=== design 1 ===
`src/rtl/dmem_arb_pkg.sv`:
```
// Shared definitions for the two-requester data-memory arbiter.
package dmem_arb_pkg;

  localparam int DEF_MEM_BYTES  = 512;
  localparam int DEF_WORD_BYTES = 8;
  localparam int ID_W           = 1;

  typedef logic [ID_W-1:0] id_t;

  typedef enum logic [1:0] {
    IDLE   = 2'd0,
    ACCESS = 2'd1,
    RESP   = 2'd2
  } state_t;

endpackage

```
`src/rtl/rr_arb2.sv`:
```
// Two-way round-robin pick: on a tie the requester that did not win last is chosen.
module rr_arb2 (
  input  logic [1:0] req,
  input  logic       last,
  output logic [1:0] grant
);

  always_comb begin
    grant = 2'b00;
    if (req[0] && (!req[1] || last)) begin
      grant = 2'b01;
    end else if (req[1]) begin
      grant = 2'b10;
    end
  end

endmodule

```
`src/rtl/dmem_arb.sv`:
```
// Arbitrates two load/store requesters onto a single data-memory port,
// one access per grant, with an out-of-range check taken at grant time.
//
// state  | meaning
// IDLE   | waiting for a request; grant is combinational
// ACCESS | memory read/write for the captured request (suppressed if out of range)
// RESP   | one-cycle rvalid/err pulse to the winner
module dmem_arb
  import dmem_arb_pkg::*;
#(
  parameter int MEM_BYTES  = DEF_MEM_BYTES,
  parameter int WORD_BYTES = DEF_WORD_BYTES
) (
  input  logic        clk,
  input  logic        reset,
  input  logic        m0_req,
  input  logic        m1_req,
  input  logic        m0_we,
  input  logic        m1_we,
  input  logic [63:0] m0_addr,
  input  logic [63:0] m1_addr,
  input  logic [63:0] m0_wdata,
  input  logic [63:0] m1_wdata,
  output logic        m0_gnt,
  output logic        m1_gnt,
  output logic        m0_rvalid,
  output logic        m1_rvalid,
  output logic        m0_err,
  output logic        m1_err,
  output logic [63:0] m_rdata,
  output logic [63:0] mem_addr,
  output logic [63:0] mem_wdata,
  output logic        mem_read,
  output logic        mem_write,
  input  logic [63:0] mem_rdata
);

  localparam logic [63:0] MAX_ADDR = 64'(MEM_BYTES - WORD_BYTES);

  state_t      state_q, state_d;
  id_t         last_q, last_d;
  id_t         id_q, id_d;
  logic        we_q, we_d;
  logic        err_q, err_d;
  logic [63:0] addr_q, addr_d;
  logic [63:0] wdata_q, wdata_d;
  logic [63:0] rdata_q, rdata_d;

  logic [1:0]  req;
  logic [1:0]  grant;
  logic        take;
  id_t         win_id;
  logic        win_we;
  logic [63:0] win_addr;
  logic [63:0] win_wdata;

  assign req = {m1_req, m0_req};

  rr_arb2 u_rr (
    .req   (req),
    .last  (last_q),
    .grant (grant)
  );

  assign take = (state_q == IDLE) && (grant != 2'b00);

  always_comb begin
    win_id    = id_t'(grant[1]);
    win_we    = grant[1] ? m1_we    : m0_we;
    win_addr  = grant[1] ? m1_addr  : m0_addr;
    win_wdata = grant[1] ? m1_wdata : m0_wdata;
  end

  always_ff @(posedge clk) begin
    if (reset) begin
      state_q <= IDLE;
    end else begin
      state_q <= state_d;
    end
  end

  always_comb begin
    state_d = state_q;
    case (state_q)
      IDLE:    if (take) state_d = ACCESS;
      ACCESS:  state_d = RESP;
      RESP:    state_d = IDLE;
      default: state_d = IDLE;
    endcase
  end

  // last_q = 1 means m1 won last, so m0 takes the first tie after reset.
  always_ff @(posedge clk) begin
    if (reset) begin
      last_q  <= id_t'(1);
      id_q    <= '0;
      we_q    <= 1'b0;
      err_q   <= 1'b0;
      addr_q  <= '0;
      wdata_q <= '0;
      rdata_q <= '0;
    end else begin
      last_q  <= last_d;
      id_q    <= id_d;
      we_q    <= we_d;
      err_q   <= err_d;
      addr_q  <= addr_d;
      wdata_q <= wdata_d;
      rdata_q <= rdata_d;
    end
  end

  always_comb begin
    last_d  = last_q;
    id_d    = id_q;
    we_d    = we_q;
    err_d   = err_q;
    addr_d  = addr_q;
    wdata_d = wdata_q;
    rdata_d = rdata_q;
    if (take) begin
      last_d = win_id;
      id_d   = win_id;
      we_d   = win_we;
      err_d  = win_addr > MAX_ADDR;
      addr_d = win_addr;
      if (win_we) wdata_d = win_wdata;
    end
    if (state_q == ACCESS) begin
      if (err_q)      rdata_d = '0;
      else if (!we_q) rdata_d = mem_rdata;
    end
  end

  always_comb begin
    m0_gnt    = 1'b0;
    m1_gnt    = 1'b0;
    m0_rvalid = 1'b0;
    m1_rvalid = 1'b0;
    m0_err    = 1'b0;
    m1_err    = 1'b0;
    mem_read  = 1'b0;
    mem_write = 1'b0;
    if (!reset) begin
      case (state_q)
        IDLE: begin
          m0_gnt = grant[0];
          m1_gnt = grant[1];
        end
        ACCESS: begin
          mem_read  = !err_q && !we_q;
          mem_write = !err_q && we_q;
        end
        RESP: begin
          m0_rvalid = (id_q == id_t'(0));
          m1_rvalid = (id_q == id_t'(1));
          m0_err    = (id_q == id_t'(0)) && err_q;
          m1_err    = (id_q == id_t'(1)) && err_q;
        end
        default: ;
      endcase
    end
  end

  assign mem_addr  = addr_q;
  assign mem_wdata = wdata_q;
  assign m_rdata   = rdata_q;

endmodule

```
`config.mk`:
```
export PLATFORM = sky130hd
export DESIGN_NAME = dmem_arb
export DESIGN_NICKNAME = d
export VERILOG_FILES = /design/src/rtl/dmem_arb_pkg.sv /design/src/rtl/rr_arb2.sv /design/src/rtl/dmem_arb.sv
export SDC_FILE = /design/constraint.sdc
export NUM_CORES = 1
export LEC_CHECK = 0
export CAP_MARGIN = 25
export CORE_AREA = 3 3 205 207
export CTS_CLUSTER_DIAMETER = 120
export CTS_CLUSTER_SIZE = 14
export DETAILED_ROUTE_END_ITERATION = 10
export DIE_AREA = 0 0 208 210
export HOLD_SLACK_MARGIN = 0.05
export REMOVE_ABC_BUFFERS = 1
export SLEW_MARGIN = 20
export SYNTH_ARGS = -nofsm -noshare
export SYNTH_HDL_FRONTEND = slang
export SYNTH_SLANG_ARGS = --single-unit
```
`constraint.sdc`:
```
create_clock -name clk -period 2.2 [get_ports clk]
set_clock_uncertainty 0.2 [all_clocks]
set_input_delay 0.44 -clock clk [delete_from_list [all_inputs] [get_ports clk]]
set_output_delay 0.44 -clock clk [all_outputs]
set_load 0.02 [all_outputs]
```
=== design 2 ===
[config.mk]
export PLATFORM = sky130hd
export DESIGN_NAME = demux8b_stream
export DESIGN_NICKNAME = d
export VERILOG_FILES = /design/src/rtl/demux8b_stream_pkg.sv /design/src/rtl/demux8b_stream_fifo.sv /design/src/rtl/demux8b_stream.sv
export SDC_FILE = /design/constraint.sdc
export NUM_CORES = 1
export LEC_CHECK = 0
export CAP_MARGIN = 20
export CORE_MARGIN = 1
export CORE_UTILIZATION = 41
export CTS_CLUSTER_DIAMETER = 30
export DETAILED_ROUTE_END_ITERATION = 8
export GPL_TIMING_DRIVEN = 0
export PLACE_DENSITY = 0.65
export SKIP_CTS_REPAIR_TIMING = 1
export SYNTH_ARGS = -nofsm -noshare
export SYNTH_HDL_FRONTEND = slang
export SYNTH_HIERARCHICAL = 1
export SYNTH_SLANG_ARGS = --single-unit
[constraint.sdc]
create_clock -name clk -period 2.8 [get_ports clk]
set_input_delay 0.42 -clock clk [delete_from_list [all_inputs] [get_ports clk]]
set_output_delay 0.42 -clock clk [all_outputs]
set_load 0.02 [all_outputs]
[src/rtl/demux8b_stream_pkg.sv]
// Shared constants for the demux8b_stream block: route-select encodings,
// default FIFO depth and the width of the optional transfer counters.
package demux8b_stream_pkg;

  localparam logic SEL_A         = 1'b0;
  localparam logic SEL_B         = 1'b1;
  localparam int   DEPTH_DEFAULT = 2;
  localparam int   STATS_W       = 16;

endpackage

[src/rtl/demux8b_stream_fifo.sv]
// demux_fifo: per-output buffer with a registered head word. The head holds
// its last value while the buffer is empty, and is 0 after reset.
module demux_fifo #(
  parameter int W     = 8,
  parameter int DEPTH = 2
) (
  input  logic         clk,
  input  logic         rst_n,
  input  logic         push,
  input  logic [W-1:0] din,
  input  logic         pop,
  output logic         full,
  output logic         empty,
  output logic [W-1:0] dout
);

  localparam int AW = $clog2(DEPTH);

  logic [AW-1:0] wr_ptr_q, wr_ptr_d, rd_ptr_q, rd_ptr_d;
  logic [AW:0]   cnt_q, cnt_d;
  logic [W-1:0]  dout_q, dout_d;
  logic [W-1:0]  mem_q [DEPTH];
  logic          do_push, do_pop;

  assign full    = (cnt_q == (AW+1)'(DEPTH));
  assign empty   = (cnt_q == '0);
  assign do_push = push && !full;
  assign do_pop  = pop && !empty;
  assign dout    = dout_q;

  always_comb begin
    wr_ptr_d = wr_ptr_q + AW'(do_push);
    rd_ptr_d = rd_ptr_q + AW'(do_pop);
    cnt_d    = cnt_q + (AW+1)'(do_push) - (AW+1)'(do_pop);
    dout_d   = dout_q;
    // A write landing in the slot about to become head bypasses the array.
    if (cnt_d != '0)
      dout_d = (do_push && rd_ptr_d == wr_ptr_q) ? din : mem_q[rd_ptr_d];
  end

  always_ff @(posedge clk or negedge rst_n) begin
    if (!rst_n) begin
      wr_ptr_q <= '0;
      rd_ptr_q <= '0;
      cnt_q    <= '0;
      dout_q   <= '0;
    end else begin
      wr_ptr_q <= wr_ptr_d;
      rd_ptr_q <= rd_ptr_d;
      cnt_q    <= cnt_d;
      dout_q   <= dout_d;
    end
  end

  always_ff @(posedge clk) begin
    if (do_push) mem_q[wr_ptr_q] <= din;
  end

endmodule

[src/rtl/demux8b_stream.sv]
// Two-way stream demultiplexer: each input word is routed by Sel into an
// independent A or B FIFO. Define DEMUX8B_STREAM_STATS_EN for A_cnt/B_cnt.
module demux8b_stream
  import demux8b_stream_pkg::*;
#(
  parameter int DEPTH = DEPTH_DEFAULT,
  parameter int W     = 8
) (
  input  logic               clk,
  input  logic               rst_n,
  input  logic [W-1:0]       F,
  input  logic               F_valid,
  output logic               F_ready,
  input  logic               Sel,
  output logic [W-1:0]       A,
  output logic               A_valid,
  input  logic               A_ready,
  output logic [W-1:0]       B,
  output logic               B_valid,
  input  logic               B_ready
`ifdef DEMUX8B_STREAM_STATS_EN
  ,
  output logic [STATS_W-1:0] A_cnt,
  output logic [STATS_W-1:0] B_cnt
`endif
);

  logic a_full, a_empty, b_full, b_empty;
  logic push_a, push_b, pop_a, pop_b;

  // Ready comes only from registered counts, so a same-cycle pop cannot open it.
  assign F_ready = (Sel == SEL_A) ? !a_full : !b_full;
  assign push_a  = F_valid && F_ready && (Sel == SEL_A);
  assign push_b  = F_valid && F_ready && (Sel == SEL_B);
  assign A_valid = !a_empty;
  assign B_valid = !b_empty;
  assign pop_a   = A_valid && A_ready;
  assign pop_b   = B_valid && B_ready;

  demux_fifo #(.W(W), .DEPTH(DEPTH)) u_fifo_a (
    .clk(clk), .rst_n(rst_n), .push(push_a), .din(F), .pop(pop_a),
    .full(a_full), .empty(a_empty), .dout(A)
  );

  demux_fifo #(.W(W), .DEPTH(DEPTH)) u_fifo_b (
    .clk(clk), .rst_n(rst_n), .push(push_b), .din(F), .pop(pop_b),
    .full(b_full), .empty(b_empty), .dout(B)
  );

`ifdef DEMUX8B_STREAM_STATS_EN
  logic [STATS_W-1:0] a_cnt_q, a_cnt_d, b_cnt_q, b_cnt_d;

  always_comb begin
    a_cnt_d = a_cnt_q + STATS_W'(pop_a);
    b_cnt_d = b_cnt_q + STATS_W'(pop_b);
  end

  always_ff @(posedge clk or negedge rst_n) begin
    if (!rst_n) begin
      a_cnt_q <= '0;
      b_cnt_q <= '0;
    end else begin
      a_cnt_q <= a_cnt_d;
      b_cnt_q <= b_cnt_d;
    end
  end

  assign A_cnt = a_cnt_q;
  assign B_cnt = b_cnt_q;
`endif

endmodule

=== design 3 ===
[src/rtl/fft_bin_streamer.sv]
`default_nettype none
// ============================================================================
// Module      : fft_bin_streamer
// Description : Captures a parallel FFT result frame on fft_out_valid and
//               streams it one bin per beat over a valid/ready interface,
//               bin 0 first. Frames arriving mid-stream are dropped and
//               counted.
// Revision    : 1.0 - initial release
// ============================================================================
module fft_bin_streamer #(
    parameter int SAMPLES = 16,
    parameter int WIDTH   = 32
) (
    input  logic                       clk,
    input  logic                       rst,
    input  logic                       fft_out_valid,
    input  logic [WIDTH-1:0]           fft_outputs [SAMPLES],
    output logic                       m_valid,
    input  logic                       m_ready,
    output logic [WIDTH-1:0]           m_data,
    output logic [$clog2(SAMPLES)-1:0] m_index,
    output logic                       m_last,
    output logic                       busy,
    output logic                       overrun,
    output logic [7:0]                 drop_count
);

    localparam int                c_IW       = $clog2(SAMPLES);
    localparam logic [c_IW-1:0]   c_LAST_IDX = c_IW'(SAMPLES - 1);

    typedef enum logic [0:0] {
        ST_IDLE   = 1'b0,
        ST_STREAM = 1'b1
    } state_t;

    state_t            r_state;
    state_t            w_state_next;
    logic [WIDTH-1:0]  r_buf [SAMPLES];
    logic [c_IW-1:0]   r_idx;
    logic              r_overrun;
    logic [7:0]        r_drop_count;

    logic              w_fire;
    logic              w_at_last;
    logic              w_capture;
    logic              w_advance;
    logic              w_drop;

    // Stream outputs come straight from registers so m_valid never depends on m_ready.
    assign m_valid    = (r_state == ST_STREAM);
    assign busy       = (r_state == ST_STREAM);
    assign m_data     = r_buf[r_idx];
    assign m_index    = r_idx;
    assign m_last     = m_valid && w_at_last;
    assign overrun    = r_overrun;
    assign drop_count = r_drop_count;

    assign w_fire    = m_valid && m_ready;
    assign w_at_last = (r_idx == c_LAST_IDX);

    // State register.
    always_ff @(posedge clk or negedge rst) begin
        if (!rst) begin
            r_state <= ST_IDLE;
        end else begin
            r_state <= w_state_next;
        end
    end

    // Next-state logic plus capture/advance/drop decisions.
    always_comb begin
        w_state_next = r_state;
        w_capture    = 1'b0;
        w_advance    = 1'b0;
        w_drop       = 1'b0;
        case (r_state)
            ST_IDLE: begin
                if (fft_out_valid) begin
                    w_capture    = 1'b1;
                    w_state_next = ST_STREAM;
                end
            end
            ST_STREAM: begin
                if (w_fire && w_at_last) begin
                    // Final beat accepted: a frame landing now chains with no bubble.
                    if (fft_out_valid) begin
                        w_capture = 1'b1;
                    end else begin
                        w_state_next = ST_IDLE;
                    end
                end else begin
                    w_advance = w_fire;
                    w_drop    = fft_out_valid;
                end
            end
            default: begin
                w_state_next = ST_IDLE;
            end
        endcase
    end

    // Frame buffer: loaded whole on capture, otherwise held.
    always_ff @(posedge clk or negedge rst) begin
        if (!rst) begin
            for (int i = 0; i < SAMPLES; i++) begin
                r_buf[i] <= '0;
            end
        end else if (w_capture) begin
            for (int i = 0; i < SAMPLES; i++) begin
                r_buf[i] <= fft_outputs[i];
            end
        end
    end

    // Bin index: restarts on capture, steps on each accepted non-final beat.
    always_ff @(posedge clk or negedge rst) begin
        if (!rst) begin
            r_idx <= '0;
        end else if (w_capture) begin
            r_idx <= '0;
        end else if (w_advance) begin
            r_idx <= r_idx + 1'b1;
        end
    end

    // Dropped-frame bookkeeping; sticky flag and saturating counter.
    always_ff @(posedge clk or negedge rst) begin
        if (!rst) begin
            r_overrun    <= 1'b0;
            r_drop_count <= 8'd0;
        end else if (w_drop) begin
            r_overrun <= 1'b1;
            if (r_drop_count != 8'hFF) begin
                r_drop_count <= r_drop_count + 8'd1;
            end
        end
    end

endmodule
`default_nettype wire

[config.mk]
export PLATFORM = sky130hd
export DESIGN_NAME = fft_bin_streamer
export DESIGN_NICKNAME = d
export VERILOG_FILES = /design/src/rtl/fft_bin_streamer.sv
export SDC_FILE = /design/constraint.sdc
export NUM_CORES = 1
export LEC_CHECK = 0
export CAP_MARGIN = 15
export CORE_MARGIN = 2
export CORE_UTILIZATION = 51
export CTS_CLUSTER_DIAMETER = 80
export DETAILED_ROUTE_END_ITERATION = 7
export GPL_TIMING_DRIVEN = 1
export MAX_ROUTING_LAYER = met4
export PLACE_DENSITY = 0.78
export SLEW_MARGIN = 20
export SYNTH_ARGS = -nofsm -noshare
export SYNTH_HDL_FRONTEND = slang
export SYNTH_SLANG_ARGS = --single-unit
[constraint.sdc]
create_clock -name clk -period 2.3 [get_ports clk]
set_input_delay 0.345 -clock clk [delete_from_list [all_inputs] [get_ports clk]]
set_output_delay 0.345 -clock clk [all_outputs]
set_load 0.02 [all_outputs]
=== design 4 ===
--- config.mk ---
export PLATFORM = sky130hd
export DESIGN_NAME = fxp_to_fp16_norm
export DESIGN_NICKNAME = d
export VERILOG_FILES = /design/src/rtl/fxp_to_fp16_norm.sv
export SDC_FILE = /design/constraint.sdc
export NUM_CORES = 1
export LEC_CHECK = 0
export CAP_MARGIN = 20
export CORE_AREA = 2 2 95 97
export DETAILED_ROUTE_END_ITERATION = 6
export DIE_AREA = 0 0 97 99
export GPL_TIMING_DRIVEN = 0
export PLACE_DENSITY = 0.73
export SYNTH_ARGS = -nofsm -noshare
export SYNTH_HDL_FRONTEND = slang
export SYNTH_SLANG_ARGS = --single-unit
--- constraint.sdc ---
create_clock -name clk -period 4.25 [get_ports clk]
set_clock_uncertainty 0.05 [all_clocks]
set_input_delay 0.85 -clock clk [delete_from_list [all_inputs] [get_ports clk]]
set_output_delay 0.85 -clock clk [all_outputs]
set_load 0.01 [all_outputs]
--- src/rtl/fxp_to_fp16_norm.sv ---
// fxp_to_fp16_norm: converts a block-exponent fixed-point accumulator to IEEE FP16,
// normalising one bit per cycle and rounding to nearest-even.
module fxp_to_fp16_norm #(
  parameter int ACC_WIDTH = 32,
  parameter int FRAC_BITS = 10
) (
  input  logic                 clk,
  input  logic                 rst,
  input  logic                 in_valid,
  output logic                 in_ready,
  input  logic [4:0]           exp_in,
  input  logic [ACC_WIDTH-1:0] acc_in,
  output logic                 out_valid,
  input  logic                 out_ready,
  output logic [15:0]          fp_out,
  output logic                 ovf,
  output logic                 unf
);
  localparam int LZW = $clog2(ACC_WIDTH) + 1;
  typedef enum logic [1:0] {IDLE, NORM, ROUND, OUT} state_t;
  state_t state_q, state_d;
  logic                 sign_q, sign_d, ovf_q, ovf_d, unf_q, unf_d;
  logic [ACC_WIDTH-1:0] mag_q, mag_d;
  logic [4:0]           exp_q, exp_d;
  logic [LZW-1:0]       lz_q, lz_d;
  logic [15:0]          fp_q, fp_d;
  logic [9:0]           mant;
  logic                 guard, sticky, rnd;
  logic [10:0]          mant_r;
  logic signed [15:0]   be, be_r;
  assign in_ready  = (state_q == IDLE) && !rst;
  assign out_valid = state_q == OUT;
  assign fp_out    = fp_q;
  assign ovf       = ovf_q;
  assign unf       = unf_q;
  assign mant      = mag_q[ACC_WIDTH-2 -: 10];
  assign guard     = mag_q[ACC_WIDTH-12];
  assign sticky    = |mag_q[ACC_WIDTH-13:0];
  assign rnd       = guard & (sticky | mant[0]);
  assign mant_r    = {1'b0, mant} + 11'(rnd);
  // Unsigned wrap-around arithmetic yields the correct two's-complement result.
  assign be        = 16'(ACC_WIDTH - 1 - FRAC_BITS) + 16'(exp_q) - 16'(lz_q);
  assign be_r      = be + 16'(mant_r[10]);
  always_comb begin
    state_d = state_q;
    sign_d  = sign_q;
    mag_d   = mag_q;
    exp_d   = exp_q;
    lz_d    = lz_q;
    fp_d    = fp_q;
    ovf_d   = ovf_q;
    unf_d   = unf_q;
    case (state_q)
      IDLE: if (in_valid && in_ready) begin
        sign_d  = acc_in[ACC_WIDTH-1];
        mag_d   = acc_in[ACC_WIDTH-1] ? -acc_in : acc_in;
        exp_d   = exp_in;
        lz_d    = '0;
        state_d = NORM;
      end
      NORM: if (mag_q == '0) begin
        fp_d    = 16'h0000;
        ovf_d   = 1'b0;
        unf_d   = 1'b0;
        state_d = OUT;
      end else if (mag_q[ACC_WIDTH-1]) begin
        state_d = ROUND;
      end else begin
        mag_d = mag_q << 1;
        lz_d  = lz_q + 1'b1;
      end
      ROUND: begin
        ovf_d   = be_r >= 16'sd31;
        unf_d   = be_r <= 16'sd0;
        fp_d    = ovf_d ? {sign_q, 5'h1F, 10'h0} : unf_d ? {sign_q, 15'h0} : {sign_q, be_r[4:0], mant_r[9:0]};
        state_d = OUT;
      end
      default: state_d = out_ready ? IDLE : OUT;
    endcase
  end
  always_ff @(posedge clk) begin
    if (rst) begin
      state_q <= IDLE;
      sign_q  <= 1'b0;
      mag_q   <= '0;
      exp_q   <= '0;
      lz_q    <= '0;
      fp_q    <= 16'h0000;
      ovf_q   <= 1'b0;
      unf_q   <= 1'b0;
    end else begin
      state_q <= state_d;
      sign_q  <= sign_d;
      mag_q   <= mag_d;
      exp_q   <= exp_d;
      lz_q    <= lz_d;
      fp_q    <= fp_d;
      ovf_q   <= ovf_d;
      unf_q   <= unf_d;
    end
  end
endmodule


==> gallery <==
Gate-type map.
(a)
Drawn at 3 px/um.
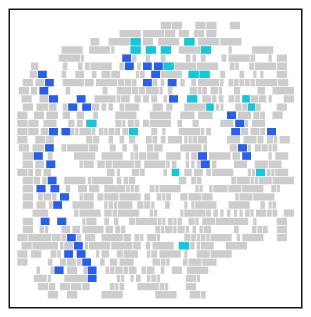
(b)
Drawn at 3 px/um.
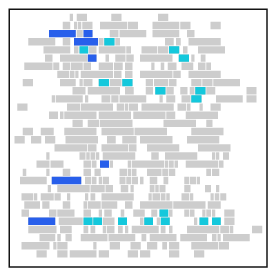
(c)
Drawn at 1.5 px/um.
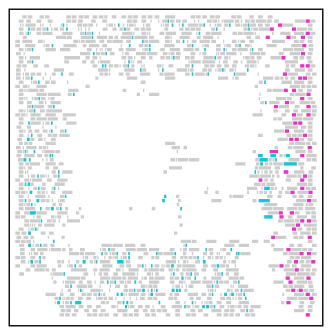
| picture | from |
|---|---|
| (b) | design 2 |
| (c) | design 1 |
| (a) | design 4 |
Of these, largest die: (c)
Of these, fewest cells: (b)

Key to (c):
Key: magenta = non-inverting ao/oa cells [cells 67, where a column on the right]; cyan = nor cells [cells 177, where all over the die]

**Design 3: zoomed window**

Region (156, 156) to (181, 181) um. Cells in gray, sequential cells in the stronger gray; small squares are vias.
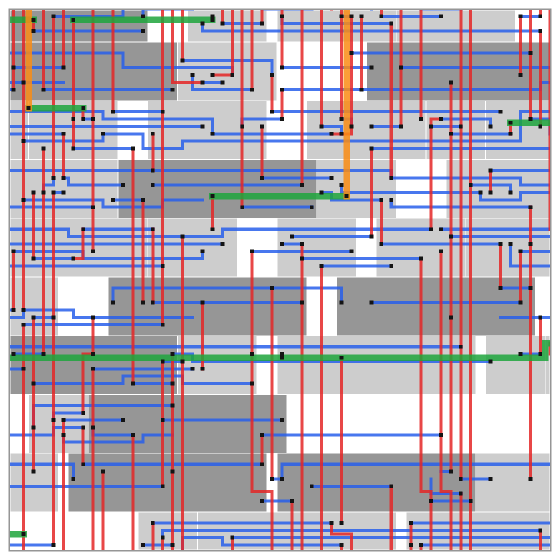
Key: green = M3; red = M2; blue = M1; orange = M4
Sequential cells in the window: 10. Netlist names of flops here include r_buf (10). Most frequent: dfrtp_1 (10), mux2i_1 (5). 36 logic cells have their middle in the window.

==> summary.txt, design 3 <==
Notes from the flow run.

Outcome:
- The flow ran to the end, but the final reports show violations.
- The final reports fail on negative setup slack.

Global routing:
- Across every metal layer, demand over resource in global routing totals 35.7%.
- The run gives the first-pass GRT wire length as 129,000 um.

Synthesis:
- In the Yosys stats the netlist draws on 30 distinct library cells.
- Looking at area per cell type in the netlist, the leader is sky130_fd_sc_hd__dfrtp_1.
- By area, the combinational part of the netlist is dominated by multiplexers.
- The run gives the yosys cell count as 1,552.
- During synthesis, Yosys emitted a total of 0 warnings.

Finish:
- The run gives the synthesis-to-finish area growth as 51.5%.
- Leaving out fill and tap cells, the most frequent cells in the layout are sky130_fd_sc_hd__clkdlybuf4s50_1, sky130_fd_sc_hd__dfrtp_1, sky130_fd_sc_hd__mux2_4, sky130_fd_sc_hd__mux2_2, sky130_fd_sc_hd__mux2i_1.
- Ranked by flip-flop count, first place goes to r_buf.

Pwr:
- The run gives the power per standard cell area as 1380 nW/um2.
- The run gives the main power-consuming group as combinational logic.

Timing:
- The run puts the total of endpoints with negative setup slack in the final report at 549.
- The run puts the worst path setup slack after routing at -574 ps.
- The run puts the relative slew slack at 63.0%.

Setup path:
- The number of buffers and inverters on the critical path is 3.
- The run gives the endpoint of the worst register-to-register path as r_buf[93]$_DFFE_PN0P_.

Floorplanning:
- The run gives the area of the die as 50,400 um2.
- The run gives the floorplan core area as 47,800 um2.

Clock network:
- In this run the deepest clock path goes through 3 buffers.
design 3: logic make-up (layout without fill, tap and decap cells):
family | after synthesis | count (layout)
buf+inv | 117 | 932
fa+ha+maj | 2 | 2
xor+xnor | 10 | 10
simple gates | 61 | 61
compound gates | 130 | 130
other cells | 0 | 28
mux | 706 | 706
flops | 526 | 526
design 3: area by class of cell:
cell class | count | area share [%]
clock inverters | 15 | 0.310
repair buffers | 825 | 26.7
clock buffers | 89 | 4.58
multi-input cells | 909 | 31.0
flip-flops and latches | 526 | 35.1
inverters | 3 | 0.0300
diodes | 28 | 0.187
well taps | 615 | 2.05
design 3: through the flow:
step	hold slack [ps]	cell area (um2)	worst slack, ps
2_1_floorplan	49.4	24800	77.7
3_3_place_gp	323	31800	-356
3_5_place_dp	316	31800	-370
4_1_cts	270	37600	-656
5_1_grt	296	37500	-654
6_report	277	37500	-574
design 3: per-layer routing:
metal	GRT usage, %	routed length [um]
met5	-	0
met4	20.4	5030
met2	56.8	43200
met3	8.02	6410
met1	42.0	33200
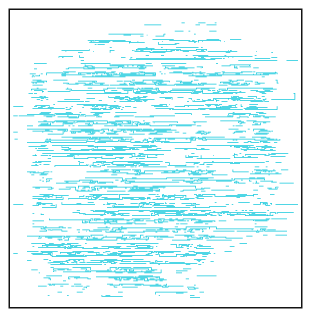
**Above:** design 4 (M1 wires).
Drawn at 3 px/um.
The wires run mostly horizontal. The layer holds 46% of the routed length. The layer carries 5,090 um of wire.

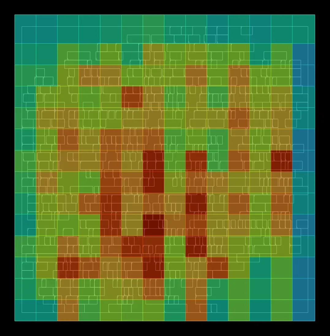
**Above:** design 4 (routing congestion map).
fraction of the core area covered by cells at the end of the flow: 59.7%
met2 track demand over resource: 39.2%

==> summary.txt, design 4 <==
Notes from the flow run.

Outcome:
- The run finished with clean final reports.

Clock network:
- Looking at the clock tree report, the root buffer type is sky130_fd_sc_hd__clkbuf_8.

Synthesis:
- The run gives the number of flops mapped to enable cells by yosys as 0.
- In the synthesized netlist, mux cells make up 1.23% of the area.
- For this run, the chip area from Yosys synthesis comes to 4180 um2.

Finish:
- The run gives the number of inserted filler cells in the final layout as 788.
- The run gives the dominant logic cell type in the layout as sky130_fd_sc_hd__dfxtp_1.
- Per the layout area report, the register area comes to 1280 um2.
- The run puts the combinational fraction of the cell area at 52.4%.

Setup path:
- Counting both buffers and inverters, the worst setup path holds a total of 2.

Run:
- The run gives the count of maximum capacitance violations as 0.

Drt:
- The run puts the total iterations of the first detailed-routing run at 5.

Pwr:
- The run gives the clock power share as 21.5%.
- The run puts the fraction of power spent switching nets at 41.5%.

Hold path:
- The run puts the depth of the worst hold-timing path at 2.
## design 4: state kept, by name (all words and copies together) (netlist names)
register,flops
unf,1
mag_q,32
exp_q,5
lz_q,6
sign_q,1
ovf,1
state_q,2
fp_out,16
## design 4: per-stage QoR
stage	hold WS (ps)	power [mW]
2_1_floorplan	386	1.62
3_3_place_gp	387	1.96
3_5_place_dp	395	1.99
4_1_cts	412	2.53
5_1_grt	444	2.71
6_report	404	2.55
## design 4: power groups by stage
stage | sequential (mW) | combinational [mW] | clock, mW
3_3_place_gp | 0.845 | 1.12 | 0
2_1_floorplan | 0.829 | 0.792 | 0
3_5_place_dp | 0.848 | 1.14 | 0
4_1_cts | 0.836 | 1.15 | 0.550
6_report | 0.839 | 1.16 | 0.548
5_1_grt | 0.855 | 1.28 | 0.580
## design 4: logic make-up (layout without fill, tap and decap cells)
family          Yosys count  after routing
compound gates          148            148
flops                    64             64
mux                       5              5
simple gates            177            177
fa+ha+maj                20             20
xor+xnor                 43             43
buf+inv                  56            129
## design 4: routing by layer
metal	global-route usage, %	wire length [um]	vias up
met3	3.76	614	14
met4	8.13	160	0
met1	30.4	5090	1952
met2	39.2	5160	134
met5	0	0	-
li1	-	-	2041
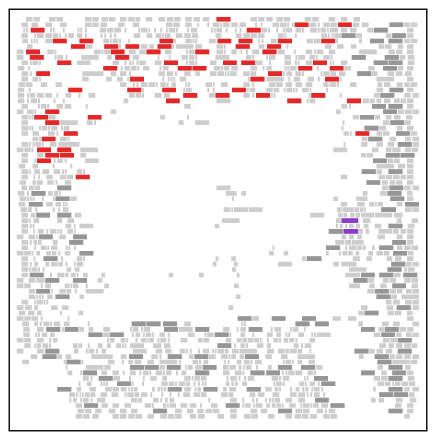
**Above:** design 1 (sequential cells colored by netlist name).
Drawn at 2 px/um.
Key: purple = state_q [placed flops 2]; red = mem_wdata [placed flops 64, where a horizontal strip, top]

==> summary.txt, design 1 <==
Notes from the flow run.

Outcome:
- The run finished with clean final reports.

Synthesis:
- For reference, the top cells by area after synthesis are sky130_fd_sc_hd__dfxtp_1, sky130_fd_sc_hd__a311oi_1, sky130_fd_sc_hd__nand2_1.
- The area fraction of the largest cell type after synthesis is 49.7%.

Setup path:
- STA classifies the critical path endpoint as an output pin.

Hold path:
- The run puts the depth of the worst hold-timing path at 3.

Timing:
- Final hold analysis gives a worst-case slack of 246 ps.

Pwr:
- In this run the power density over the cells is 678 nW/um2.
- Cell internal power was estimated by the tool at 7.30 mW.
- The run puts the power of the combinational group at 3.03 mW.
- The run gives the combinational cell fraction of total power as 29.1%.

Floorplanning:
- 526 I/O pins were placed.

Finish:
- Between the synthesized netlist and the finished layout, the area growth was recorded as 92.8%.

Clock network:
- TritonCTS built the clock tree.

Run:
- The run gives the stage-log warning count as 27.

Placed design:
- The wire-length estimate of the detail-placed layout is 28,800 um.
==> design 1: routing by layer <==
| layer | GRT usage (%) | share of wire, % |
|---|---|---|
| met1 | 19.9 | 42 |
| met2 | 27.4 | 48 |
| met3 | 5.31 | 7.3 |
| met4 | 6.16 | 3.0 |
| met5 | 0 | 0.019 |
==> design 1: registers in the layout, indices dropped and copies added, names as in the netlist <==
register   cells
err_q          1
m_rdata       64
last_q         1
id_q           1
we_q           1
mem_wdata     64
state_q        2
mem_addr      64
==> design 1: logic make-up after synthesis <==
logic type	share of synthesized area, %
buffers and inverters	5.00
DFF	49.7
AOI/OAI and AO/OA	22.1
and+or+nand+nor	23.2
==> design 1: layout make-up <==
type / count / area (um2)
flip-flops and latches: 198 / 3970
multi-input cells: 659 / 3760
well taps: 532 / 666
clock inverters: 11 / 149
fillers: 4138 / 25200
repair buffers: 649 / 6380
inverters: 3 / 13.8
clock buffers: 20 / 437
==> design 1: per-stage QoR <==
step           worst slack, ps  cell area (um2)
6_report                  58.4            15400
4_1_cts                  -27.3            15300
2_1_floorplan            -5520             7590
3_3_place_gp              -531            14700
5_1_grt                  -88.9            15400
3_5_place_dp              -492            14700
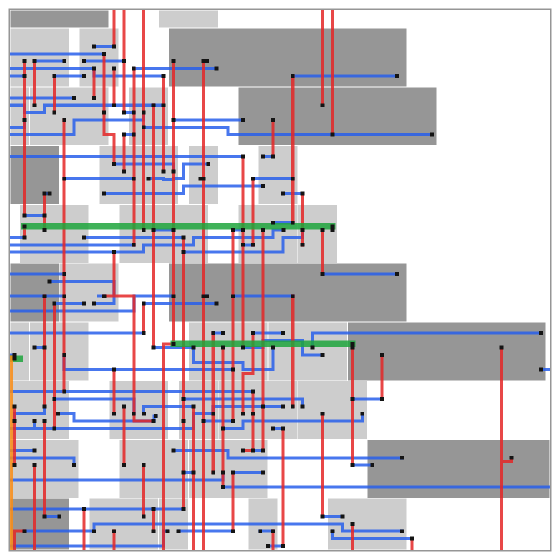
**Above:** design 2 (zoomed window).
Region (52, 52) to (77, 77) um. Cells in gray, sequential cells in the stronger gray; small squares are vias.
Key: red = M2; green = M3; blue = M1; orange = M4
Sequential cells in the window: 5. 32 logic cells have their middle in the window. Netlist names of flops here include u_fifo_b/dout (3), u_fifo_b/mem_q (2). Most frequent: a21oi_2 (6), a41o_1 (4), a22oi_1 (4).

==> summary.txt, design 2 <==
Notes from the flow run.

Finish:
- Leaving out fill and tap cells, the most frequent cells in the layout are sky130_fd_sc_hd__clkdlybuf4s50_1, sky130_fd_sc_hd__edfxtp_1, sky130_fd_sc_hd__inv_1, sky130_fd_sc_hd__nand2_1, sky130_fd_sc_hd__buf_4.
- The run gives the number of antenna repair diodes as 0.
- The final layout report lists a filler cell count of 574.
- The run gives the final instance area as 3750 um2.
- In the final design database the tool counted 340 nets.
- After layout the clock buffers and inverters come to 3.07% of cell area.

Clock network:
- The run puts the clock insertion delay at the later pin of the skew report at 310 ps.

Drt:
- The run puts the routed length on met1 at 2890 um.
- Signal routing reaches up to met4.

Synthesis:
- Yosys attributes the largest share of cell area to sky130_fd_sc_hd__edfxtp_1, sky130_fd_sc_hd__dfrtp_1, sky130_fd_sc_hd__a21oi_1.
- Yosys mapped a number of flops with a built-in enable equal to 32.
- Per the synth stats, the flop cell with the highest instance count is sky130_fd_sc_hd__edfxtp_1.
- The run gives the average cell area after synthesis as 11.1 um2.
- The run puts the number of warning messages in the yosys log at 6.

Pwr:
- The script extracted a net switching power of 2.27 mW.
- The run puts the clock power share at 10.2%.

Global routing:
- The number of global-route vias before repair came to 2,017.

Outcome:
- The flow ran to the end, and the final reports show no timing, DRC or antenna violations.

Timing:
- The run puts the worst hold slack after final layout at 484 ps.
## design 2: flip-flops by register name, indices dropped and copies added, names as in the netlist
register / flops
u_fifo_a/cnt_q: 2
u_fifo_a/dout: 8
u_fifo_a/mem_q: 16
u_fifo_a/rd_ptr_q: 1
u_fifo_a/wr_ptr_q: 1
u_fifo_b/cnt_q: 2
u_fifo_b/dout: 8
u_fifo_b/mem_q: 16
u_fifo_b/rd_ptr_q: 1
u_fifo_b/wr_ptr_q: 1
## design 2: worst paths after layout
path                                              start                           end
max                         u_fifo_b/cnt_q[0]$_DFF_PN0_  u_fifo_b/dout[1]$_DFFE_PN0P_
max in group asynchronous                         rst_n   u_fifo_b/cnt_q[0]$_DFF_PN0_
min                        u_fifo_a/dout[3]$_DFFE_PN0P_  u_fifo_a/dout[3]$_DFFE_PN0P_
min in group asynchronous                         rst_n  u_fifo_a/dout[5]$_DFFE_PN0P_
min reg2reg                u_fifo_a/dout[3]$_DFFE_PN0P_  u_fifo_a/dout[3]$_DFFE_PN0P_
max reg2reg                 u_fifo_b/cnt_q[0]$_DFF_PN0_  u_fifo_b/dout[1]$_DFFE_PN0P_

=== design 5 ===
**Design 5: M1 wires**

Drawn at 2 px/um.
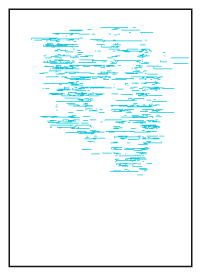

File: config.mk
export PLATFORM = sky130hd
export DESIGN_NAME = key_conditioner_flat
export DESIGN_NICKNAME = d
export VERILOG_FILES = /design/src/rtl/key_pkg.sv /design/src/rtl/key_conditioner_if.sv /design/src/rtl/key_debounce.sv /design/src/rtl/key_conditioner.sv /design/src/flat_wrapper.sv
export SDC_FILE = /design/constraint.sdc
export NUM_CORES = 1
export LEC_CHECK = 0
export CAP_MARGIN = 40
export CORE_ASPECT_RATIO = 1.5
export CORE_MARGIN = 8
export CORE_UTILIZATION = 26
export CTS_CLUSTER_DIAMETER = 40
export CTS_CLUSTER_SIZE = 40
export DETAILED_ROUTE_END_ITERATION = 7
export SLEW_MARGIN = 20
export SYNTH_ARGS = -nofsm -noshare
export SYNTH_HDL_FRONTEND = slang
export SYNTH_SLANG_ARGS = --single-unit
export TNS_END_PERCENT = 100
File: constraint.sdc
create_clock -name CLOCK_50 -period 2.05 [get_ports CLOCK_50]
set_clock_uncertainty 0.1 [all_clocks]
set_input_delay 0.5125 -clock CLOCK_50 [delete_from_list [all_inputs] [get_ports CLOCK_50]]
set_output_delay 0.5125 -clock CLOCK_50 [all_outputs]
set_load 0.03 [all_outputs]
File: src/rtl/key_pkg.sv
// key_pkg: shared debounce constants, channel state type and counter width helper.
package key_pkg;
    localparam int DEBOUNCE_5MS_50MHZ = 250000;
    localparam int DEBOUNCE_SIM = 4;
    typedef enum logic {STABLE, PENDING} key_state_t;
    function automatic int cnt_width(input int cycles);
        return $clog2(cycles + 1);
    endfunction
endpackage

File: src/rtl/key_conditioner_if.sv
// key_conditioner_if: raw button inputs and conditioned level/strobe outputs.
interface key_conditioner_if #(parameter int N_KEYS = 2);
    logic [N_KEYS-1:0] KEY;
    logic [N_KEYS-1:0] key_level;
    logic [N_KEYS-1:0] key_press;
    logic [N_KEYS-1:0] key_release;
    modport master(output KEY, input key_level, key_press, key_release);
    modport slave(input KEY, output key_level, key_press, key_release);
endinterface

File: src/rtl/key_debounce.sv
// key_debounce: one button channel - 2-flop synchroniser, stability counter, level and strobes.
module key_debounce
    import key_pkg::*;
#(
    parameter int DEBOUNCE_CYCLES = DEBOUNCE_SIM
) (
    input  logic clk,
    input  logic rst,
    input  logic pressed_raw,
    output logic level,
    output logic press,
    output logic rel
);
    localparam int CW = cnt_width(DEBOUNCE_CYCLES);
    localparam logic [CW-1:0] LAST = CW'(DEBOUNCE_CYCLES - 1);
    logic s1, s2;
    logic [CW-1:0] cnt, cnt_n;
    logic level_n, press_n, rel_n, mismatch, done;
    key_state_t st;
    always_comb begin
        st = (cnt == '0) ? STABLE : PENDING;
        mismatch = s2 != level;
        done = mismatch && cnt == LAST;
        // a matching sample or an accepted change both restart the run
        cnt_n = (!mismatch || done) ? '0 : (st == STABLE ? CW'(1) : cnt + CW'(1));
        level_n = done ? s2 : level;
        press_n = done && s2;
        rel_n = done && !s2;
    end
    always_ff @(posedge clk) begin
        if (rst) begin
            s1 <= 1'b0;
            s2 <= 1'b0;
            cnt <= '0;
            level <= 1'b0;
            press <= 1'b0;
            rel <= 1'b0;
        end else begin
            s1 <= pressed_raw;
            s2 <= s1;
            cnt <= cnt_n;
            level <= level_n;
            press <= press_n;
            rel <= rel_n;
        end
    end
endmodule

File: src/rtl/key_conditioner.sv
// key_conditioner: per-key polarity normalisation feeding independent debounce channels.
module key_conditioner
    import key_pkg::*;
#(
    parameter int N_KEYS = 2,
    parameter int DEBOUNCE_CYCLES = DEBOUNCE_5MS_50MHZ,
    parameter bit ACTIVE_LOW = 1'b1
) (
    input logic CLOCK_50,
    input logic rst,
    key_conditioner_if.slave kif
);
    for (genvar i = 0; i < N_KEYS; i++) begin : g_key
        key_debounce #(.DEBOUNCE_CYCLES(DEBOUNCE_CYCLES)) u_deb (
            .clk(CLOCK_50),
            .rst(rst),
            .pressed_raw(ACTIVE_LOW ? ~kif.KEY[i] : kif.KEY[i]),
            .level(kif.key_level[i]),
            .press(kif.key_press[i]),
            .rel(kif.key_release[i])
        );
    end
endmodule

File: src/flat_wrapper.sv
// flat-port wrapper written by rule: the top's interface ports become plain ports
module key_conditioner_flat import key_pkg::*;
#(
    parameter int N_KEYS = 2,
    parameter int DEBOUNCE_CYCLES = DEBOUNCE_5MS_50MHZ,
    parameter bit ACTIVE_LOW = 1'b1
)
  (CLOCK_50, rst, kif_KEY, kif_key_level, kif_key_press, kif_key_release);
  key_conditioner_if #(.N_KEYS(N_KEYS)) kif_i ();
  input logic CLOCK_50;
  input logic rst;
  input wire logic [$bits(kif_i.KEY)-1:0] kif_KEY;
  output wire logic [$bits(kif_i.key_level)-1:0] kif_key_level;
  output wire logic [$bits(kif_i.key_press)-1:0] kif_key_press;
  output wire logic [$bits(kif_i.key_release)-1:0] kif_key_release;
  assign kif_i.KEY = kif_KEY;
  assign kif_key_level = kif_i.key_level;
  assign kif_key_press = kif_i.key_press;
  assign kif_key_release = kif_i.key_release;
  key_conditioner #(.N_KEYS(N_KEYS), .DEBOUNCE_CYCLES(DEBOUNCE_CYCLES), .ACTIVE_LOW(ACTIVE_LOW)) u_core (.CLOCK_50(CLOCK_50), .rst(rst), .kif(kif_i));
endmodule
=== design 6 ===
<file path="config.mk">
export PLATFORM = sky130hd
export DESIGN_NAME = xorwow
export DESIGN_NICKNAME = d
export VERILOG_FILES = /design/src/rtl/xorwow_pkg.sv /design/src/rtl/xorwow_step.sv /design/src/rtl/xorwow.sv
export SDC_FILE = /design/constraint.sdc
export NUM_CORES = 1
export LEC_CHECK = 0
export CAP_MARGIN = 20
export CORE_MARGIN = 3
export CORE_UTILIZATION = 55
export DETAILED_ROUTE_END_ITERATION = 10
export GPL_ROUTABILITY_DRIVEN = 0
export PLACE_DENSITY = 0.72
export SYNTH_ARGS = -nofsm -noshare
export SYNTH_HDL_FRONTEND = slang
export SYNTH_SLANG_ARGS = --single-unit
</file>
<file path="constraint.sdc">
create_clock -name clk -period 4.3 [get_ports clk]
set_input_delay 0.43 -clock clk [delete_from_list [all_inputs] [get_ports clk]]
set_output_delay 0.43 -clock clk [all_outputs]
set_load 0.01 [all_outputs]
</file>
<file path="src/rtl/xorwow_pkg.sv">
// xorwow shared types and default seeds.
// Seeds are Marsaglia's reference values.
package xorwow_pkg;

    typedef logic [31:0] word_t;

    localparam word_t DEF_SEED_X = 32'd123456789;
    localparam word_t DEF_SEED_Y = 32'd362436069;
    localparam word_t DEF_SEED_Z = 32'd521288629;
    localparam word_t DEF_SEED_W = 32'd88675123;
    localparam word_t DEF_SEED_V = 32'd5783321;
    localparam word_t DEF_SEED_D = 32'd6615241;
    localparam word_t DEF_WEYL_INC = 32'd362437;

endpackage

</file>
<file path="src/rtl/xorwow_step.sv">
// xorwow next-state logic, purely combinational.
// Produces the shifted state, new Weyl count and output sum.
module xorwow_step
    import xorwow_pkg::*;
#(
    parameter word_t WEYL_INC = DEF_WEYL_INC
) (
    input  word_t x,
    input  word_t y,
    input  word_t z,
    input  word_t w,
    input  word_t v,
    input  word_t d,
    output word_t nx,
    output word_t ny,
    output word_t nz,
    output word_t nw,
    output word_t nv,
    output word_t nd,
    output word_t sum
);

    word_t t;

    // xorshift mix, Weyl advance and output sum
    always_comb begin
        t   = x ^ (x >> 2);
        nx  = y;
        ny  = z;
        nz  = w;
        nw  = v;
        nv  = (v ^ (v << 4)) ^ (t ^ (t << 1));
        nd  = d + WEYL_INC;
        sum = nv + nd;
    end

endmodule

</file>
<file path="src/rtl/xorwow.sv">
// Free-running xorwow PRNG, one 32-bit word per clock.
// Sequence is deterministic from the seed parameters.
module xorwow
    import xorwow_pkg::*;
#(
    parameter word_t SEED_X   = DEF_SEED_X,
    parameter word_t SEED_Y   = DEF_SEED_Y,
    parameter word_t SEED_Z   = DEF_SEED_Z,
    parameter word_t SEED_W   = DEF_SEED_W,
    parameter word_t SEED_V   = DEF_SEED_V,
    parameter word_t SEED_D   = DEF_SEED_D,
    parameter word_t WEYL_INC = DEF_WEYL_INC
) (
    input  logic        clk,
    input  logic        rst,
    output logic [31:0] random
);

    word_t st_x, st_y, st_z, st_w, st_v, st_d;
    word_t nx, ny, nz, nw, nv, nd, sum;

    xorwow_step #(
        .WEYL_INC(WEYL_INC)
    ) u_step (
        .x  (st_x),
        .y  (st_y),
        .z  (st_z),
        .w  (st_w),
        .v  (st_v),
        .d  (st_d),
        .nx (nx),
        .ny (ny),
        .nz (nz),
        .nw (nw),
        .nv (nv),
        .nd (nd),
        .sum(sum)
    );

    // load seeds on reset, otherwise advance every cycle
    always_ff @(posedge clk) begin
        if (rst) begin
            st_x   <= SEED_X;
            st_y   <= SEED_Y;
            st_z   <= SEED_Z;
            st_w   <= SEED_W;
            st_v   <= SEED_V;
            st_d   <= SEED_D;
            random <= '0;
        end else begin
            st_x   <= nx;
            st_y   <= ny;
            st_z   <= nz;
            st_w   <= nw;
            st_v   <= nv;
            st_d   <= nd;
            random <= sum;
        end
    end

endmodule

</file>
=== design 7 ===
**src/rtl/conv_encoder_framer.sv**
```systemverilog
// Rate-1/2 K=4 convolutional encoder with frame/tail/gap sequencing.
// Feeds the Viterbi decoder's symbol input and enable.
module conv_encoder_framer #(
  parameter int unsigned FRAME_LEN  = 1024,
  parameter logic [3:0]  G0         = 4'b1111,
  parameter logic [3:0]  G1         = 4'b1101,
  parameter int unsigned GAP_CYCLES = 2
) (
  input  logic        clk,
  input  logic        rst,
  input  logic        bit_in,
  input  logic        bit_valid,
  output logic        bit_ready,
  input  logic        frame_abort,
  output logic [1:0]  enc_out,
  output logic        enc_valid,
  output logic        frame_last,
  output logic        stall_seen,
  output logic [15:0] frame_count
);

  typedef enum logic [1:0] {
    S_IDLE, S_DATA, S_TAIL, S_GAP
  } state_t;

  localparam logic [15:0] LEN_C = 16'(FRAME_LEN);
  localparam logic [15:0] GAP_C = 16'(GAP_CYCLES);

  state_t      state;
  logic [2:0]  s;
  logic [15:0] cnt;
  logic [1:0]  tail_cnt;
  logic [15:0] gap_cnt;
  logic        ready_q;
  logic        take;

  // abort must block a transfer in the very cycle it is raised
  assign bit_ready = ready_q & ~frame_abort;
  assign take      = bit_valid & bit_ready;

  function automatic logic [1:0] encode(
    input logic       b,
    input logic [2:0] sr
  );
    logic [3:0] v;
    v = {b, sr[0], sr[1], sr[2]};
    return {^(v & G0), ^(v & G1)};
  endfunction

  always_ff @(posedge clk or posedge rst) begin
    if (rst) begin
      state       <= S_IDLE;
      s           <= 3'b000;
      cnt         <= 16'd0;
      tail_cnt    <= 2'd0;
      gap_cnt     <= 16'd0;
      ready_q     <= 1'b0;
      enc_out     <= 2'b00;
      enc_valid   <= 1'b0;
      frame_last  <= 1'b0;
      stall_seen  <= 1'b0;
      frame_count <= 16'd0;
    end else if (frame_abort) begin
      state      <= S_IDLE;
      s          <= 3'b000;
      cnt        <= 16'd0;
      tail_cnt   <= 2'd0;
      gap_cnt    <= 16'd0;
      ready_q    <= 1'b1;
      enc_valid  <= 1'b0;
      frame_last <= 1'b0;
    end else begin
      enc_valid  <= 1'b0;
      frame_last <= 1'b0;
      unique case (state)
        S_IDLE, S_DATA: begin
          ready_q <= 1'b1;
          if (take) begin
            enc_out   <= encode(bit_in, s);
            enc_valid <= 1'b1;
            s         <= {s[1:0], bit_in};
            if (cnt + 16'd1 == LEN_C) begin
              state    <= S_TAIL;
              cnt      <= 16'd0;
              tail_cnt <= 2'd0;
              ready_q  <= 1'b0;
            end else begin
              state <= S_DATA;
              cnt   <= cnt + 16'd1;
            end
          end else if (state == S_DATA) begin
            stall_seen <= 1'b1;
          end
        end
        S_TAIL: begin
          ready_q   <= 1'b0;
          enc_out   <= encode(1'b0, s);
          enc_valid <= 1'b1;
          s         <= {s[1:0], 1'b0};
          tail_cnt  <= tail_cnt + 2'd1;
          if (tail_cnt == 2'd2) begin
            frame_last  <= 1'b1;
            frame_count <= frame_count + 16'd1;
            tail_cnt    <= 2'd0;
            gap_cnt     <= 16'd0;
            state       <= (GAP_C == 16'd0) ? S_IDLE : S_GAP;
          end
        end
        S_GAP: begin
          // ready rises one cycle after IDLE is re-entered
          ready_q <= 1'b0;
          gap_cnt <= gap_cnt + 16'd1;
          if (gap_cnt + 16'd1 == GAP_C) state <= S_IDLE;
        end
      endcase
    end
  end

endmodule

```
**config.mk**
```make
export PLATFORM = sky130hd
export DESIGN_NAME = conv_encoder_framer
export DESIGN_NICKNAME = d
export VERILOG_FILES = /design/src/rtl/conv_encoder_framer.sv
export SDC_FILE = /design/constraint.sdc
export NUM_CORES = 1
export LEC_CHECK = 0
export CORE_AREA = 2 2 79 81
export CTS_CLUSTER_SIZE = 20
export DETAILED_ROUTE_END_ITERATION = 12
export DIE_AREA = 0 0 81 83
export PLACE_DENSITY_LB_ADDON = 0.2
export SYNTH_ARGS = -nofsm -noshare
export SYNTH_HDL_FRONTEND = slang
export SYNTH_SLANG_ARGS = --single-unit
export TNS_END_PERCENT = 5
```
**constraint.sdc**
```tcl
create_clock -name clk -period 5.35 [get_ports clk]
set_input_delay 1.07 -clock clk [delete_from_list [all_inputs] [get_ports clk]]
set_output_delay 1.07 -clock clk [all_outputs]
set_load 0.005 [all_outputs]
```
=== design 8 ===
[src/rtl/eu_pkg.sv]
// Shared definitions for the execute stage: opcode encodings, FSM states
// and the control-flag portion of the result bundle.
package eu_pkg;

    localparam logic [3:0] OP_NOP   = 4'h0;
    localparam logic [3:0] OP_ADD   = 4'h1;
    localparam logic [3:0] OP_SUB   = 4'h2;
    localparam logic [3:0] OP_AND   = 4'h3;
    localparam logic [3:0] OP_OR    = 4'h4;
    localparam logic [3:0] OP_XOR   = 4'h5;
    localparam logic [3:0] OP_NOT   = 4'h6;
    localparam logic [3:0] OP_SHL   = 4'h7;
    localparam logic [3:0] OP_SHR   = 4'h8;
    localparam logic [3:0] OP_MUL   = 4'hD;
    localparam logic [3:0] OP_LOAD  = 4'hE;
    localparam logic [3:0] OP_STORE = 4'hF;

    typedef enum logic {
        IDLE = 1'b0,
        BUSY = 1'b1
    } eu_state_t;

    typedef struct packed {
        logic reg_we;
        logic mem_we;
    } eu_ctrl_t;

endpackage

[src/rtl/eu_mul.sv]
// Iterative shift-add multiplier: one partial product per clock, DATA_W steps,
// keeps only the low DATA_W bits of the product.
module eu_mul #(
    parameter int DATA_W = 8
) (
    input  logic              clk,
    input  logic              reset,
    input  logic              i_start,
    input  logic              i_abort,
    input  logic [DATA_W-1:0] i_a,
    input  logic [DATA_W-1:0] i_b,
    output logic              o_done,
    output logic [DATA_W-1:0] o_product
);

    localparam int CNT_W = $clog2(DATA_W);
    localparam logic [CNT_W-1:0] LAST = CNT_W'(DATA_W - 1);

    logic [DATA_W-1:0] r_mcand;
    logic [DATA_W-1:0] r_mplier;
    logic [DATA_W-1:0] r_acc;
    logic [CNT_W-1:0]  r_count;
    logic              r_busy;
    logic [DATA_W-1:0] w_acc_next;

    assign w_acc_next = r_acc + (r_mplier[0] ? r_mcand : '0);
    // Done is raised during the final step so the caller can capture the
    // product on the same edge that completes it.
    assign o_done     = r_busy && (r_count == LAST);
    assign o_product  = w_acc_next;

    always_ff @(posedge clk or posedge reset) begin
        if (reset) begin
            r_mcand  <= '0;
            r_mplier <= '0;
            r_acc    <= '0;
            r_count  <= '0;
            r_busy   <= 1'b0;
        end else if (i_abort) begin
            r_count  <= '0;
            r_busy   <= 1'b0;
        end else if (i_start) begin
            r_mcand  <= i_a;
            r_mplier <= i_b;
            r_acc    <= '0;
            r_count  <= '0;
            r_busy   <= 1'b1;
        end else if (r_busy) begin
            r_acc    <= w_acc_next;
            r_mcand  <= r_mcand << 1;
            r_mplier <= r_mplier >> 1;
            if (o_done) begin
                r_count <= '0;
                r_busy  <= 1'b0;
            end else begin
                r_count <= r_count + 1'b1;
            end
        end
    end

endmodule

[src/rtl/eu_pipe.sv]
// Execute stage with valid/ready handshakes on both sides, synchronous flush
// and a multi-cycle multiply that stalls the input while it iterates.
module eu_pipe
    import eu_pkg::*;
#(
    parameter int DATA_W = 8,
    parameter int REG_AW = 3,
    parameter int MEM_AW = 4
) (
    input  logic              clk,
    input  logic              reset,
    input  logic              flush,
    input  logic              in_valid,
    output logic              in_ready,
    input  logic [3:0]        in_opcode,
    input  logic [REG_AW-1:0] in_a_addr,
    input  logic [REG_AW-1:0] in_b_addr,
    input  logic [REG_AW-1:0] in_dest,
    input  logic [MEM_AW-1:0] in_mem_addr,
    input  logic [DATA_W-1:0] in_a,
    input  logic [DATA_W-1:0] in_b,
    output logic              out_valid,
    input  logic              out_ready,
    output logic [3:0]        out_opcode,
    output logic [REG_AW-1:0] out_a_addr,
    output logic [REG_AW-1:0] out_dest,
    output logic [DATA_W-1:0] out_result,
    output logic              out_reg_we,
    output logic              out_mem_we,
    output logic [MEM_AW-1:0] out_mem_addr,
    output logic [DATA_W-1:0] out_store_data,
    output logic              out_zero
);

    localparam int SH_W = $clog2(DATA_W);

    typedef struct packed {
        logic [3:0]        opcode;
        logic [REG_AW-1:0] a_addr;
        logic [REG_AW-1:0] dest;
        logic [DATA_W-1:0] result;
        eu_ctrl_t          ctrl;
        logic [MEM_AW-1:0] mem_addr;
        logic [DATA_W-1:0] store_data;
    } eu_bundle_t;

    eu_state_t         r_state;
    eu_state_t         w_state_next;
    eu_bundle_t        r_out;
    logic              r_out_valid;
    logic [REG_AW-1:0] r_mul_a_addr;
    logic [REG_AW-1:0] r_mul_dest;
    eu_bundle_t        w_in_bundle;
    eu_bundle_t        w_mul_bundle;
    logic [DATA_W-1:0] w_alu;
    logic              w_in_ready;
    logic              w_accept;
    logic              w_consume;
    logic              w_mul_start;
    logic              w_mul_done;
    logic [DATA_W-1:0] w_mul_product;

    assign w_in_ready  = (r_state == IDLE) && (!r_out_valid || out_ready) && !flush;
    assign w_accept    = in_valid && w_in_ready;
    assign w_consume   = r_out_valid && out_ready;
    assign w_mul_start = w_accept && (in_opcode == OP_MUL);

    always_comb begin
        w_alu = '0;
        case (in_opcode)
            OP_ADD:  w_alu = in_a + in_b;
            OP_SUB:  w_alu = in_a - in_b;
            OP_AND:  w_alu = in_a & in_b;
            OP_OR:   w_alu = in_a | in_b;
            OP_XOR:  w_alu = in_a ^ in_b;
            OP_NOT:  w_alu = ~in_a;
            OP_SHL:  w_alu = in_a << in_b[SH_W-1:0];
            OP_SHR:  w_alu = in_a >> in_b[SH_W-1:0];
            default: w_alu = '0;
        endcase
    end

    always_comb begin
        w_in_bundle             = '0;
        w_in_bundle.opcode      = in_opcode;
        w_in_bundle.a_addr      = in_a_addr;
        w_in_bundle.dest        = in_dest;
        w_in_bundle.ctrl.reg_we = 1'b1;
        case (in_opcode)
            OP_LOAD: begin
                w_in_bundle.mem_addr = in_mem_addr;
            end
            OP_STORE: begin
                w_in_bundle.ctrl.reg_we = 1'b0;
                w_in_bundle.ctrl.mem_we = 1'b1;
                w_in_bundle.mem_addr    = in_mem_addr;
                w_in_bundle.store_data  = in_a;
            end
            default: begin
                w_in_bundle.result = w_alu;
            end
        endcase
    end

    always_comb begin
        w_mul_bundle             = '0;
        w_mul_bundle.opcode      = OP_MUL;
        w_mul_bundle.a_addr      = r_mul_a_addr;
        w_mul_bundle.dest        = r_mul_dest;
        w_mul_bundle.result      = w_mul_product;
        w_mul_bundle.ctrl.reg_we = 1'b1;
    end

    always_comb begin
        w_state_next = r_state;
        case (r_state)
            IDLE:    if (w_mul_start) w_state_next = BUSY;
            BUSY:    if (flush || w_mul_done) w_state_next = IDLE;
            default: w_state_next = IDLE;
        endcase
    end

    always_ff @(posedge clk or posedge reset) begin
        if (reset) begin
            r_state <= IDLE;
        end else begin
            r_state <= w_state_next;
        end
    end

    // Flush wins over everything; a NOP or MUL accepted while a bundle is
    // consumed leaves out_valid low because nothing new is produced yet.
    always_ff @(posedge clk or posedge reset) begin
        if (reset) begin
            r_out        <= '0;
            r_out_valid  <= 1'b0;
            r_mul_a_addr <= '0;
            r_mul_dest   <= '0;
        end else if (flush) begin
            r_out_valid <= 1'b0;
        end else if (r_state == BUSY) begin
            if (w_mul_done) begin
                r_out       <= w_mul_bundle;
                r_out_valid <= 1'b1;
            end
        end else if (w_accept) begin
            case (in_opcode)
                OP_NOP: begin
                    r_out_valid <= 1'b0;
                end
                OP_MUL: begin
                    r_out_valid  <= 1'b0;
                    r_mul_a_addr <= in_a_addr;
                    r_mul_dest   <= in_dest;
                end
                default: begin
                    r_out       <= w_in_bundle;
                    r_out_valid <= 1'b1;
                end
            endcase
        end else if (w_consume) begin
            r_out_valid <= 1'b0;
        end
    end

    eu_mul #(
        .DATA_W (DATA_W)
    ) u_mul (
        .clk       (clk),
        .reset     (reset),
        .i_start   (w_mul_start),
        .i_abort   (flush),
        .i_a       (in_a),
        .i_b       (in_b),
        .o_done    (w_mul_done),
        .o_product (w_mul_product)
    );

    assign in_ready       = w_in_ready;
    assign out_valid      = r_out_valid;
    assign out_opcode     = r_out.opcode;
    assign out_a_addr     = r_out.a_addr;
    assign out_dest       = r_out.dest;
    assign out_result     = r_out.result;
    assign out_reg_we     = r_out.ctrl.reg_we;
    assign out_mem_we     = r_out.ctrl.mem_we;
    assign out_mem_addr   = r_out.mem_addr;
    assign out_store_data = r_out.store_data;
    assign out_zero       = (r_out.result == '0);

endmodule

[config.mk]
export PLATFORM = sky130hd
export DESIGN_NAME = eu_pipe
export DESIGN_NICKNAME = d
export VERILOG_FILES = /design/src/rtl/eu_pkg.sv /design/src/rtl/eu_mul.sv /design/src/rtl/eu_pipe.sv
export SDC_FILE = /design/constraint.sdc
export NUM_CORES = 1
export LEC_CHECK = 0
export ABC_AREA = 1
export CORE_ASPECT_RATIO = 1.1
export CORE_UTILIZATION = 45
export DETAILED_ROUTE_END_ITERATION = 8
export GPL_TIMING_DRIVEN = 0
export HOLD_SLACK_MARGIN = 0.1
export PLACE_DENSITY = 0.68
export SYNTH_ARGS = -nofsm -noshare
export SYNTH_HDL_FRONTEND = slang
export SYNTH_HIERARCHICAL = 1
export SYNTH_SLANG_ARGS = --single-unit
[constraint.sdc]
create_clock -name clk -period 6.1 [get_ports clk]
set_clock_uncertainty 0.05 [all_clocks]
set_input_delay 0.915 -clock clk [delete_from_list [all_inputs] [get_ports clk]]
set_output_delay 0.915 -clock clk [all_outputs]
set_load 0.02 [all_outputs]
**Design 8: zoomed window**

Region (64, 72) to (89, 97) um. Cells in gray, sequential cells in the stronger gray; small squares are vias.
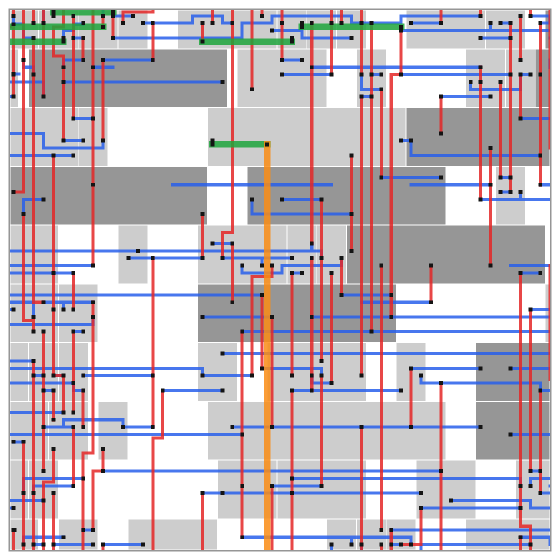
Key: green = M3; red = M2; orange = M4; blue = M1
Sequential cells in the window: 6. 52 logic cells have their middle in the window. Most frequent: nand2_1 (11), nor2_1 (7), dfrtp_1 (6).

==> summary.txt, design 8 <==
Notes from the flow run.

Floorplanning:
- The run puts the effective utilization at floorplan at 47.2%.
- The report lists the number of standard-cell rows as 39.
- The run gives the height of the die as 113 um.

Global routing:
- The first global-routing pass estimated 24,100 um of wire.
- The run gives the initial antenna violation count as 0.
- The run gives the global routing's busiest layer as met2.

Setup path:
- The run gives the critical path start-end classification as input pin to flop.
- The run gives the endpoint of the worst register-to-register path as out_result[6]$_DFFE_PP0P_.
- The run gives the number of cells on the worst reg-to-reg path as 14.
- The critical path starts at in_b[1].

Synthesis:
- The cell-mix breakdown from Yosys lists the compound-gate area share as 14.6%.
- For reference, the top cells by area after synthesis are sky130_fd_sc_hd__dfrtp_1, sky130_fd_sc_hd__nand2_1, sky130_fd_sc_hd__ha_1.

Pwr:
- The run puts the clock distribution power at 559 uW.
- The run puts the combinational cell fraction of total power at 35.1%.
- The run gives the net load switching power as 625 uW.
- The run gives the clock power share as 30.8%.

Clock network:
- The run gives the clock insertion delay at the later pin of the skew report as 330 ps.
- The run gives the CTS tree as done.
- Per the CTS log, the root buffer master is sky130_fd_sc_hd__clkbuf_16.
- The run puts the number of sinks handled by clock tree synthesis at 68.

Finish:
- The run gives the cell kind with the greatest summed area as combinational gates.
- The run puts the core occupancy in the finished layout at 58.4%.
- Per the layout area report, the combinational gate area comes to 2840 um2.
- The run puts the share of post-route cells with drive strength above 1 at 7.29%.
- Clock cells make up 5.24% of the layout cell area.

Drt:
- In the routed layout, each cell is associated on average with a via count of 5.28.
- The run puts the detail-routed net length per standard cell at 15.8 um.

Timing:
- The run puts the total negative slack at 0 ps.
- The run gives the final number of hold-violating endpoints as 0.

Run:
- The run puts the count of maximum capacitance violations at 0.

Outcome:
- The run finished with clean final reports.

Placed design:
- Port buffering added 68 buffers.
==> design 8: through the flow <==
stage	setup slack, ps	total power [mW]	area, um2
3_5_place_dp	1540	1.27	5860
3_3_place_gp	1510	1.25	5860
5_1_grt	1690	1.93	6180
6_report	1850	1.82	6180
4_1_cts	1880	1.83	6180
2_1_floorplan	2690	1.03	5000
==> design 8: cells in the mapped netlist (9+ instances only) <==
| master | n |
|---|---|
| sky130_fd_sc_hd__nand3_1 | 42 |
| sky130_fd_sc_hd__dfrtp_1 | 68 |
| sky130_fd_sc_hd__buf_2 | 10 |
| sky130_fd_sc_hd__a21oi_1 | 20 |
| sky130_fd_sc_hd__nand2_1 | 239 |
| sky130_fd_sc_hd__o21ai_0 | 40 |
| sky130_fd_sc_hd__o21ai_1 | 15 |
| sky130_fd_sc_hd__inv_1 | 82 |
| sky130_fd_sc_hd__a31oi_1 | 9 |
| sky130_fd_sc_hd__nor2_1 | 62 |
| sky130_fd_sc_hd__ha_1 | 34 |
==> design 8: flip-flops by register name, indices dropped and copies added (netlist names), 4 cells and up <==
signal	flops
u_mul/r_mplier	8
out_opcode	4
out_store_data	8
u_mul/r_mcand	8
out_result	8
out_mem_addr	4
u_mul/r_acc	8
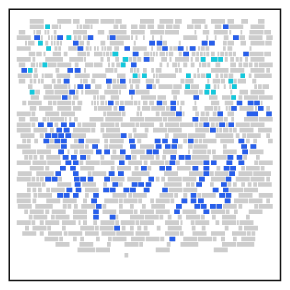
**Above:** design 6 (gate-type map).
Drawn at 2 px/um.
Key: cyan = non-inverting ao/oa cells [cells 25]; blue = xor and xnor cells [cells 172]

==> summary.txt, design 6 <==
Notes from the flow run.

Synthesis:
- The run puts the synthesized flop and latch total at 224.
- The run gives the mux cell area share after synthesis as 0.233%.
- The run puts the adder-cell share of the synthesized area at 4.60%.

Setup path:
- The worst setup path is launched from a flop.
- The run gives the cell with the largest stage delay on the worst path as sky130_fd_sc_hd__or4_1.

Placed design:
- The run puts the post-placement cell area at 9650 um2.

Finish:
- The run puts the final instance area at 10,300 um2.
- The run gives the flip-flop and latch count as 224.
- The run gives the cell kind with the greatest summed area as combinational gates.
- The run puts the register area at 4480 um2.
- The most common logic cells in the final layout are sky130_fd_sc_hd__dfxtp_1, sky130_fd_sc_hd__xnor2_1, sky130_fd_sc_hd__nor2b_1, sky130_fd_sc_hd__or2_2, sky130_fd_sc_hd__nor2_1.

Pwr:
- The combinational power reported by the tool is 4.48 mW.
- The run puts the combinational cell fraction of total power at 49.5%.

Clock network:
- The run puts the clock-pin slew on the worst setup and hold paths at 60 ps.
- The run gives the post-CTS setup buffer count as 0.
- The run gives the maximum buffer depth of the clock tree as 3.

Timing:
- The run puts the total of endpoints with negative setup slack in the final report at 0.
- The final max-slew violation count recorded for this run is 0.

Global routing:
- The run puts the total global routing overflow at 0.
- The run gives the met2 demand-to-capacity share in global routing as 32.7%.

Outcome:
- The run finished with clean final reports.

Drt:
- The run puts the number of vias after detailed routing at 5,758.
- The detailed router reports a met2 wire length of 7940 um.
==> design 6: sequential cells by signal, indices dropped and copies added (netlist names) <==
name,count
random,32
st_x,32
st_z,32
st_d,32
st_v,32
st_y,32
st_w,32
==> design 6: through the flow <==
step	hold slack (ps)	power (mW)
finish	407	9.05
global route	415	9.74
CTS	407	9.13
global placement	391	7.30
detailed placement	393	7.34
floorplan	388	6.26
==> design 6: kinds of logic after synthesis <==
group | count (synthesis)
fa+ha+maj | 33
simple gates | 333
flops | 224
buf+inv | 36
compound gates | 102
mux | 2
xor+xnor | 172
==> design 6: path summary, 6_finish.rpt <==
check / from / endpoint / slack, ps / cells past startpoint
worst max-delay path: st_d[0]$_SDFF_PP1_ / random[31]$_SDFF_PP0_ / 430 / 15
worst min-delay path: st_z[8]$_SDFF_PP1_ / st_y[8]$_SDFF_PP1_ / 410 / 1
worst min register to register: st_z[8]$_SDFF_PP1_ / st_y[8]$_SDFF_PP1_ / 410 / 1
worst max register to register: st_d[0]$_SDFF_PP1_ / random[31]$_SDFF_PP0_ / 430 / 15
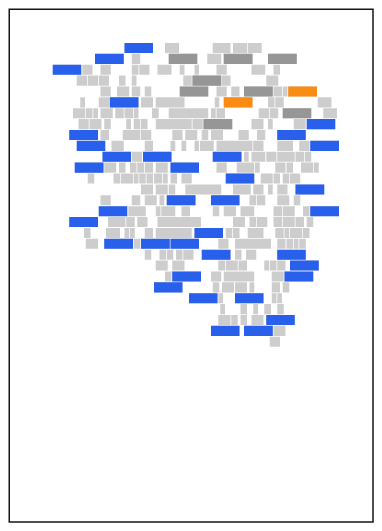
**Above:** design 5 (sequential cells colored by netlist name).
Drawn at 4 px/um.
Key: blue = u_core.g_key.u_deb.cnt [placed flops 36]; orange = u_core.g_key.u_deb.press [placed flops 2]
Another 8 sequential cells are not colored.

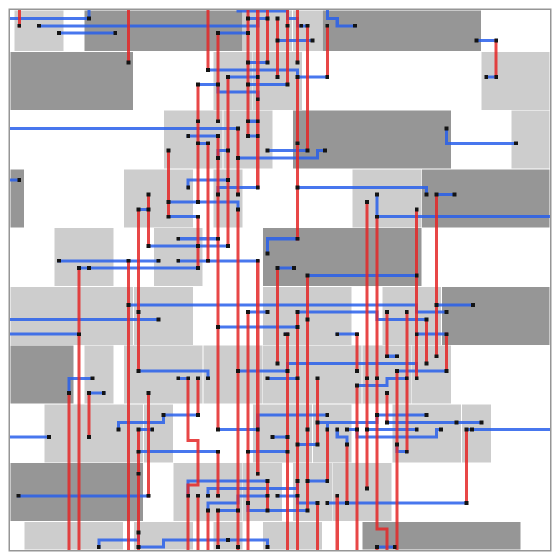
**Above:** design 5 (zoomed window).
Region (55, 83) to (80, 108) um. Cells in gray, sequential cells in the stronger gray; small squares are vias.
Key: blue = M1; red = M2
Sequential cells in the window: 8. Most frequent: dfxtp_1 (8), inv_1 (4), buf_4 (4). 41 logic cells have their middle in the window. Netlist names of flops here include u_core.g_key.u_deb.cnt (4), u_core.g_key.u_deb.press (2).

Notes on 'M1 wires' of design 5 above:
The layer holds 44% of the routed length. 254 nets have wire on it. The wires run mostly horizontal. The layer carries 1,940 um of wire. The longest straight run is 22.5 um.

==> summary.txt, design 5 <==
Notes from the flow run.

Global routing:
- Recorded from the global router log, the overflow total was 0.

Setup path:
- Per STA, the endpoint of the critical path is kif_key_level[1].
- The run puts the worst path required time at 1440 ps.

Pwr:
- The run gives the clock power share as 49.1%.
- Ranked by power, first place goes to clock.
- The run puts the static leakage at 0.796 nW.
- Looking at the power breakdown, sequential logic takes 48.8% of the total.

Hold path:
- The run puts the depth of the worst hold-timing path at 1.
- The min-delay analysis places its worst path in the category flop to flop.

Floorplanning:
- The run gives the effective utilization at floorplan as 26.2%.
- The run puts the width of the die at 90.5 um.

Drt:
- Detailed routing placed a total of 104 um of wire on met3.
- The routed wirelength on the met1 layer is recorded as 1940 um.
- After detailed routing, the met2 layer carries 2380 um of wire.

Outcome:
- The run finished with clean final reports.

Timing:
- In the final report, the number of endpoints failing setup comes to 0.

Synthesis:
- The run puts the count of unique library cells instantiated by Yosys at 39.
- The run gives the area fraction in and, or, nand and nor cells as 30.3%.
- The largest total area in the synthesized netlist belongs to sky130_fd_sc_hd__dfxtp_1.
- The run puts the share of synthesized area occupied by flip-flops and latches at 42.5%.

Clock network:
- The run puts the post-CTS setup buffer count at 0.
[design 5: cells by family after synthesis]
group / count (synthesis)
flops: 46
compound gates: 20
buf+inv: 25
xor+xnor: 28
simple gates: 114
fa+ha+maj: 4
[design 5: layer usage]
layer	up-vias	track usage (%)
met4	0	2.07
li1	899	-
met2	26	14.5
met3	5	1.93
met1	860	8.50
met5	-	0
[design 5: state kept, by name (all words and copies together), names as in the netlist]
name and cells:
u_core.g_key.u_deb.rel 2, u_core.g_key.u_deb.cnt 36, u_core.g_key.u_deb.s2 2, u_core.g_key.u_deb.level 2
u_core.g_key.u_deb.press 2, u_core.g_key.u_deb.s1 2
[design 5: per-stage QoR]
stage	utilization (%)	instances	power [mW]	setup slack (ps)	area (um2)
3_5_place_dp	30.0	360	0.962	109	2480
2_1_floorplan	-	237	0.942	207	2170
3_3_place_gp	30.0	360	0.961	153	2480
4_1_cts	32.0	368	1.86	36.2	2640
5_1_grt	32.1	368	1.90	13.3	2650
6_report	32.1	368	1.85	50.1	2650
[design 5: repair_timing]
action / in CTS / in global routing
endpoints found under the hold margin: 0 / 0
hold buffers: 0 / 0
resized: 0 / 2
setup endpoints to repair: 0 / 2
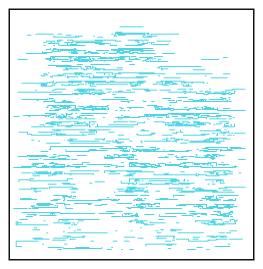
**Above:** design 7 (M1 wires).
Drawn at 3 px/um.
The layer carries 3,190 um of wire. The layer holds 45% of the routed length. The wires run mostly horizontal. 378 nets have wire on it. The longest straight run is 19.8 um.

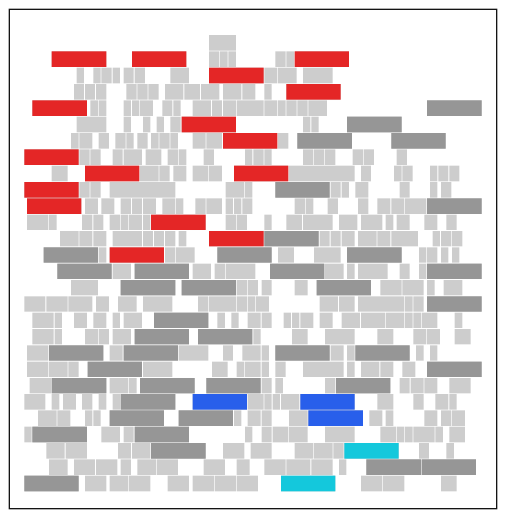
**Above:** design 7 (sequential cells colored by netlist name).
Drawn at 6 px/um.
Key: blue = s [placed flops 3]; red = gap_cnt [placed flops 16]; cyan = enc_out [placed flops 2]
Another 40 sequential cells are not colored.

==> summary.txt, design 7 <==
Notes from the flow run.

Setup path:
- In the setup report, the worst path falls into the class input pin to output pin.
- The run puts the delay of the slowest critical-path stage at 570 ps.

Drt:
- For this run, the detailed router's first-pass iteration total came to 4.
- The count of nets left with antenna violations once routing finished came out at 0.

Timing:
- At the pin with the least slew margin, the transition time is 1150 ps.
- The run gives the worst path setup slack after routing as 1960 ps.

Finish:
- The run puts the final instance area at 3890 um2.
- The run puts the proportion of cell area occupied by registers at 39.2%.

Placed design:
- The run gives the post-placement cell area as 3670 um2.

Clock network:
- The run puts the number of buffers added to fix hold violations after cts at 0.
- Buffers added to address setup during post-CTS repair amount to 0.
- The run puts the H-tree depth at 3.

Global routing:
- Recorded from the global router log, the overflow total was 0.

Pwr:
- The run puts the internal portion of total power at 773 uW.

Outcome:
- The run finished with clean final reports.
-- design 7: power groups by stage --
stage          sequential [mW]  clock [mW]  combinational (mW)
2_1_floorplan            0.480           0              0.0303
5_1_grt                  0.473       0.497              0.0543
4_1_cts                  0.473       0.472              0.0492
6_report                 0.473       0.465              0.0480
3_5_place_dp             0.481           0              0.0489
3_3_place_gp             0.481           0              0.0486
-- design 7: worst paths after layout --
check,to,slack [ps]
worst max-delay path,bit_ready,1960
worst min-delay path,frame_count[15]$_DFFE_PP0P_,500
worst max register to register,state[1]$_DFFE_PP0P_,2490
worst min register to register,frame_count[15]$_DFFE_PP0P_,500
max in group asynchronous,cnt[8]$_DFFE_PP0P_,3580
min in group asynchronous,gap_cnt[1]$_DFFE_PP0P_,1270
-- design 7: worst reg2reg max path, stage by stage (launching register included) --
cell,delay (ps)
sky130_fd_sc_hd__dfrtp_1,490
sky130_fd_sc_hd__ha_1,340
sky130_fd_sc_hd__nand3_1,200
sky130_fd_sc_hd__nor3_1,800
sky130_fd_sc_hd__nand3_1,150
sky130_fd_sc_hd__nor2_1,140
sky130_fd_sc_hd__a31oi_1,60
sky130_fd_sc_hd__a211oi_1,440
sky130_fd_sc_hd__o21ai_1,120

=== design 9 ===
[config.mk]
export PLATFORM = sky130hd
export DESIGN_NAME = rx_unit_gen
export DESIGN_NICKNAME = d
export VERILOG_FILES = /design/src/rtl/rx_unit_gen_pkg.sv /design/src/rtl/rx_irq_fifo.sv /design/src/rtl/rx_unit_gen.sv
export SDC_FILE = /design/constraint.sdc
export NUM_CORES = 1
export LEC_CHECK = 0
export CORE_MARGIN = 1.5
export CORE_UTILIZATION = 32
export DETAILED_ROUTE_END_ITERATION = 8
export SYNTH_ARGS = -nofsm -noshare
export SYNTH_HDL_FRONTEND = slang
export SYNTH_HIERARCHICAL = 1
export SYNTH_SLANG_ARGS = --single-unit
[constraint.sdc]
create_clock -name clk -period 4.54 [get_ports clk]
set_input_delay 0.908 -clock clk [delete_from_list [all_inputs] [get_ports clk]]
set_output_delay 0.908 -clock clk [all_outputs]
set_load 0.03 [all_outputs]
[src/rtl/rx_unit_gen_pkg.sv]
// rx_unit_gen_pkg
// Shared types and flit-field helpers for the receive unit and its FIFO.
//   pkt_type_e : header type, encoded exactly as payload[FLIT_W-1:FLIT_W-2]
//   state_e    : receive state machine states
//   *_bit / *_msb functions : flit field positions derived from FLIT_W
//
// Flit layout:
//   valid = FLIT_W+2, sop = FLIT_W+1, eop = FLIT_W, payload = [FLIT_W-1:0].
// Header payload:
//   type    = payload[FLIT_W-1:FLIT_W-2]
//   address = payload[FLIT_W-3 -: ADDR_W]
package rx_unit_gen_pkg;

   // The encoding matches the raw header type bits, so decoding is a cast.
   typedef enum logic [1:0] {
      PKT_DATA      = 2'b00,
      PKT_CONFIG    = 2'b01,
      PKT_DATA_LAST = 2'b10,
      PKT_IRQ       = 2'b11
   } pkt_type_e;

   typedef enum logic [2:0] {
      ST_IDLE,
      ST_DATA,
      ST_CONFIG,
      ST_IRQ,
      ST_DRAIN
   } state_e;

   function automatic int valid_bit(input int flit_w);
      return flit_w + 2;
   endfunction

   function automatic int sop_bit(input int flit_w);
      return flit_w + 1;
   endfunction

   function automatic int eop_bit(input int flit_w);
      return flit_w;
   endfunction

   function automatic int type_msb(input int flit_w);
      return flit_w - 1;
   endfunction

   function automatic int addr_msb(input int flit_w);
      return flit_w - 3;
   endfunction

   function automatic int addr_lsb(input int flit_w, input int addr_w);
      return flit_w - 2 - addr_w;
   endfunction

endpackage

[src/rtl/rx_irq_fifo.sv]
// rx_irq_fifo
// Synchronous FIFO holding interrupt / data-complete notifications.
// Ports:
//   clk, reset   : clock, synchronous active-high reset
//   push         : write push_data (accepted if not full, or if popping)
//   push_data    : entry to store
//   pop          : remove head entry; ignored when empty
//   dout         : head entry, combinational view of the storage
//   empty, full  : occupancy flags
//   overflow     : sticky; set when a push is dropped
module rx_irq_fifo #(
   parameter int DEPTH = 4,
   parameter int WIDTH = 15
)(
   input  logic             clk,
   input  logic             reset,
   input  logic             push,
   input  logic [WIDTH-1:0] push_data,
   input  logic             pop,
   output logic [WIDTH-1:0] dout,
   output logic             empty,
   output logic             full,
   output logic             overflow
);

   localparam int PTR_W = $clog2(DEPTH);

   logic [WIDTH-1:0] mem_reg [DEPTH];
   logic [PTR_W-1:0] rd_ptr_reg;
   logic [PTR_W-1:0] wr_ptr_reg;
   logic [PTR_W:0]   count_reg;
   logic             overflow_reg;
   logic             do_pop;
   logic             do_push;

   assign empty = (count_reg == '0);
   assign full  = (count_reg == (PTR_W+1)'(DEPTH));

   // A pop in the same cycle frees the head slot, so a push while full is
   // still accepted; the freed slot is exactly the one wr_ptr points at.
   assign do_pop  = pop && !empty;
   assign do_push = push && (!full || do_pop);

   assign dout     = mem_reg[rd_ptr_reg];
   assign overflow = overflow_reg;

   always_ff @(posedge clk) begin
      if (do_push) begin
         mem_reg[wr_ptr_reg] <= push_data;
      end
   end

   always_ff @(posedge clk) begin
      if (reset) begin
         rd_ptr_reg   <= '0;
         wr_ptr_reg   <= '0;
         count_reg    <= '0;
         overflow_reg <= 1'b0;
      end else begin
         if (do_pop) begin
            rd_ptr_reg <= rd_ptr_reg + 1'b1;
         end
         if (do_push) begin
            wr_ptr_reg <= wr_ptr_reg + 1'b1;
         end
         if (do_push && !do_pop) begin
            count_reg <= count_reg + 1'b1;
         end else if (do_pop && !do_push) begin
            count_reg <= count_reg - 1'b1;
         end
         if (push && !do_push) begin
            overflow_reg <= 1'b1;
         end
      end
   end

endmodule

[src/rtl/rx_unit_gen.sv]
// rx_unit_gen
// Decodes router flits into SPM word writes, config-bus writes and
// interrupt-FIFO entries. Malformed packets raise a one-cycle rx_err.
// Optional build macro: RX_STATS_EN adds saturating pkt_cnt / err_cnt.
// Ports:
//   clk, reset      : clock, synchronous active-high reset
//   pkt_in          : {valid, sop, eop, payload[FLIT_W-1:0]}
//   spm_addr/en/wr/wdata          : registered SPM write port
//   config_addr/wr/wdata          : registered config-bus write port
//   irq_fifo_pop/dout/empty       : interrupt FIFO read side
//   irq_overflow    : sticky, a FIFO push was dropped
//   rx_err          : one-cycle protocol error pulse
//   pkt_cnt, err_cnt: (RX_STATS_EN only) good packets / error pulses
module rx_unit_gen
   import rx_unit_gen_pkg::*;
#(
   parameter int FLIT_W         = 32,
   parameter int ADDR_W         = 14,
   parameter int FLITS_PER_WORD = 2,
   parameter int IRQ_FIFO_DEPTH = 4
)(
   input  logic                             clk,
   input  logic                             reset,
   input  logic [FLIT_W+2:0]                pkt_in,
   output logic [ADDR_W-1:0]                spm_addr,
   output logic [FLITS_PER_WORD-1:0]        spm_en,
   output logic                             spm_wr,
   output logic [FLIT_W*FLITS_PER_WORD-1:0] spm_wdata,
   output logic [ADDR_W-1:0]                config_addr,
   output logic                             config_wr,
   output logic [FLIT_W-1:0]                config_wdata,
   input  logic                             irq_fifo_pop,
   output logic [ADDR_W:0]                  irq_fifo_dout,
   output logic                             irq_fifo_empty,
   output logic                             irq_overflow,
`ifdef RX_STATS_EN
   output logic [15:0]                      pkt_cnt,
   output logic [15:0]                      err_cnt,
`endif
   output logic                             rx_err
);

   localparam int WORD_W   = FLIT_W * FLITS_PER_WORD;
   localparam int LANE_W   = (FLITS_PER_WORD > 1) ? $clog2(FLITS_PER_WORD) : 1;
   localparam int VALID_B  = valid_bit(FLIT_W);
   localparam int SOP_B    = sop_bit(FLIT_W);
   localparam int EOP_B    = eop_bit(FLIT_W);
   localparam int TYPE_MSB = type_msb(FLIT_W);
   localparam int ADDR_MSB = addr_msb(FLIT_W);

   // Flit fields
   logic              flit_valid;
   logic              flit_sop;
   logic              flit_eop;
   logic [FLIT_W-1:0] payload;
   pkt_type_e         hdr_type;
   logic [ADDR_W-1:0] hdr_addr;

   assign flit_valid = pkt_in[VALID_B];
   assign flit_sop   = pkt_in[SOP_B];
   assign flit_eop   = pkt_in[EOP_B];
   assign payload    = pkt_in[FLIT_W-1:0];
   assign hdr_type   = pkt_type_e'(payload[TYPE_MSB -: 2]);
   assign hdr_addr   = payload[ADDR_MSB -: ADDR_W];

   // Packet context
   state_e              state_reg, state_next;
   logic [ADDR_W-1:0]   base_reg, base_next;
   logic [ADDR_W-1:0]   offset_reg, offset_next;
   logic [LANE_W-1:0]   lane_idx_reg, lane_idx_next;
   logic                last_reg, last_next;
   logic [WORD_W-1:0]   buf_reg, buf_next;

   // Registered outputs
   logic [ADDR_W-1:0]         spm_addr_reg, spm_addr_next;
   logic [FLITS_PER_WORD-1:0] spm_en_reg, spm_en_next;
   logic                      spm_wr_reg, spm_wr_next;
   logic [WORD_W-1:0]         spm_wdata_reg, spm_wdata_next;
   logic [ADDR_W-1:0]         config_addr_reg, config_addr_next;
   logic                      config_wr_reg, config_wr_next;
   logic [FLIT_W-1:0]         config_wdata_reg, config_wdata_next;
   logic                      rx_err_reg, rx_err_next;

   // FIFO interface
   logic              fifo_push;
   logic [ADDR_W:0]   fifo_push_data;
   logic              fifo_full_unused;

   // Lane assembly: the first flit of a word goes to the top lane.
   logic [WORD_W-1:0]         word_fill;
   logic [FLITS_PER_WORD-1:0] partial_en;
   logic                      word_done;

   assign word_done = (int'(lane_idx_reg) == FLITS_PER_WORD - 1);

   genvar gi;
   generate
      for (gi = 0; gi < FLITS_PER_WORD; gi++) begin : g_lane
         assign word_fill[gi*FLIT_W +: FLIT_W] =
            (int'(lane_idx_reg) == FLITS_PER_WORD - 1 - gi) ? payload
                                                            : buf_reg[gi*FLIT_W +: FLIT_W];
         // With lane_idx+1 flits received, the top lane_idx+1 lanes are valid.
         assign partial_en[gi] = (gi >= FLITS_PER_WORD - 1 - int'(lane_idx_reg));
      end
   endgenerate

   // State register and datapath registers
   always_ff @(posedge clk) begin
      if (reset) begin
         state_reg        <= ST_IDLE;
         base_reg         <= '0;
         offset_reg       <= '0;
         lane_idx_reg     <= '0;
         last_reg         <= 1'b0;
         buf_reg          <= '0;
         spm_addr_reg     <= '0;
         spm_en_reg       <= '0;
         spm_wr_reg       <= 1'b0;
         spm_wdata_reg    <= '0;
         config_addr_reg  <= '0;
         config_wr_reg    <= 1'b0;
         config_wdata_reg <= '0;
         rx_err_reg       <= 1'b0;
      end else begin
         state_reg        <= state_next;
         base_reg         <= base_next;
         offset_reg       <= offset_next;
         lane_idx_reg     <= lane_idx_next;
         last_reg         <= last_next;
         buf_reg          <= buf_next;
         spm_addr_reg     <= spm_addr_next;
         spm_en_reg       <= spm_en_next;
         spm_wr_reg       <= spm_wr_next;
         spm_wdata_reg    <= spm_wdata_next;
         config_addr_reg  <= config_addr_next;
         config_wr_reg    <= config_wr_next;
         config_wdata_reg <= config_wdata_next;
         rx_err_reg       <= rx_err_next;
      end
   end

   // Next-state logic. A sop flit is always decoded as a header, whatever
   // the current state, which is what aborts a packet in flight.
   always_comb begin
      state_next = state_reg;
      if (flit_valid) begin
         if (flit_sop) begin
            if (flit_eop) begin
               state_next = ST_IDLE;
            end else begin
               case (hdr_type)
                  PKT_DATA, PKT_DATA_LAST: state_next = ST_DATA;
                  PKT_CONFIG:              state_next = ST_CONFIG;
                  default:                 state_next = ST_IRQ;
               endcase
            end
         end else begin
            case (state_reg)
               ST_IDLE: state_next = ST_IDLE;
               ST_IRQ:  state_next = flit_eop ? ST_IDLE : ST_DRAIN;
               default: begin
                  if (flit_eop) begin
                     state_next = ST_IDLE;
                  end
               end
            endcase
         end
      end
   end

   // Output / datapath logic
   always_comb begin
      base_next         = base_reg;
      offset_next       = offset_reg;
      lane_idx_next     = lane_idx_reg;
      last_next         = last_reg;
      buf_next          = buf_reg;
      spm_addr_next     = spm_addr_reg;
      spm_en_next       = spm_en_reg;
      spm_wr_next       = 1'b0;
      spm_wdata_next    = spm_wdata_reg;
      config_addr_next  = config_addr_reg;
      config_wr_next    = 1'b0;
      config_wdata_next = config_wdata_reg;
      rx_err_next       = 1'b0;
      fifo_push         = 1'b0;
      fifo_push_data    = {1'b0, base_reg};

      if (flit_valid) begin
         if (flit_sop) begin
            // Busy state: the partial word in buf_reg is abandoned unwritten.
            if (state_reg != ST_IDLE || flit_eop) begin
               rx_err_next = 1'b1;
            end
            if (!flit_eop) begin
               base_next     = hdr_addr;
               offset_next   = '0;
               lane_idx_next = '0;
               last_next     = (hdr_type == PKT_DATA_LAST);
               buf_next      = '0;
            end
         end else begin
            case (state_reg)
               ST_IDLE: begin
                  rx_err_next = 1'b1;
               end
               ST_DATA: begin
                  if (word_done || flit_eop) begin
                     spm_wr_next    = 1'b1;
                     spm_addr_next  = base_reg + offset_reg;
                     spm_wdata_next = word_fill;
                     spm_en_next    = word_done ? '1 : partial_en;
                     offset_next    = offset_reg + 1'b1;
                     lane_idx_next  = '0;
                     buf_next       = '0;
                  end else begin
                     lane_idx_next = lane_idx_reg + 1'b1;
                     buf_next      = word_fill;
                  end
                  if (flit_eop && last_reg) begin
                     fifo_push      = 1'b1;
                     fifo_push_data = {1'b0, base_reg};
                  end
               end
               ST_CONFIG: begin
                  config_wr_next    = 1'b1;
                  config_addr_next  = base_reg + offset_reg;
                  config_wdata_next = payload;
                  offset_next       = offset_reg + 1'b1;
               end
               ST_IRQ: begin
                  spm_wr_next    = 1'b1;
                  spm_addr_next  = base_reg;
                  spm_en_next    = FLITS_PER_WORD'(1);
                  spm_wdata_next = WORD_W'(payload);
                  fifo_push      = 1'b1;
                  fifo_push_data = {1'b1, base_reg};
                  if (!flit_eop) begin
                     rx_err_next = 1'b1;
                  end
               end
               default: ;
            endcase
         end
      end
   end

   rx_irq_fifo #(
      .DEPTH (IRQ_FIFO_DEPTH),
      .WIDTH (ADDR_W + 1)
   ) u_irq_fifo (
      .clk       (clk),
      .reset     (reset),
      .push      (fifo_push),
      .push_data (fifo_push_data),
      .pop       (irq_fifo_pop),
      .dout      (irq_fifo_dout),
      .empty     (irq_fifo_empty),
      .full      (fifo_full_unused),
      .overflow  (irq_overflow)
   );

   assign spm_addr     = spm_addr_reg;
   assign spm_en       = spm_en_reg;
   assign spm_wr       = spm_wr_reg;
   assign spm_wdata    = spm_wdata_reg;
   assign config_addr  = config_addr_reg;
   assign config_wr    = config_wr_reg;
   assign config_wdata = config_wdata_reg;
   assign rx_err       = rx_err_reg;

`ifdef RX_STATS_EN
   logic        pkt_done;
   logic [15:0] pkt_cnt_reg;
   logic [15:0] err_cnt_reg;

   // A packet completes cleanly on a non-sop eop in DATA/CONFIG, or on an
   // IRQ packet whose single payload flit carries eop.
   assign pkt_done = flit_valid && !flit_sop && flit_eop &&
                     (state_reg == ST_DATA || state_reg == ST_CONFIG || state_reg == ST_IRQ);

   always_ff @(posedge clk) begin
      if (reset) begin
         pkt_cnt_reg <= '0;
         err_cnt_reg <= '0;
      end else begin
         if (pkt_done && pkt_cnt_reg != 16'hFFFF) begin
            pkt_cnt_reg <= pkt_cnt_reg + 16'd1;
         end
         if (rx_err_next && err_cnt_reg != 16'hFFFF) begin
            err_cnt_reg <= err_cnt_reg + 16'd1;
         end
      end
   end

   assign pkt_cnt = pkt_cnt_reg;
   assign err_cnt = err_cnt_reg;
`endif

endmodule

=== design 10 ===
[config.mk]
export PLATFORM = sky130hd
export DESIGN_NAME = ds_adc_decim
export DESIGN_NICKNAME = d
export VERILOG_FILES = /design/src/rtl/ds_pkg.sv /design/src/rtl/ds_cic_comb.sv /design/src/rtl/ds_adc_decim.sv
export SDC_FILE = /design/constraint.sdc
export NUM_CORES = 1
export LEC_CHECK = 0
export CORE_UTILIZATION = 42
export DETAILED_ROUTE_END_ITERATION = 10
export SYNTH_ARGS = -nofsm -noshare
export SYNTH_HDL_FRONTEND = slang
export SYNTH_SLANG_ARGS = --single-unit
[constraint.sdc]
create_clock -name clk -period 7.4 [get_ports clk]
set_input_delay 1.48 -clock clk [delete_from_list [all_inputs] [get_ports clk]]
set_output_delay 1.48 -clock clk [all_outputs]
set_load 0.01 [all_outputs]
[src/rtl/ds_pkg.sv]
// Shared constants and helpers for the delta-sigma DAC/ADC pair.
// The CIC width leaves one bit above 3*log2(R) so that full scale (R^3) is representable.
package ds_pkg;

    localparam int PCM_W = 16;

    function automatic int cic_width(input int decim_log2);
        return 3 * decim_log2 + 1;
    endfunction

endpackage

[src/rtl/ds_cic_comb.sv]
// Decimated comb section of the sinc^3 filter: three differentiators, saturation to PCM,
// and the registered output sample with its one-cycle valid strobe.
module ds_cic_comb
    import ds_pkg::*;
#(
    parameter int DECIM_LOG2 = 6
) (
    input  logic                                 clk,
    input  logic                                 rst_n,
    input  logic                                 en,
    input  logic [cic_width(DECIM_LOG2)-1:0]     c0,
    output logic                                 ce_out,
    output logic [PCM_W-1:0]                     dout
);

    localparam int W     = cic_width(DECIM_LOG2);
    localparam int SHIFT = 3 * DECIM_LOG2 - PCM_W;

    logic [W-1:0]     d0_q, d0_d;
    logic [W-1:0]     d1_q, d1_d;
    logic [W-1:0]     d2_q, d2_d;
    logic [W-1:0]     c1, c2, c3;
    logic [PCM_W-1:0] sat_val;
    logic [PCM_W-1:0] dout_q, dout_d;
    logic             ce_q, ce_d;

    assign c1 = c0 - d0_q;
    assign c2 = c1 - d1_q;
    assign c3 = c2 - d2_q;

    // Only the exact full-scale value R^3 sets the top bit; it would otherwise alias to zero.
    assign sat_val = c3[W-1] ? {PCM_W{1'b1}} : PCM_W'(c3 >> SHIFT);

    always_comb begin
        d0_d   = d0_q;
        d1_d   = d1_q;
        d2_d   = d2_q;
        dout_d = dout_q;
        ce_d   = 1'b0;
        if (en) begin
            d0_d   = c0;
            d1_d   = c1;
            d2_d   = c2;
            dout_d = sat_val;
            ce_d   = 1'b1;
        end
    end

    always_ff @(posedge clk or negedge rst_n) begin
        if (!rst_n) begin
            d0_q   <= '0;
            d1_q   <= '0;
            d2_q   <= '0;
            dout_q <= '0;
            ce_q   <= 1'b0;
        end else begin
            d0_q   <= d0_d;
            d1_q   <= d1_d;
            d2_q   <= d2_d;
            dout_q <= dout_d;
            ce_q   <= ce_d;
        end
    end

    assign ce_out = ce_q;
    assign dout   = dout_q;

endmodule

[src/rtl/ds_adc_decim.sv]
// Sinc^3 CIC decimator turning a 1-bit delta-sigma stream into 16-bit unsigned PCM.
// Integrators and the decimation counter run at the enabled input rate; the comb runs on ticks.
module ds_adc_decim
    import ds_pkg::*;
#(
    parameter int DECIM_LOG2 = 6
) (
    input  logic             clk,
    input  logic             rst_n,
    input  logic             clk_en,
    input  logic             din,
    output logic             ce_out,
    output logic [PCM_W-1:0] dout
);

    localparam int W = cic_width(DECIM_LOG2);

    logic [W-1:0]          i1_q, i1_d;
    logic [W-1:0]          i2_q, i2_d;
    logic [W-1:0]          i3_q, i3_d;
    logic [DECIM_LOG2-1:0] dcnt_q, dcnt_d;
    logic                  tick;

    // Each integrator adds the previous stage's pre-edge value; wrap-around is harmless in a CIC.
    always_comb begin
        i1_d   = i1_q;
        i2_d   = i2_q;
        i3_d   = i3_q;
        dcnt_d = dcnt_q;
        if (clk_en) begin
            i1_d   = i1_q + W'(din);
            i2_d   = i2_q + i1_q;
            i3_d   = i3_q + i2_q;
            dcnt_d = dcnt_q + DECIM_LOG2'(1);
        end
    end

    assign tick = clk_en && (dcnt_q == {DECIM_LOG2{1'b1}});

    always_ff @(posedge clk or negedge rst_n) begin
        if (!rst_n) begin
            i1_q   <= '0;
            i2_q   <= '0;
            i3_q   <= '0;
            dcnt_q <= '0;
        end else begin
            i1_q   <= i1_d;
            i2_q   <= i2_d;
            i3_q   <= i3_d;
            dcnt_q <= dcnt_d;
        end
    end

    ds_cic_comb #(
        .DECIM_LOG2 (DECIM_LOG2)
    ) u_comb (
        .clk    (clk),
        .rst_n  (rst_n),
        .en     (tick),
        .c0     (i3_q),
        .ce_out (ce_out),
        .dout   (dout)
    );

endmodule

=== design 11 ===
**config.mk**
```make
export PLATFORM = sky130hd
export DESIGN_NAME = onehot_sequencer
export DESIGN_NICKNAME = d
export VERILOG_FILES = /design/src/rtl/onehot_sequencer.sv
export SDC_FILE = /design/constraint.sdc
export NUM_CORES = 1
export LEC_CHECK = 0
export ABC_CLOCK_PERIOD_IN_PS = 2110
export CAP_MARGIN = 25
export CORE_UTILIZATION = 42
export DETAILED_ROUTE_END_ITERATION = 16
export PLACE_DENSITY = 0.76
export SYNTH_ARGS = -nofsm -noshare
export SYNTH_HDL_FRONTEND = slang
export SYNTH_SLANG_ARGS = --single-unit
```
**constraint.sdc**
```tcl
create_clock -name clk -period 2.11 [get_ports clk]
set_input_delay 0.633 -clock clk [delete_from_list [all_inputs] [get_ports clk]]
set_output_delay 0.633 -clock clk [all_outputs]
set_load 0.005 [all_outputs]
```
**src/rtl/onehot_sequencer.sv**
```systemverilog
// Registered one-hot decoder with a ring sequencer: the active bit is loaded from a binary index
// or stepped up/down modulo N_OUT. Define ONEHOT_SEQ_AUTO_STEP_EN to add the run input and a DIV-cycle auto-step prescaler.
module onehot_sequencer #(
  parameter int IN_W  = 3,
  parameter int N_OUT = 8,
  parameter int DIV   = 4
) (
  input  logic             clk,
  input  logic             rst,
  input  logic             load,
  input  logic [IN_W-1:0]  load_idx,
  input  logic             step,
  input  logic             dir,
`ifdef ONEHOT_SEQ_AUTO_STEP_EN
  input  logic             run,
`endif
  output logic [N_OUT-1:0] out,
  output logic [IN_W-1:0]  idx,
  output logic             wrap,
  output logic             err
);

  localparam logic [IN_W-1:0] LAST    = IN_W'(N_OUT - 1);
  localparam logic [IN_W:0]   N_OUT_X = (IN_W + 1)'(N_OUT);

  if ((N_OUT < 2) || (N_OUT > (2 ** IN_W)) || (DIV < 1)) begin : g_bad_cfg
    $error("onehot_sequencer: N_OUT must be 2..2**IN_W and DIV >= 1");
  end

  logic            step_any;
  logic [IN_W-1:0] nxt_idx;
  logic            nxt_wrap;
  logic            nxt_err;

`ifdef ONEHOT_SEQ_AUTO_STEP_EN
  localparam int CNT_W = (DIV > 1) ? $clog2(DIV) : 1;
  localparam logic [CNT_W-1:0] CNT_LAST = CNT_W'(DIV - 1);

  logic [CNT_W-1:0] cnt;
  logic             auto_tick;

  assign auto_tick = run && (cnt == CNT_LAST);
  assign step_any  = step || auto_tick;

  // Any load, legal or not, restarts the prescaler phase.
  always_ff @(posedge clk) begin
    if (rst) begin
      cnt <= '0;
    end else if (load) begin
      cnt <= '0;
    end else if (run) begin
      cnt <= auto_tick ? '0 : cnt + 1'b1;
    end
  end
`else
  assign step_any = step;
`endif

  always_comb begin
    nxt_idx  = idx;
    nxt_wrap = 1'b0;
    nxt_err  = 1'b0;
    if (load) begin
      if ({1'b0, load_idx} < N_OUT_X) begin
        nxt_idx = load_idx;
      end else begin
        nxt_err = 1'b1;
      end
    end else if (step_any) begin
      if (!dir) begin
        if (idx == LAST) begin
          nxt_idx  = '0;
          nxt_wrap = 1'b1;
        end else begin
          nxt_idx = idx + 1'b1;
        end
      end else begin
        if (idx == '0) begin
          nxt_idx  = LAST;
          nxt_wrap = 1'b1;
        end else begin
          nxt_idx = idx - 1'b1;
        end
      end
    end
  end

  // out is derived from the same next index so it can never disagree with idx.
  always_ff @(posedge clk) begin
    if (rst) begin
      idx  <= '0;
      out  <= N_OUT'(1);
      wrap <= 1'b0;
      err  <= 1'b0;
    end else begin
      idx  <= nxt_idx;
      out  <= N_OUT'(1) << nxt_idx;
      wrap <= nxt_wrap;
      err  <= nxt_err;
    end
  end

endmodule

```

==> gallery <==
M1 wires.
panel A
Drawn at 1.5 px/um.
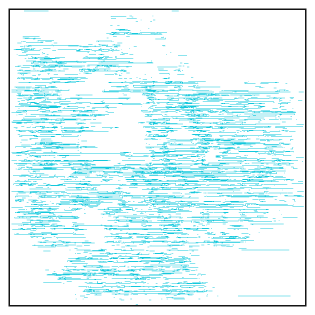
panel B
Drawn at 8 px/um.
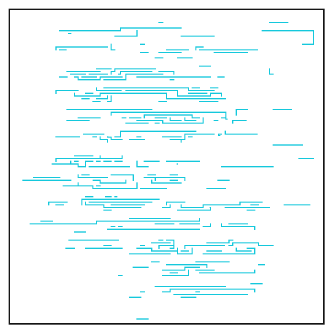
panel C
Drawn at 2 px/um.
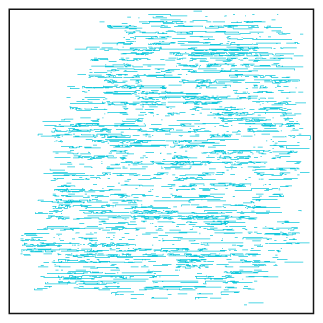
| from | picture |
|---|---|
| design 9 | panel A |
| design 11 | panel B |
| design 10 | panel C |
The one with the smallest die is panel B.

**Design 10: gate-type map**

Drawn at 2 px/um.
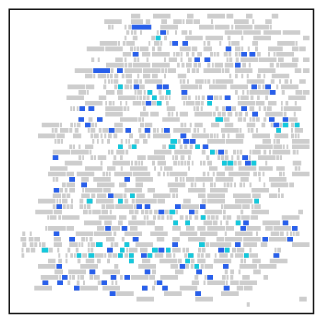
Key: blue = xor and xnor cells [cells 96, where all over the die]; cyan = non-inverting ao/oa cells [cells 47]

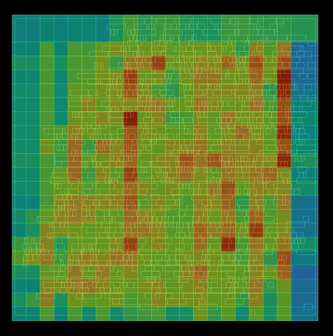
**Above:** design 10 (routing congestion map).
wire length per cell: 13.2 um
met2 track demand over resource: 25.4%
global routing met1 resource utilization: 22.6%
GRT met3 Usage: 2.62%

==> summary.txt, design 10 <==
Notes from the flow run.

Finish:
- The run gives the combinational cell area excluding buffers and inverters as 5550 um2.
- The run gives the tally of clock buffers in the finished layout as 20.

Hold path:
- The path class of the tightest hold or removal check is flop to flop.

Synthesis:
- The run puts the async set-or-reset flop fraction in the synthesized netlist at 100%.
- Per the synthesis report, the XOR/XNOR share of the synthesized area is 9.34%.
- After synthesis, the netlist uses 62 different library cells.
- The run gives the post-synth design cell area as 9370 um2.
- The cell type that accounts for the most area after synthesis is sky130_fd_sc_hd__dfrtp_1.
- Summing the areas of all compound-gate instances in the mapped netlist gives 18.3% of the synthesized area.
- The run puts the mux cell area share after synthesis at 4.62%.
- The run puts the floorplan net count at 1,103.

Clock network:
- The run gives the post-CTS setup buffer count as 0.
- After clock tree synthesis, the repair step resized 0 gates.

Floorplanning:
- The run gives the effective utilization at floorplan as 42.9%.
- 21 I/O pins were placed.

Outcome:
- The run finished with clean final reports.

Setup path:
- The critical path maximum fanout is 16.
- The run gives the launch point of the worst reg-to-reg path as i3_q[1]$_DFFE_PN0P_.
- On the critical path the largest part of the delay comes from AND-OR/OR-AND gates.
- The run puts the critical path depth at 24.
- The run gives the startpoint kind of the worst setup timing path as a flop.

Drt:
- The run gives the number of vias per cell as 5.27.

Timing:
- Post-route period utilization is reported as 79.5%.
[design 10: per-layer routing]
layer / track usage [%] / wire [um]
met1: 22.6 / 8940
met5: 0 / 0
met4: 5.10 / 203
met2: 25.4 / 7840
met3: 2.62 / 310
[design 10: cells by family after synthesis]
kind of cell | count (synthesis)
muxes | 39
buffers and inverters | 100
adders and majority gates | 96
DFF | 137
xor gates and xnor gates | 96
AOI/OAI and AO/OA | 267
and+or+nand+nor | 268
[design 10: state kept, by name (all words and copies together) (netlist names)]
register,count
u_comb.dout,16
i2_q,19
dcnt_q,6
u_comb.d1_q,19
u_comb.ce_out,1
i3_q,19
u_comb.d0_q,19
i1_q,19
u_comb.d2_q,19
[design 10: metrics by stage]
stage	cell area [um2]
after global placement	9830
after global routing	10400
after floorplan	9370
final	10400
after detailed placement	9830
after CTS	10400
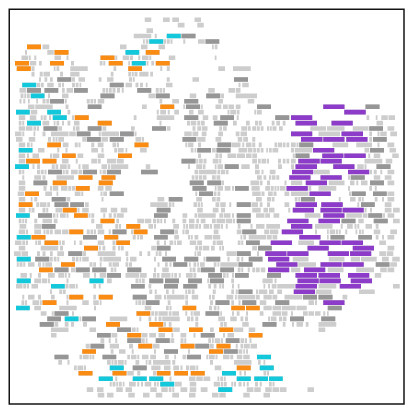
**Above:** design 9 (sequential cells colored by netlist name).
Drawn at 2 px/um.
Key: purple = u_irq_fifo/mem_reg [placed flops 60, where middle right]; cyan = config_wdata [placed flops 32, where all over the die]; orange = spm_wdata [placed flops 64]

==> summary.txt, design 9 <==
Notes from the flow run.

Floorplanning:
- The run puts the height of the die at 197 um.
- The run puts the cell row count at 70.

Timing:
- On the final layout, the worst clock skew is 10.4 ps.
- The worst pin sits at a relative slew slack of 25.3%.
- The run gives the final cycle utilization of the critical path as 73.1%.
- The run gives the transition time of the tightest slew-check pin as 1120 ps.
- The worst path needs 3320 ps of the cycle, external delays included.

Clock network:
- The cell sitting at the root of the clock tree is a sky130_fd_sc_hd__clkbuf_16.
- The run gives the clock-pin slew on the worst setup and hold paths as 60 ps.
- The run gives the number of buffers added to fix hold violations after cts as 0.
- The run puts the maximum buffer depth of the clock tree at 3.

Placed design:
- The run gives the post-placement cell area as 14,200 um2.

Setup path:
- The run puts the arrival time of data at the critical path endpoint at 3760 ps.
- The worst setup path is launched from an input pin.
- The run gives the worst setup path endpoint as u_irq_fifo/count_reg[2]$_SDFFE_PP0P_.
- The run puts the maximum fanout along the worst path at 12.
- The run gives the minimum setup slack among reg-to-reg paths as 1610 ps.

Global routing:
- The number of global-route vias before repair was 9,303.

Finish:
- The run gives the cell kind with the greatest summed area as registers.
- The run gives the tally of clock buffers in the finished layout as 54.
- For this run, the script counts the antenna cells in the layout as 2.

Synthesis:
- The run gives the average cell area after synthesis as 9.47 um2.

Hold path:
- Hold analysis lists the worst path endpoint as buf_reg[47]$_SDFFE_PP0P_.

Drt:
- The run puts the detail-routed net length per standard cell at 18.1 um.

Outcome:
- The run finished with clean final reports.
==> design 9: stage by stage <==
stage / hold slack [ps]
CTS: 451
detailed placement: 444
finish: 450
global route: 469
global placement: 437
floorplan: 430
==> design 9: worst max-delay path, stage by stage <==
cell,delay (ps)
sky130_fd_sc_hd__clkdlybuf4s50_1,620
sky130_fd_sc_hd__nand4bb_1,470
sky130_fd_sc_hd__nor2_1,250
sky130_fd_sc_hd__nor2b_1,150
sky130_fd_sc_hd__buf_4,150
sky130_fd_sc_hd__ha_1,180
sky130_fd_sc_hd__inv_1,60
sky130_fd_sc_hd__fa_1,370
sky130_fd_sc_hd__xor2_1,150
sky130_fd_sc_hd__or3_1,300
sky130_fd_sc_hd__a21oi_1,140
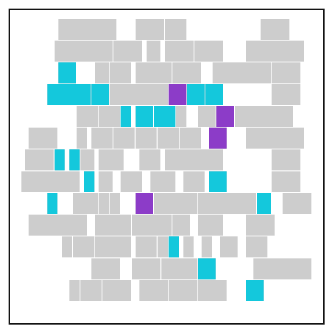
**Above:** design 11 (gate-type map).
Drawn at 8 px/um.
Key: purple = and/or cells [cells 4]; cyan = nor cells [cells 17]

==> summary.txt, design 11 <==
Notes from the flow run.

Outcome:
- The run finished, with violations left.
- The final reports fail on design-rule violations.

Hold path:
- STA lists the startpoint of the worst hold path as idx[0]$_SDFF_PP0_.
- The report gives the cell count of the worst hold path as 2.

Setup path:
- The run gives the minimum setup slack among reg-to-reg paths as 180 ps.
- The run gives the element type at the critical path end as a flop.

Synthesis:
- The run puts the async set-or-reset flop fraction in the synthesized netlist at 0%.
- By instance count, the leading cell after synthesis is sky130_fd_sc_hd__dfxtp_1.

Clock network:
- The run puts the clock insertion delay at the later pin of the skew report at 290 ps.
- For this design, the CTS-stage hold fixing added 0 buffers.

Drt:
- The run gives the residual DRC count as 2.
- Per the detail_route report, vias per standard cell equal 5.11.
- The run gives the starting DRC count in detailed routing as 11.
- The run puts the final wirelength at 1470 um.

Timing:
- The run puts the maximum clock frequency at 517 MHz.

Finish:
- The run gives the core occupancy in the finished layout as 69.3%.
- By instance count after routing, the leading logic cell types are sky130_fd_sc_hd__clkdlybuf4s50_1, sky130_fd_sc_hd__dfxtp_1, sky130_fd_sc_hd__buf_4, sky130_fd_sc_hd__nor2_1.
- The run gives the number of inserted filler cells in the final layout as 115.
- The run gives the number of nets in the layout as 108.
- The run gives the synthesis-to-finish area growth as 53.8%.

Floorplanning:
- The run puts the height of the die at 39.1 um.
- The run puts the area of the die at 1530 um2.

Run:
- The run gives the count of maximum capacitance violations as 0.

Global routing:
- The run puts the initial antenna violation count at 0.
[design 11: routing by layer]
layer / routed length (um) / GRT usage, %
met5: 0 / 0
met4: 25 / 15.5
met1: 642 / 30.0
met3: 46 / 5.20
met2: 757 / 40.0
[design 11: final cells by class]
type / instances / area share [%]
multi-input combinational: 45 / 34.6
inverter: 4 / 1.69
timing repair buffer: 30 / 30.6
clock buffer: 4 / 4.07
tap: 15 / 2.11
sequential: 12 / 27.0
[design 11: sequential cells by signal, summed over array words and instances, names as in the netlist]
name and count:
wrap 1, out 8, idx 3
[design 11: worst max-delay path, delay by kind of cell, from the launching register on]
family                     cells  cell delay, ps
buffers and inverters          2             250
DFF                            1             400
AOI/OAI and AO/OA              2             500
adders and majority gates      1             220
and+or+nand+nor                2             490
[design 11: through the flow]
stage / hold WS [ps] / area (um2) / cells
2_1_floorplan: 546 / 579 / 64
3_3_place_gp: 554 / 855 / 106
3_5_place_dp: 563 / 855 / 106
4_1_cts: 575 / 891 / 110
5_1_grt: 610 / 891 / 110
6_report: 571 / 891 / 110

=== design 12 ===
**config.mk**
```make
export PLATFORM = sky130hd
export DESIGN_NAME = mio_bus_arbiter_flat
export DESIGN_NICKNAME = d
export VERILOG_FILES = /design/src/rtl/mio_bus_arbiter_if.sv /design/src/rtl/mio_bus_arbiter.sv /design/src/flat_wrapper.sv
export SDC_FILE = /design/constraint.sdc
export NUM_CORES = 1
export LEC_CHECK = 0
export ABC_AREA = 1
export CAP_MARGIN = 20
export CORE_MARGIN = 2
export CORE_UTILIZATION = 40
export CTS_CLUSTER_SIZE = 28
export DETAILED_ROUTE_END_ITERATION = 16
export GPL_ROUTABILITY_DRIVEN = 1
export PLACE_DENSITY = 0.82
export SYNTH_ARGS = -nofsm -noshare
export SYNTH_HDL_FRONTEND = slang
export SYNTH_SLANG_ARGS = --single-unit
```
**constraint.sdc**
```tcl
create_clock -name clk -period 1.8 [get_ports clk]
set_input_delay 0.18 -clock clk [delete_from_list [all_inputs] [get_ports clk]]
set_output_delay 0.18 -clock clk [all_outputs]
set_load 0.01 [all_outputs]
```
**src/rtl/mio_bus_arbiter_if.sv**
```systemverilog
// mio_bus_arbiter_if
// Bundles the two master request channels and the shared bus port of the
// memory-mapped I/O arbiter.
//   m0_* / m1_* : req, we, addr, wdata in; ack pulse and rdata out
//   bus_*       : addr, mem_w, wdata out to the decoder; rdata back from it
//   busy, owner : arbiter status
// Modports:
//   master : the requester and bus-decoder side (drives reqs and bus_rdata)
//   slave  : the arbiter side
interface mio_bus_arbiter_if;
   logic        m0_req;
   logic        m0_we;
   logic [31:0] m0_addr;
   logic [31:0] m0_wdata;
   logic        m0_ack;
   logic [31:0] m0_rdata;

   logic        m1_req;
   logic        m1_we;
   logic [31:0] m1_addr;
   logic [31:0] m1_wdata;
   logic        m1_ack;
   logic [31:0] m1_rdata;

   logic [31:0] bus_addr;
   logic        bus_mem_w;
   logic [31:0] bus_wdata;
   logic [31:0] bus_rdata;

   logic        busy;
   logic        owner;

   modport master (
      output m0_req, m0_we, m0_addr, m0_wdata,
      input  m0_ack, m0_rdata,
      output m1_req, m1_we, m1_addr, m1_wdata,
      input  m1_ack, m1_rdata,
      input  bus_addr, bus_mem_w, bus_wdata,
      output bus_rdata,
      input  busy, owner
   );

   modport slave (
      input  m0_req, m0_we, m0_addr, m0_wdata,
      output m0_ack, m0_rdata,
      input  m1_req, m1_we, m1_addr, m1_wdata,
      output m1_ack, m1_rdata,
      output bus_addr, bus_mem_w, bus_wdata,
      input  bus_rdata,
      output busy, owner
   );
endinterface

```
**src/rtl/mio_bus_arbiter.sv**
```systemverilog
// mio_bus_arbiter
// Shares the single memory-mapped I/O bus port between the CPU (master 0)
// and a second bus master (master 1). Each transfer runs through issue,
// read-latency wait and acknowledge phases; ties go round-robin.
// Ports:
//   clk   : system clock, all state on the rising edge
//   rst   : synchronous active-high reset
//   mio   : mio_bus_arbiter_if.slave (master channels, bus port, status)
// Parameters:
//   RD_LAT    : cycles from the bus-sampling edge to valid bus_rdata (1..7)
//   IDLE_ADDR : address parked on the bus between transfers (must decode to RAM)
//
// state    | meaning
// ---------+-----------------------------------------------------------
// ST_IDLE  | no transfer; arbitrate and latch the winner's request
// ST_ISSUE | request on the bus; bus_mem_w pulses here for writes
// ST_WAIT  | read latency countdown, address held for the decoder
// ST_ACK   | one-cycle ack to the owner; bus parked at IDLE_ADDR
module mio_bus_arbiter #(
   parameter int unsigned RD_LAT    = 2,
   parameter logic [31:0] IDLE_ADDR = 32'h0000_0000
) (
   input logic              clk,
   input logic              rst,
   mio_bus_arbiter_if.slave mio
);

   typedef enum logic [1:0] {ST_IDLE, ST_ISSUE, ST_WAIT, ST_ACK} state_t;

   localparam logic [2:0] WAIT_INIT = 3'(RD_LAT - 1);

   state_t      state_q, state_d;
   logic        owner_q, owner_d;
   logic        last_owner_q, last_owner_d;
   logic [2:0]  wait_q, wait_d;
   logic [31:0] addr_q, addr_d;
   logic [31:0] wdata_q, wdata_d;
   logic        mem_w_q, mem_w_d;
   logic        ack0_q, ack0_d;
   logic        ack1_q, ack1_d;
   logic [31:0] rdata0_q, rdata0_d;
   logic [31:0] rdata1_q, rdata1_d;
   logic        grant_m1;
   logic        enter_ack;

   // m1 wins when it is alone, or on a tie when m0 went last.
   assign grant_m1 = mio.m1_req & (~mio.m0_req | ~last_owner_q);

   always_comb begin
      state_d      = state_q;
      owner_d      = owner_q;
      last_owner_d = last_owner_q;
      wait_d       = wait_q;
      addr_d       = addr_q;
      wdata_d      = wdata_q;
      mem_w_d      = mem_w_q;
      ack0_d       = 1'b0;
      ack1_d       = 1'b0;
      rdata0_d     = rdata0_q;
      rdata1_d     = rdata1_q;
      enter_ack    = 1'b0;

      case (state_q)
         ST_IDLE: begin
            if (mio.m0_req | mio.m1_req) begin
               owner_d      = grant_m1;
               last_owner_d = grant_m1;
               addr_d       = grant_m1 ? mio.m1_addr  : mio.m0_addr;
               wdata_d      = grant_m1 ? mio.m1_wdata : mio.m0_wdata;
               mem_w_d      = grant_m1 ? mio.m1_we    : mio.m0_we;
               state_d      = ST_ISSUE;
            end
         end
         ST_ISSUE: begin
            // mem_w_q still holds the latched direction while in ISSUE.
            mem_w_d = 1'b0;
            if (mem_w_q) begin
               enter_ack = 1'b1;
            end else begin
               wait_d  = WAIT_INIT;
               state_d = ST_WAIT;
            end
         end
         ST_WAIT: begin
            if (wait_q != 3'd0) begin
               wait_d = wait_q - 3'd1;
            end else begin
               if (owner_q) rdata1_d = mio.bus_rdata;
               else         rdata0_d = mio.bus_rdata;
               enter_ack = 1'b1;
            end
         end
         ST_ACK: begin
            state_d = ST_IDLE;
         end
         default: begin
            state_d = ST_IDLE;
         end
      endcase

      if (enter_ack) begin
         state_d = ST_ACK;
         ack0_d  = ~owner_q;
         ack1_d  = owner_q;
         addr_d  = IDLE_ADDR;
         wdata_d = '0;
      end
   end

   always_ff @(posedge clk) begin
      if (rst) begin
         state_q      <= ST_IDLE;
         owner_q      <= 1'b0;
         last_owner_q <= 1'b1;
         wait_q       <= 3'd0;
         addr_q       <= IDLE_ADDR;
         wdata_q      <= '0;
         mem_w_q      <= 1'b0;
         ack0_q       <= 1'b0;
         ack1_q       <= 1'b0;
         rdata0_q     <= '0;
         rdata1_q     <= '0;
      end else begin
         state_q      <= state_d;
         owner_q      <= owner_d;
         last_owner_q <= last_owner_d;
         wait_q       <= wait_d;
         addr_q       <= addr_d;
         wdata_q      <= wdata_d;
         mem_w_q      <= mem_w_d;
         ack0_q       <= ack0_d;
         ack1_q       <= ack1_d;
         rdata0_q     <= rdata0_d;
         rdata1_q     <= rdata1_d;
      end
   end

   assign mio.bus_addr  = addr_q;
   assign mio.bus_wdata = wdata_q;
   assign mio.bus_mem_w = mem_w_q;
   assign mio.m0_ack    = ack0_q;
   assign mio.m1_ack    = ack1_q;
   assign mio.m0_rdata  = rdata0_q;
   assign mio.m1_rdata  = rdata1_q;
   assign mio.owner     = owner_q;
   assign mio.busy      = (state_q != ST_IDLE);

endmodule

```
**src/flat_wrapper.sv**
```systemverilog
// flat-port wrapper written by rule: the top's interface ports become plain ports
module mio_bus_arbiter_flat 
#(
   parameter int unsigned RD_LAT    = 2,
   parameter logic [31:0] IDLE_ADDR = 32'h0000_0000
)
  (clk, rst, mio_m0_req, mio_m0_we, mio_m0_addr, mio_m0_wdata, mio_m0_ack, mio_m0_rdata, mio_m1_req, mio_m1_we, mio_m1_addr, mio_m1_wdata, mio_m1_ack, mio_m1_rdata, mio_bus_addr, mio_bus_mem_w, mio_bus_wdata, mio_bus_rdata, mio_busy, mio_owner);
  mio_bus_arbiter_if mio_i ();
  input logic clk;
  input logic rst;
  input wire logic [$bits(mio_i.m0_req)-1:0] mio_m0_req;
  input wire logic [$bits(mio_i.m0_we)-1:0] mio_m0_we;
  input wire logic [$bits(mio_i.m0_addr)-1:0] mio_m0_addr;
  input wire logic [$bits(mio_i.m0_wdata)-1:0] mio_m0_wdata;
  output wire logic [$bits(mio_i.m0_ack)-1:0] mio_m0_ack;
  output wire logic [$bits(mio_i.m0_rdata)-1:0] mio_m0_rdata;
  input wire logic [$bits(mio_i.m1_req)-1:0] mio_m1_req;
  input wire logic [$bits(mio_i.m1_we)-1:0] mio_m1_we;
  input wire logic [$bits(mio_i.m1_addr)-1:0] mio_m1_addr;
  input wire logic [$bits(mio_i.m1_wdata)-1:0] mio_m1_wdata;
  output wire logic [$bits(mio_i.m1_ack)-1:0] mio_m1_ack;
  output wire logic [$bits(mio_i.m1_rdata)-1:0] mio_m1_rdata;
  output wire logic [$bits(mio_i.bus_addr)-1:0] mio_bus_addr;
  output wire logic [$bits(mio_i.bus_mem_w)-1:0] mio_bus_mem_w;
  output wire logic [$bits(mio_i.bus_wdata)-1:0] mio_bus_wdata;
  input wire logic [$bits(mio_i.bus_rdata)-1:0] mio_bus_rdata;
  output wire logic [$bits(mio_i.busy)-1:0] mio_busy;
  output wire logic [$bits(mio_i.owner)-1:0] mio_owner;
  assign mio_i.m0_req = mio_m0_req;
  assign mio_i.m0_we = mio_m0_we;
  assign mio_i.m0_addr = mio_m0_addr;
  assign mio_i.m0_wdata = mio_m0_wdata;
  assign mio_m0_ack = mio_i.m0_ack;
  assign mio_m0_rdata = mio_i.m0_rdata;
  assign mio_i.m1_req = mio_m1_req;
  assign mio_i.m1_we = mio_m1_we;
  assign mio_i.m1_addr = mio_m1_addr;
  assign mio_i.m1_wdata = mio_m1_wdata;
  assign mio_m1_ack = mio_i.m1_ack;
  assign mio_m1_rdata = mio_i.m1_rdata;
  assign mio_bus_addr = mio_i.bus_addr;
  assign mio_bus_mem_w = mio_i.bus_mem_w;
  assign mio_bus_wdata = mio_i.bus_wdata;
  assign mio_i.bus_rdata = mio_bus_rdata;
  assign mio_busy = mio_i.busy;
  assign mio_owner = mio_i.owner;
  mio_bus_arbiter #(.RD_LAT(RD_LAT), .IDLE_ADDR(IDLE_ADDR)) u_core (.clk(clk), .rst(rst), .mio(mio_i));
endmodule
```
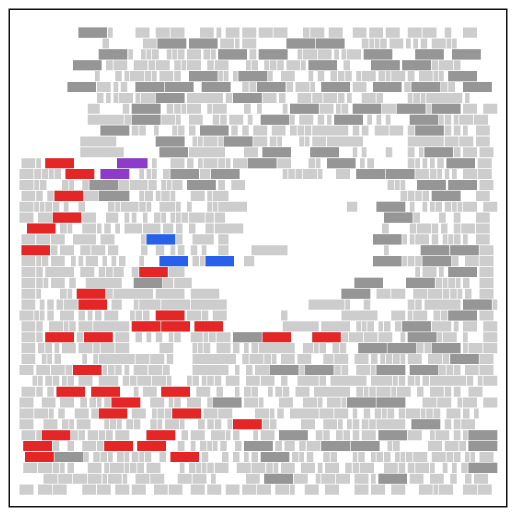
**Above:** design 12 (sequential cells colored by netlist name).
Drawn at 4 px/um.
Key: blue = u_core.wait_q [placed flops 3]; purple = u_core.state_q [placed flops 2]; red = u_core.mio.bus_addr [placed flops 32]

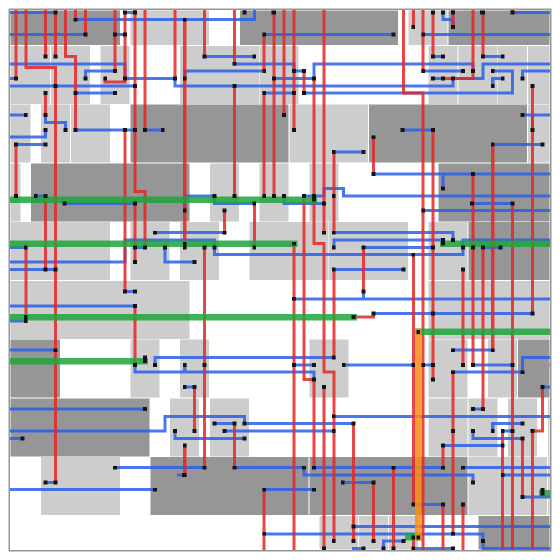
**Above:** design 12 (zoomed window).
Region (80, 80) to (105, 105) um. Cells in gray, sequential cells in the stronger gray; small squares are vias.
Key: green = M3; blue = M1; orange = M4; red = M2
Netlist names of flops here include u_core.mio.m0_rdata (6), u_core.mio.m1_rdata (5). 51 logic cells have their middle in the window. Most frequent: nor2_1 (11), dfxtp_1 (11), clkdlybuf4s50_1 (8). Sequential cells in the window: 11.

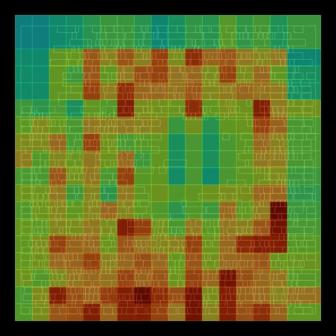
**Above:** design 12 (routing congestion map).
wire length per cell: 16.5 um
total routing resource utilization after global routing: 24.8%
global routing met1 resource utilization: 29.1%
met2 track demand over resource: 41.3%
fraction of the core area covered by cells at the end of the flow: 69.6%

==> summary.txt <==
Notes from the flow run.

Finish:
- The non-clock inverters instantiated in the layout total 80.
- The fraction of cell area in multi-input combinational cells is reported as 24.5%.
- Cells with a size suffix above 1 make up 7.47% of the layout.
- The run puts the proportion of cell area occupied by registers at 28.4%.
- The biggest slice of the area belongs to non-clock buffers.
- The run puts the synthesis-to-finish area growth at 69.1%.

Setup path:
- The run gives the critical path depth as 4.
- The run puts the minimum setup slack among reg-to-reg paths at 90 ps.
- Walking the worst path, the cells encountered are inv_1 > ha_1 > inv_1 > dlygate4sd2_1.
- In this design, the largest share of critical-path delay is due to buffers and inverters.
- In the setup report, the worst path falls into the class flop to output pin.
- The worst setup path is launched from a flop.

Run:
- The run puts the count of maximum capacitance violations at 0.
- The run puts the stage-log warning count at 30.

Clock network:
- The run puts the CTS buffer count at 17.

Drt:
- The run puts the post-route antenna net violation count at 0.
- The run gives the number of vias per cell as 5.04.
- Signal nets in the final route climb as high as met4.

Global routing:
- Global routing finished with a remaining overflow of 0.
- The run puts the initial antenna violation count at 0.

Pwr:
- Summed over all cells, the static leakage comes to 4.00 nW.

Floorplanning:
- The run gives the width of the die as 124 um.

Synthesis:
- The run puts the yosys cell count at 776.
- The run gives the floorplan net count as 948.
- The commonest cells after synthesis are sky130_fd_sc_hd__dfxtp_1, sky130_fd_sc_hd__nor2_1, sky130_fd_sc_hd__o21ai_0.

Outcome:
- The flow ran to the end, and the final reports show no timing, DRC or antenna violations.

Placed design:
- The run puts the final RePlAce weighted congestion at 0.970.
- The run gives the final HPWL from detailed placement as 14,000 um.

Hold path:
- The run gives the depth of the worst hold-timing path as 3.
==> stage by stage <==
stage | power, mW | instances | cell area [um2] | setup TNS (ps)
global placement | 9.94 | 1219 | 8910 | 0
finish | 13.8 | 1264 | 9740 | 0
CTS | 13.5 | 1251 | 9480 | 0
detailed placement | 10.1 | 1219 | 8910 | 0
floorplan | 7.16 | 776 | 5760 | 0
global route | 14.6 | 1264 | 9740 | -14.1
==> kinds of logic (layout without fill, tap and decap cells) <==
logic type               after synthesis  after routing  share of synthesized area, %
AND-OR/OR-AND                        271            271                          23.8
adder cells (fa/ha/maj)                6              6                          1.30
buffers and inverters                137            445                          10.7
flip-flops                           138            138                          48.0
AND/OR/NAND/NOR                      224            224                          16.2
==> sequential cells by signal, indices dropped and copies added (netlist names) <==
name                  flops
u_core.mio.m1_rdata      32
u_core.mio.m1_ack         1
u_core.mio.bus_mem_w      1
u_core.last_owner_q       1
u_core.mio.bus_wdata     32
u_core.state_q            2
u_core.mio.owner          1
u_core.mio.bus_addr      32
u_core.mio.m0_rdata      32
u_core.mio.m0_ack         1
u_core.wait_q             3
==> where the power goes <==
part	internal, mW	switching, mW
combinational	2.94	2.85
clock	2.10	1.31
sequential	4.02	0.559


==> gallery <==
Sequential cells colored by netlist name.
image #1
Drawn at 3 px/um.
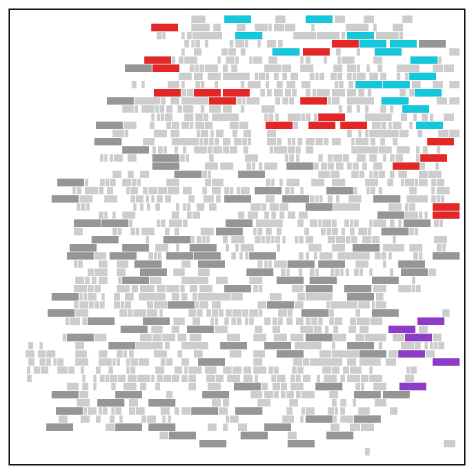
image #2
Drawn at 2 px/um.
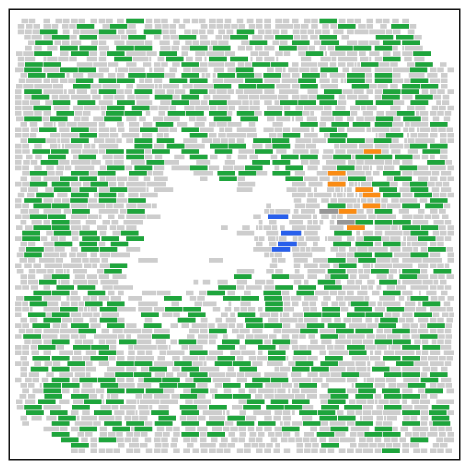
image #3
Drawn at 6 px/um.
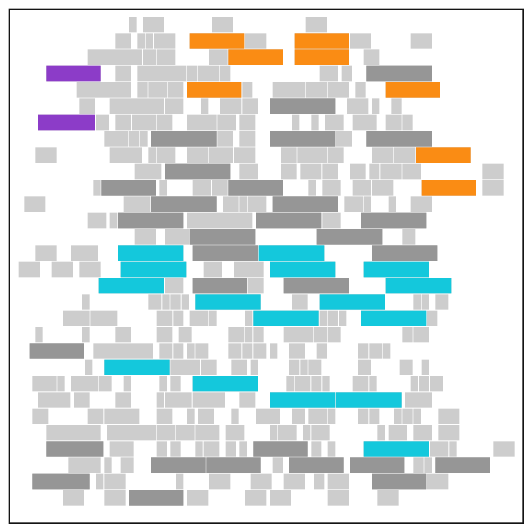
image #4
Drawn at 4 px/um.
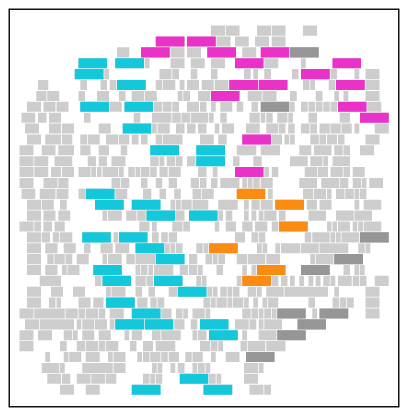
image #5
Drawn at 12 px/um.
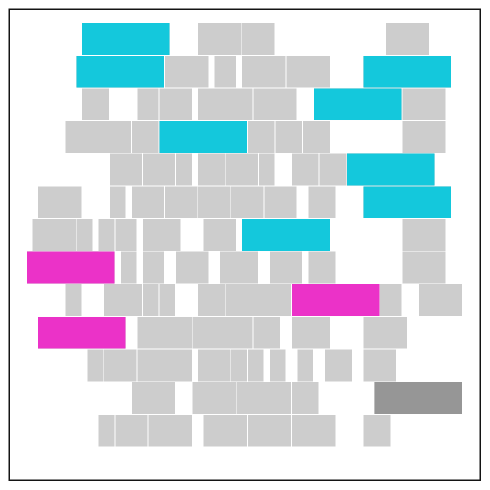
The one with the fewest sequential cells is image #5.
The one with the most sequential cells is image #2.
Image #5 comes from design 11.
Image #3 comes from design 2.
Image #4 comes from design 4.
Image #1 comes from design 10.
Image #2 comes from design 3.

Key to image #2:
Key: green = r_buf [placed flops 512, where all over the die]; blue = m_index [placed flops 4, where center]; orange = drop_count [placed flops 8, where middle right]


==> screenshots <==
Gate-type map.
Plate I
Drawn at 1.5 px/um.
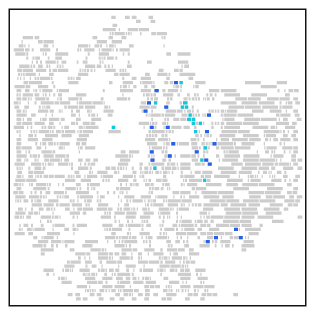
Plate II
Drawn at 3 px/um.
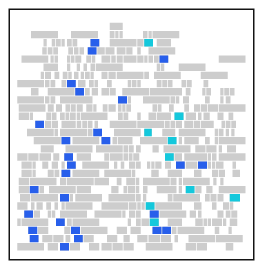
Plate III
Drawn at 2 px/um.
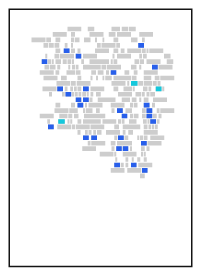
Plate IV
Drawn at 2 px/um.
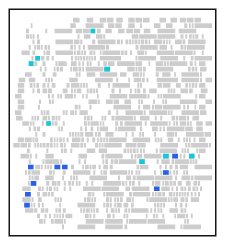
Plate V
Drawn at 2 px/um.
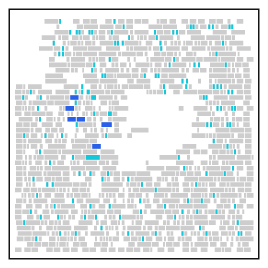
The one with the most cells is Plate I.
The one with the fewest cells is Plate III.
| picture | from |
|---|---|
| Plate V | design 12 |
| Plate IV | design 8 |
| Plate II | design 7 |
| Plate I | design 9 |
| Plate III | design 5 |

Key to Plate IV:
Key: cyan = non-inverting ao/oa cells [cells 8]; blue = xor and xnor cells [cells 9]

No activity file was given, so power comes from the tool's default toggle rates.
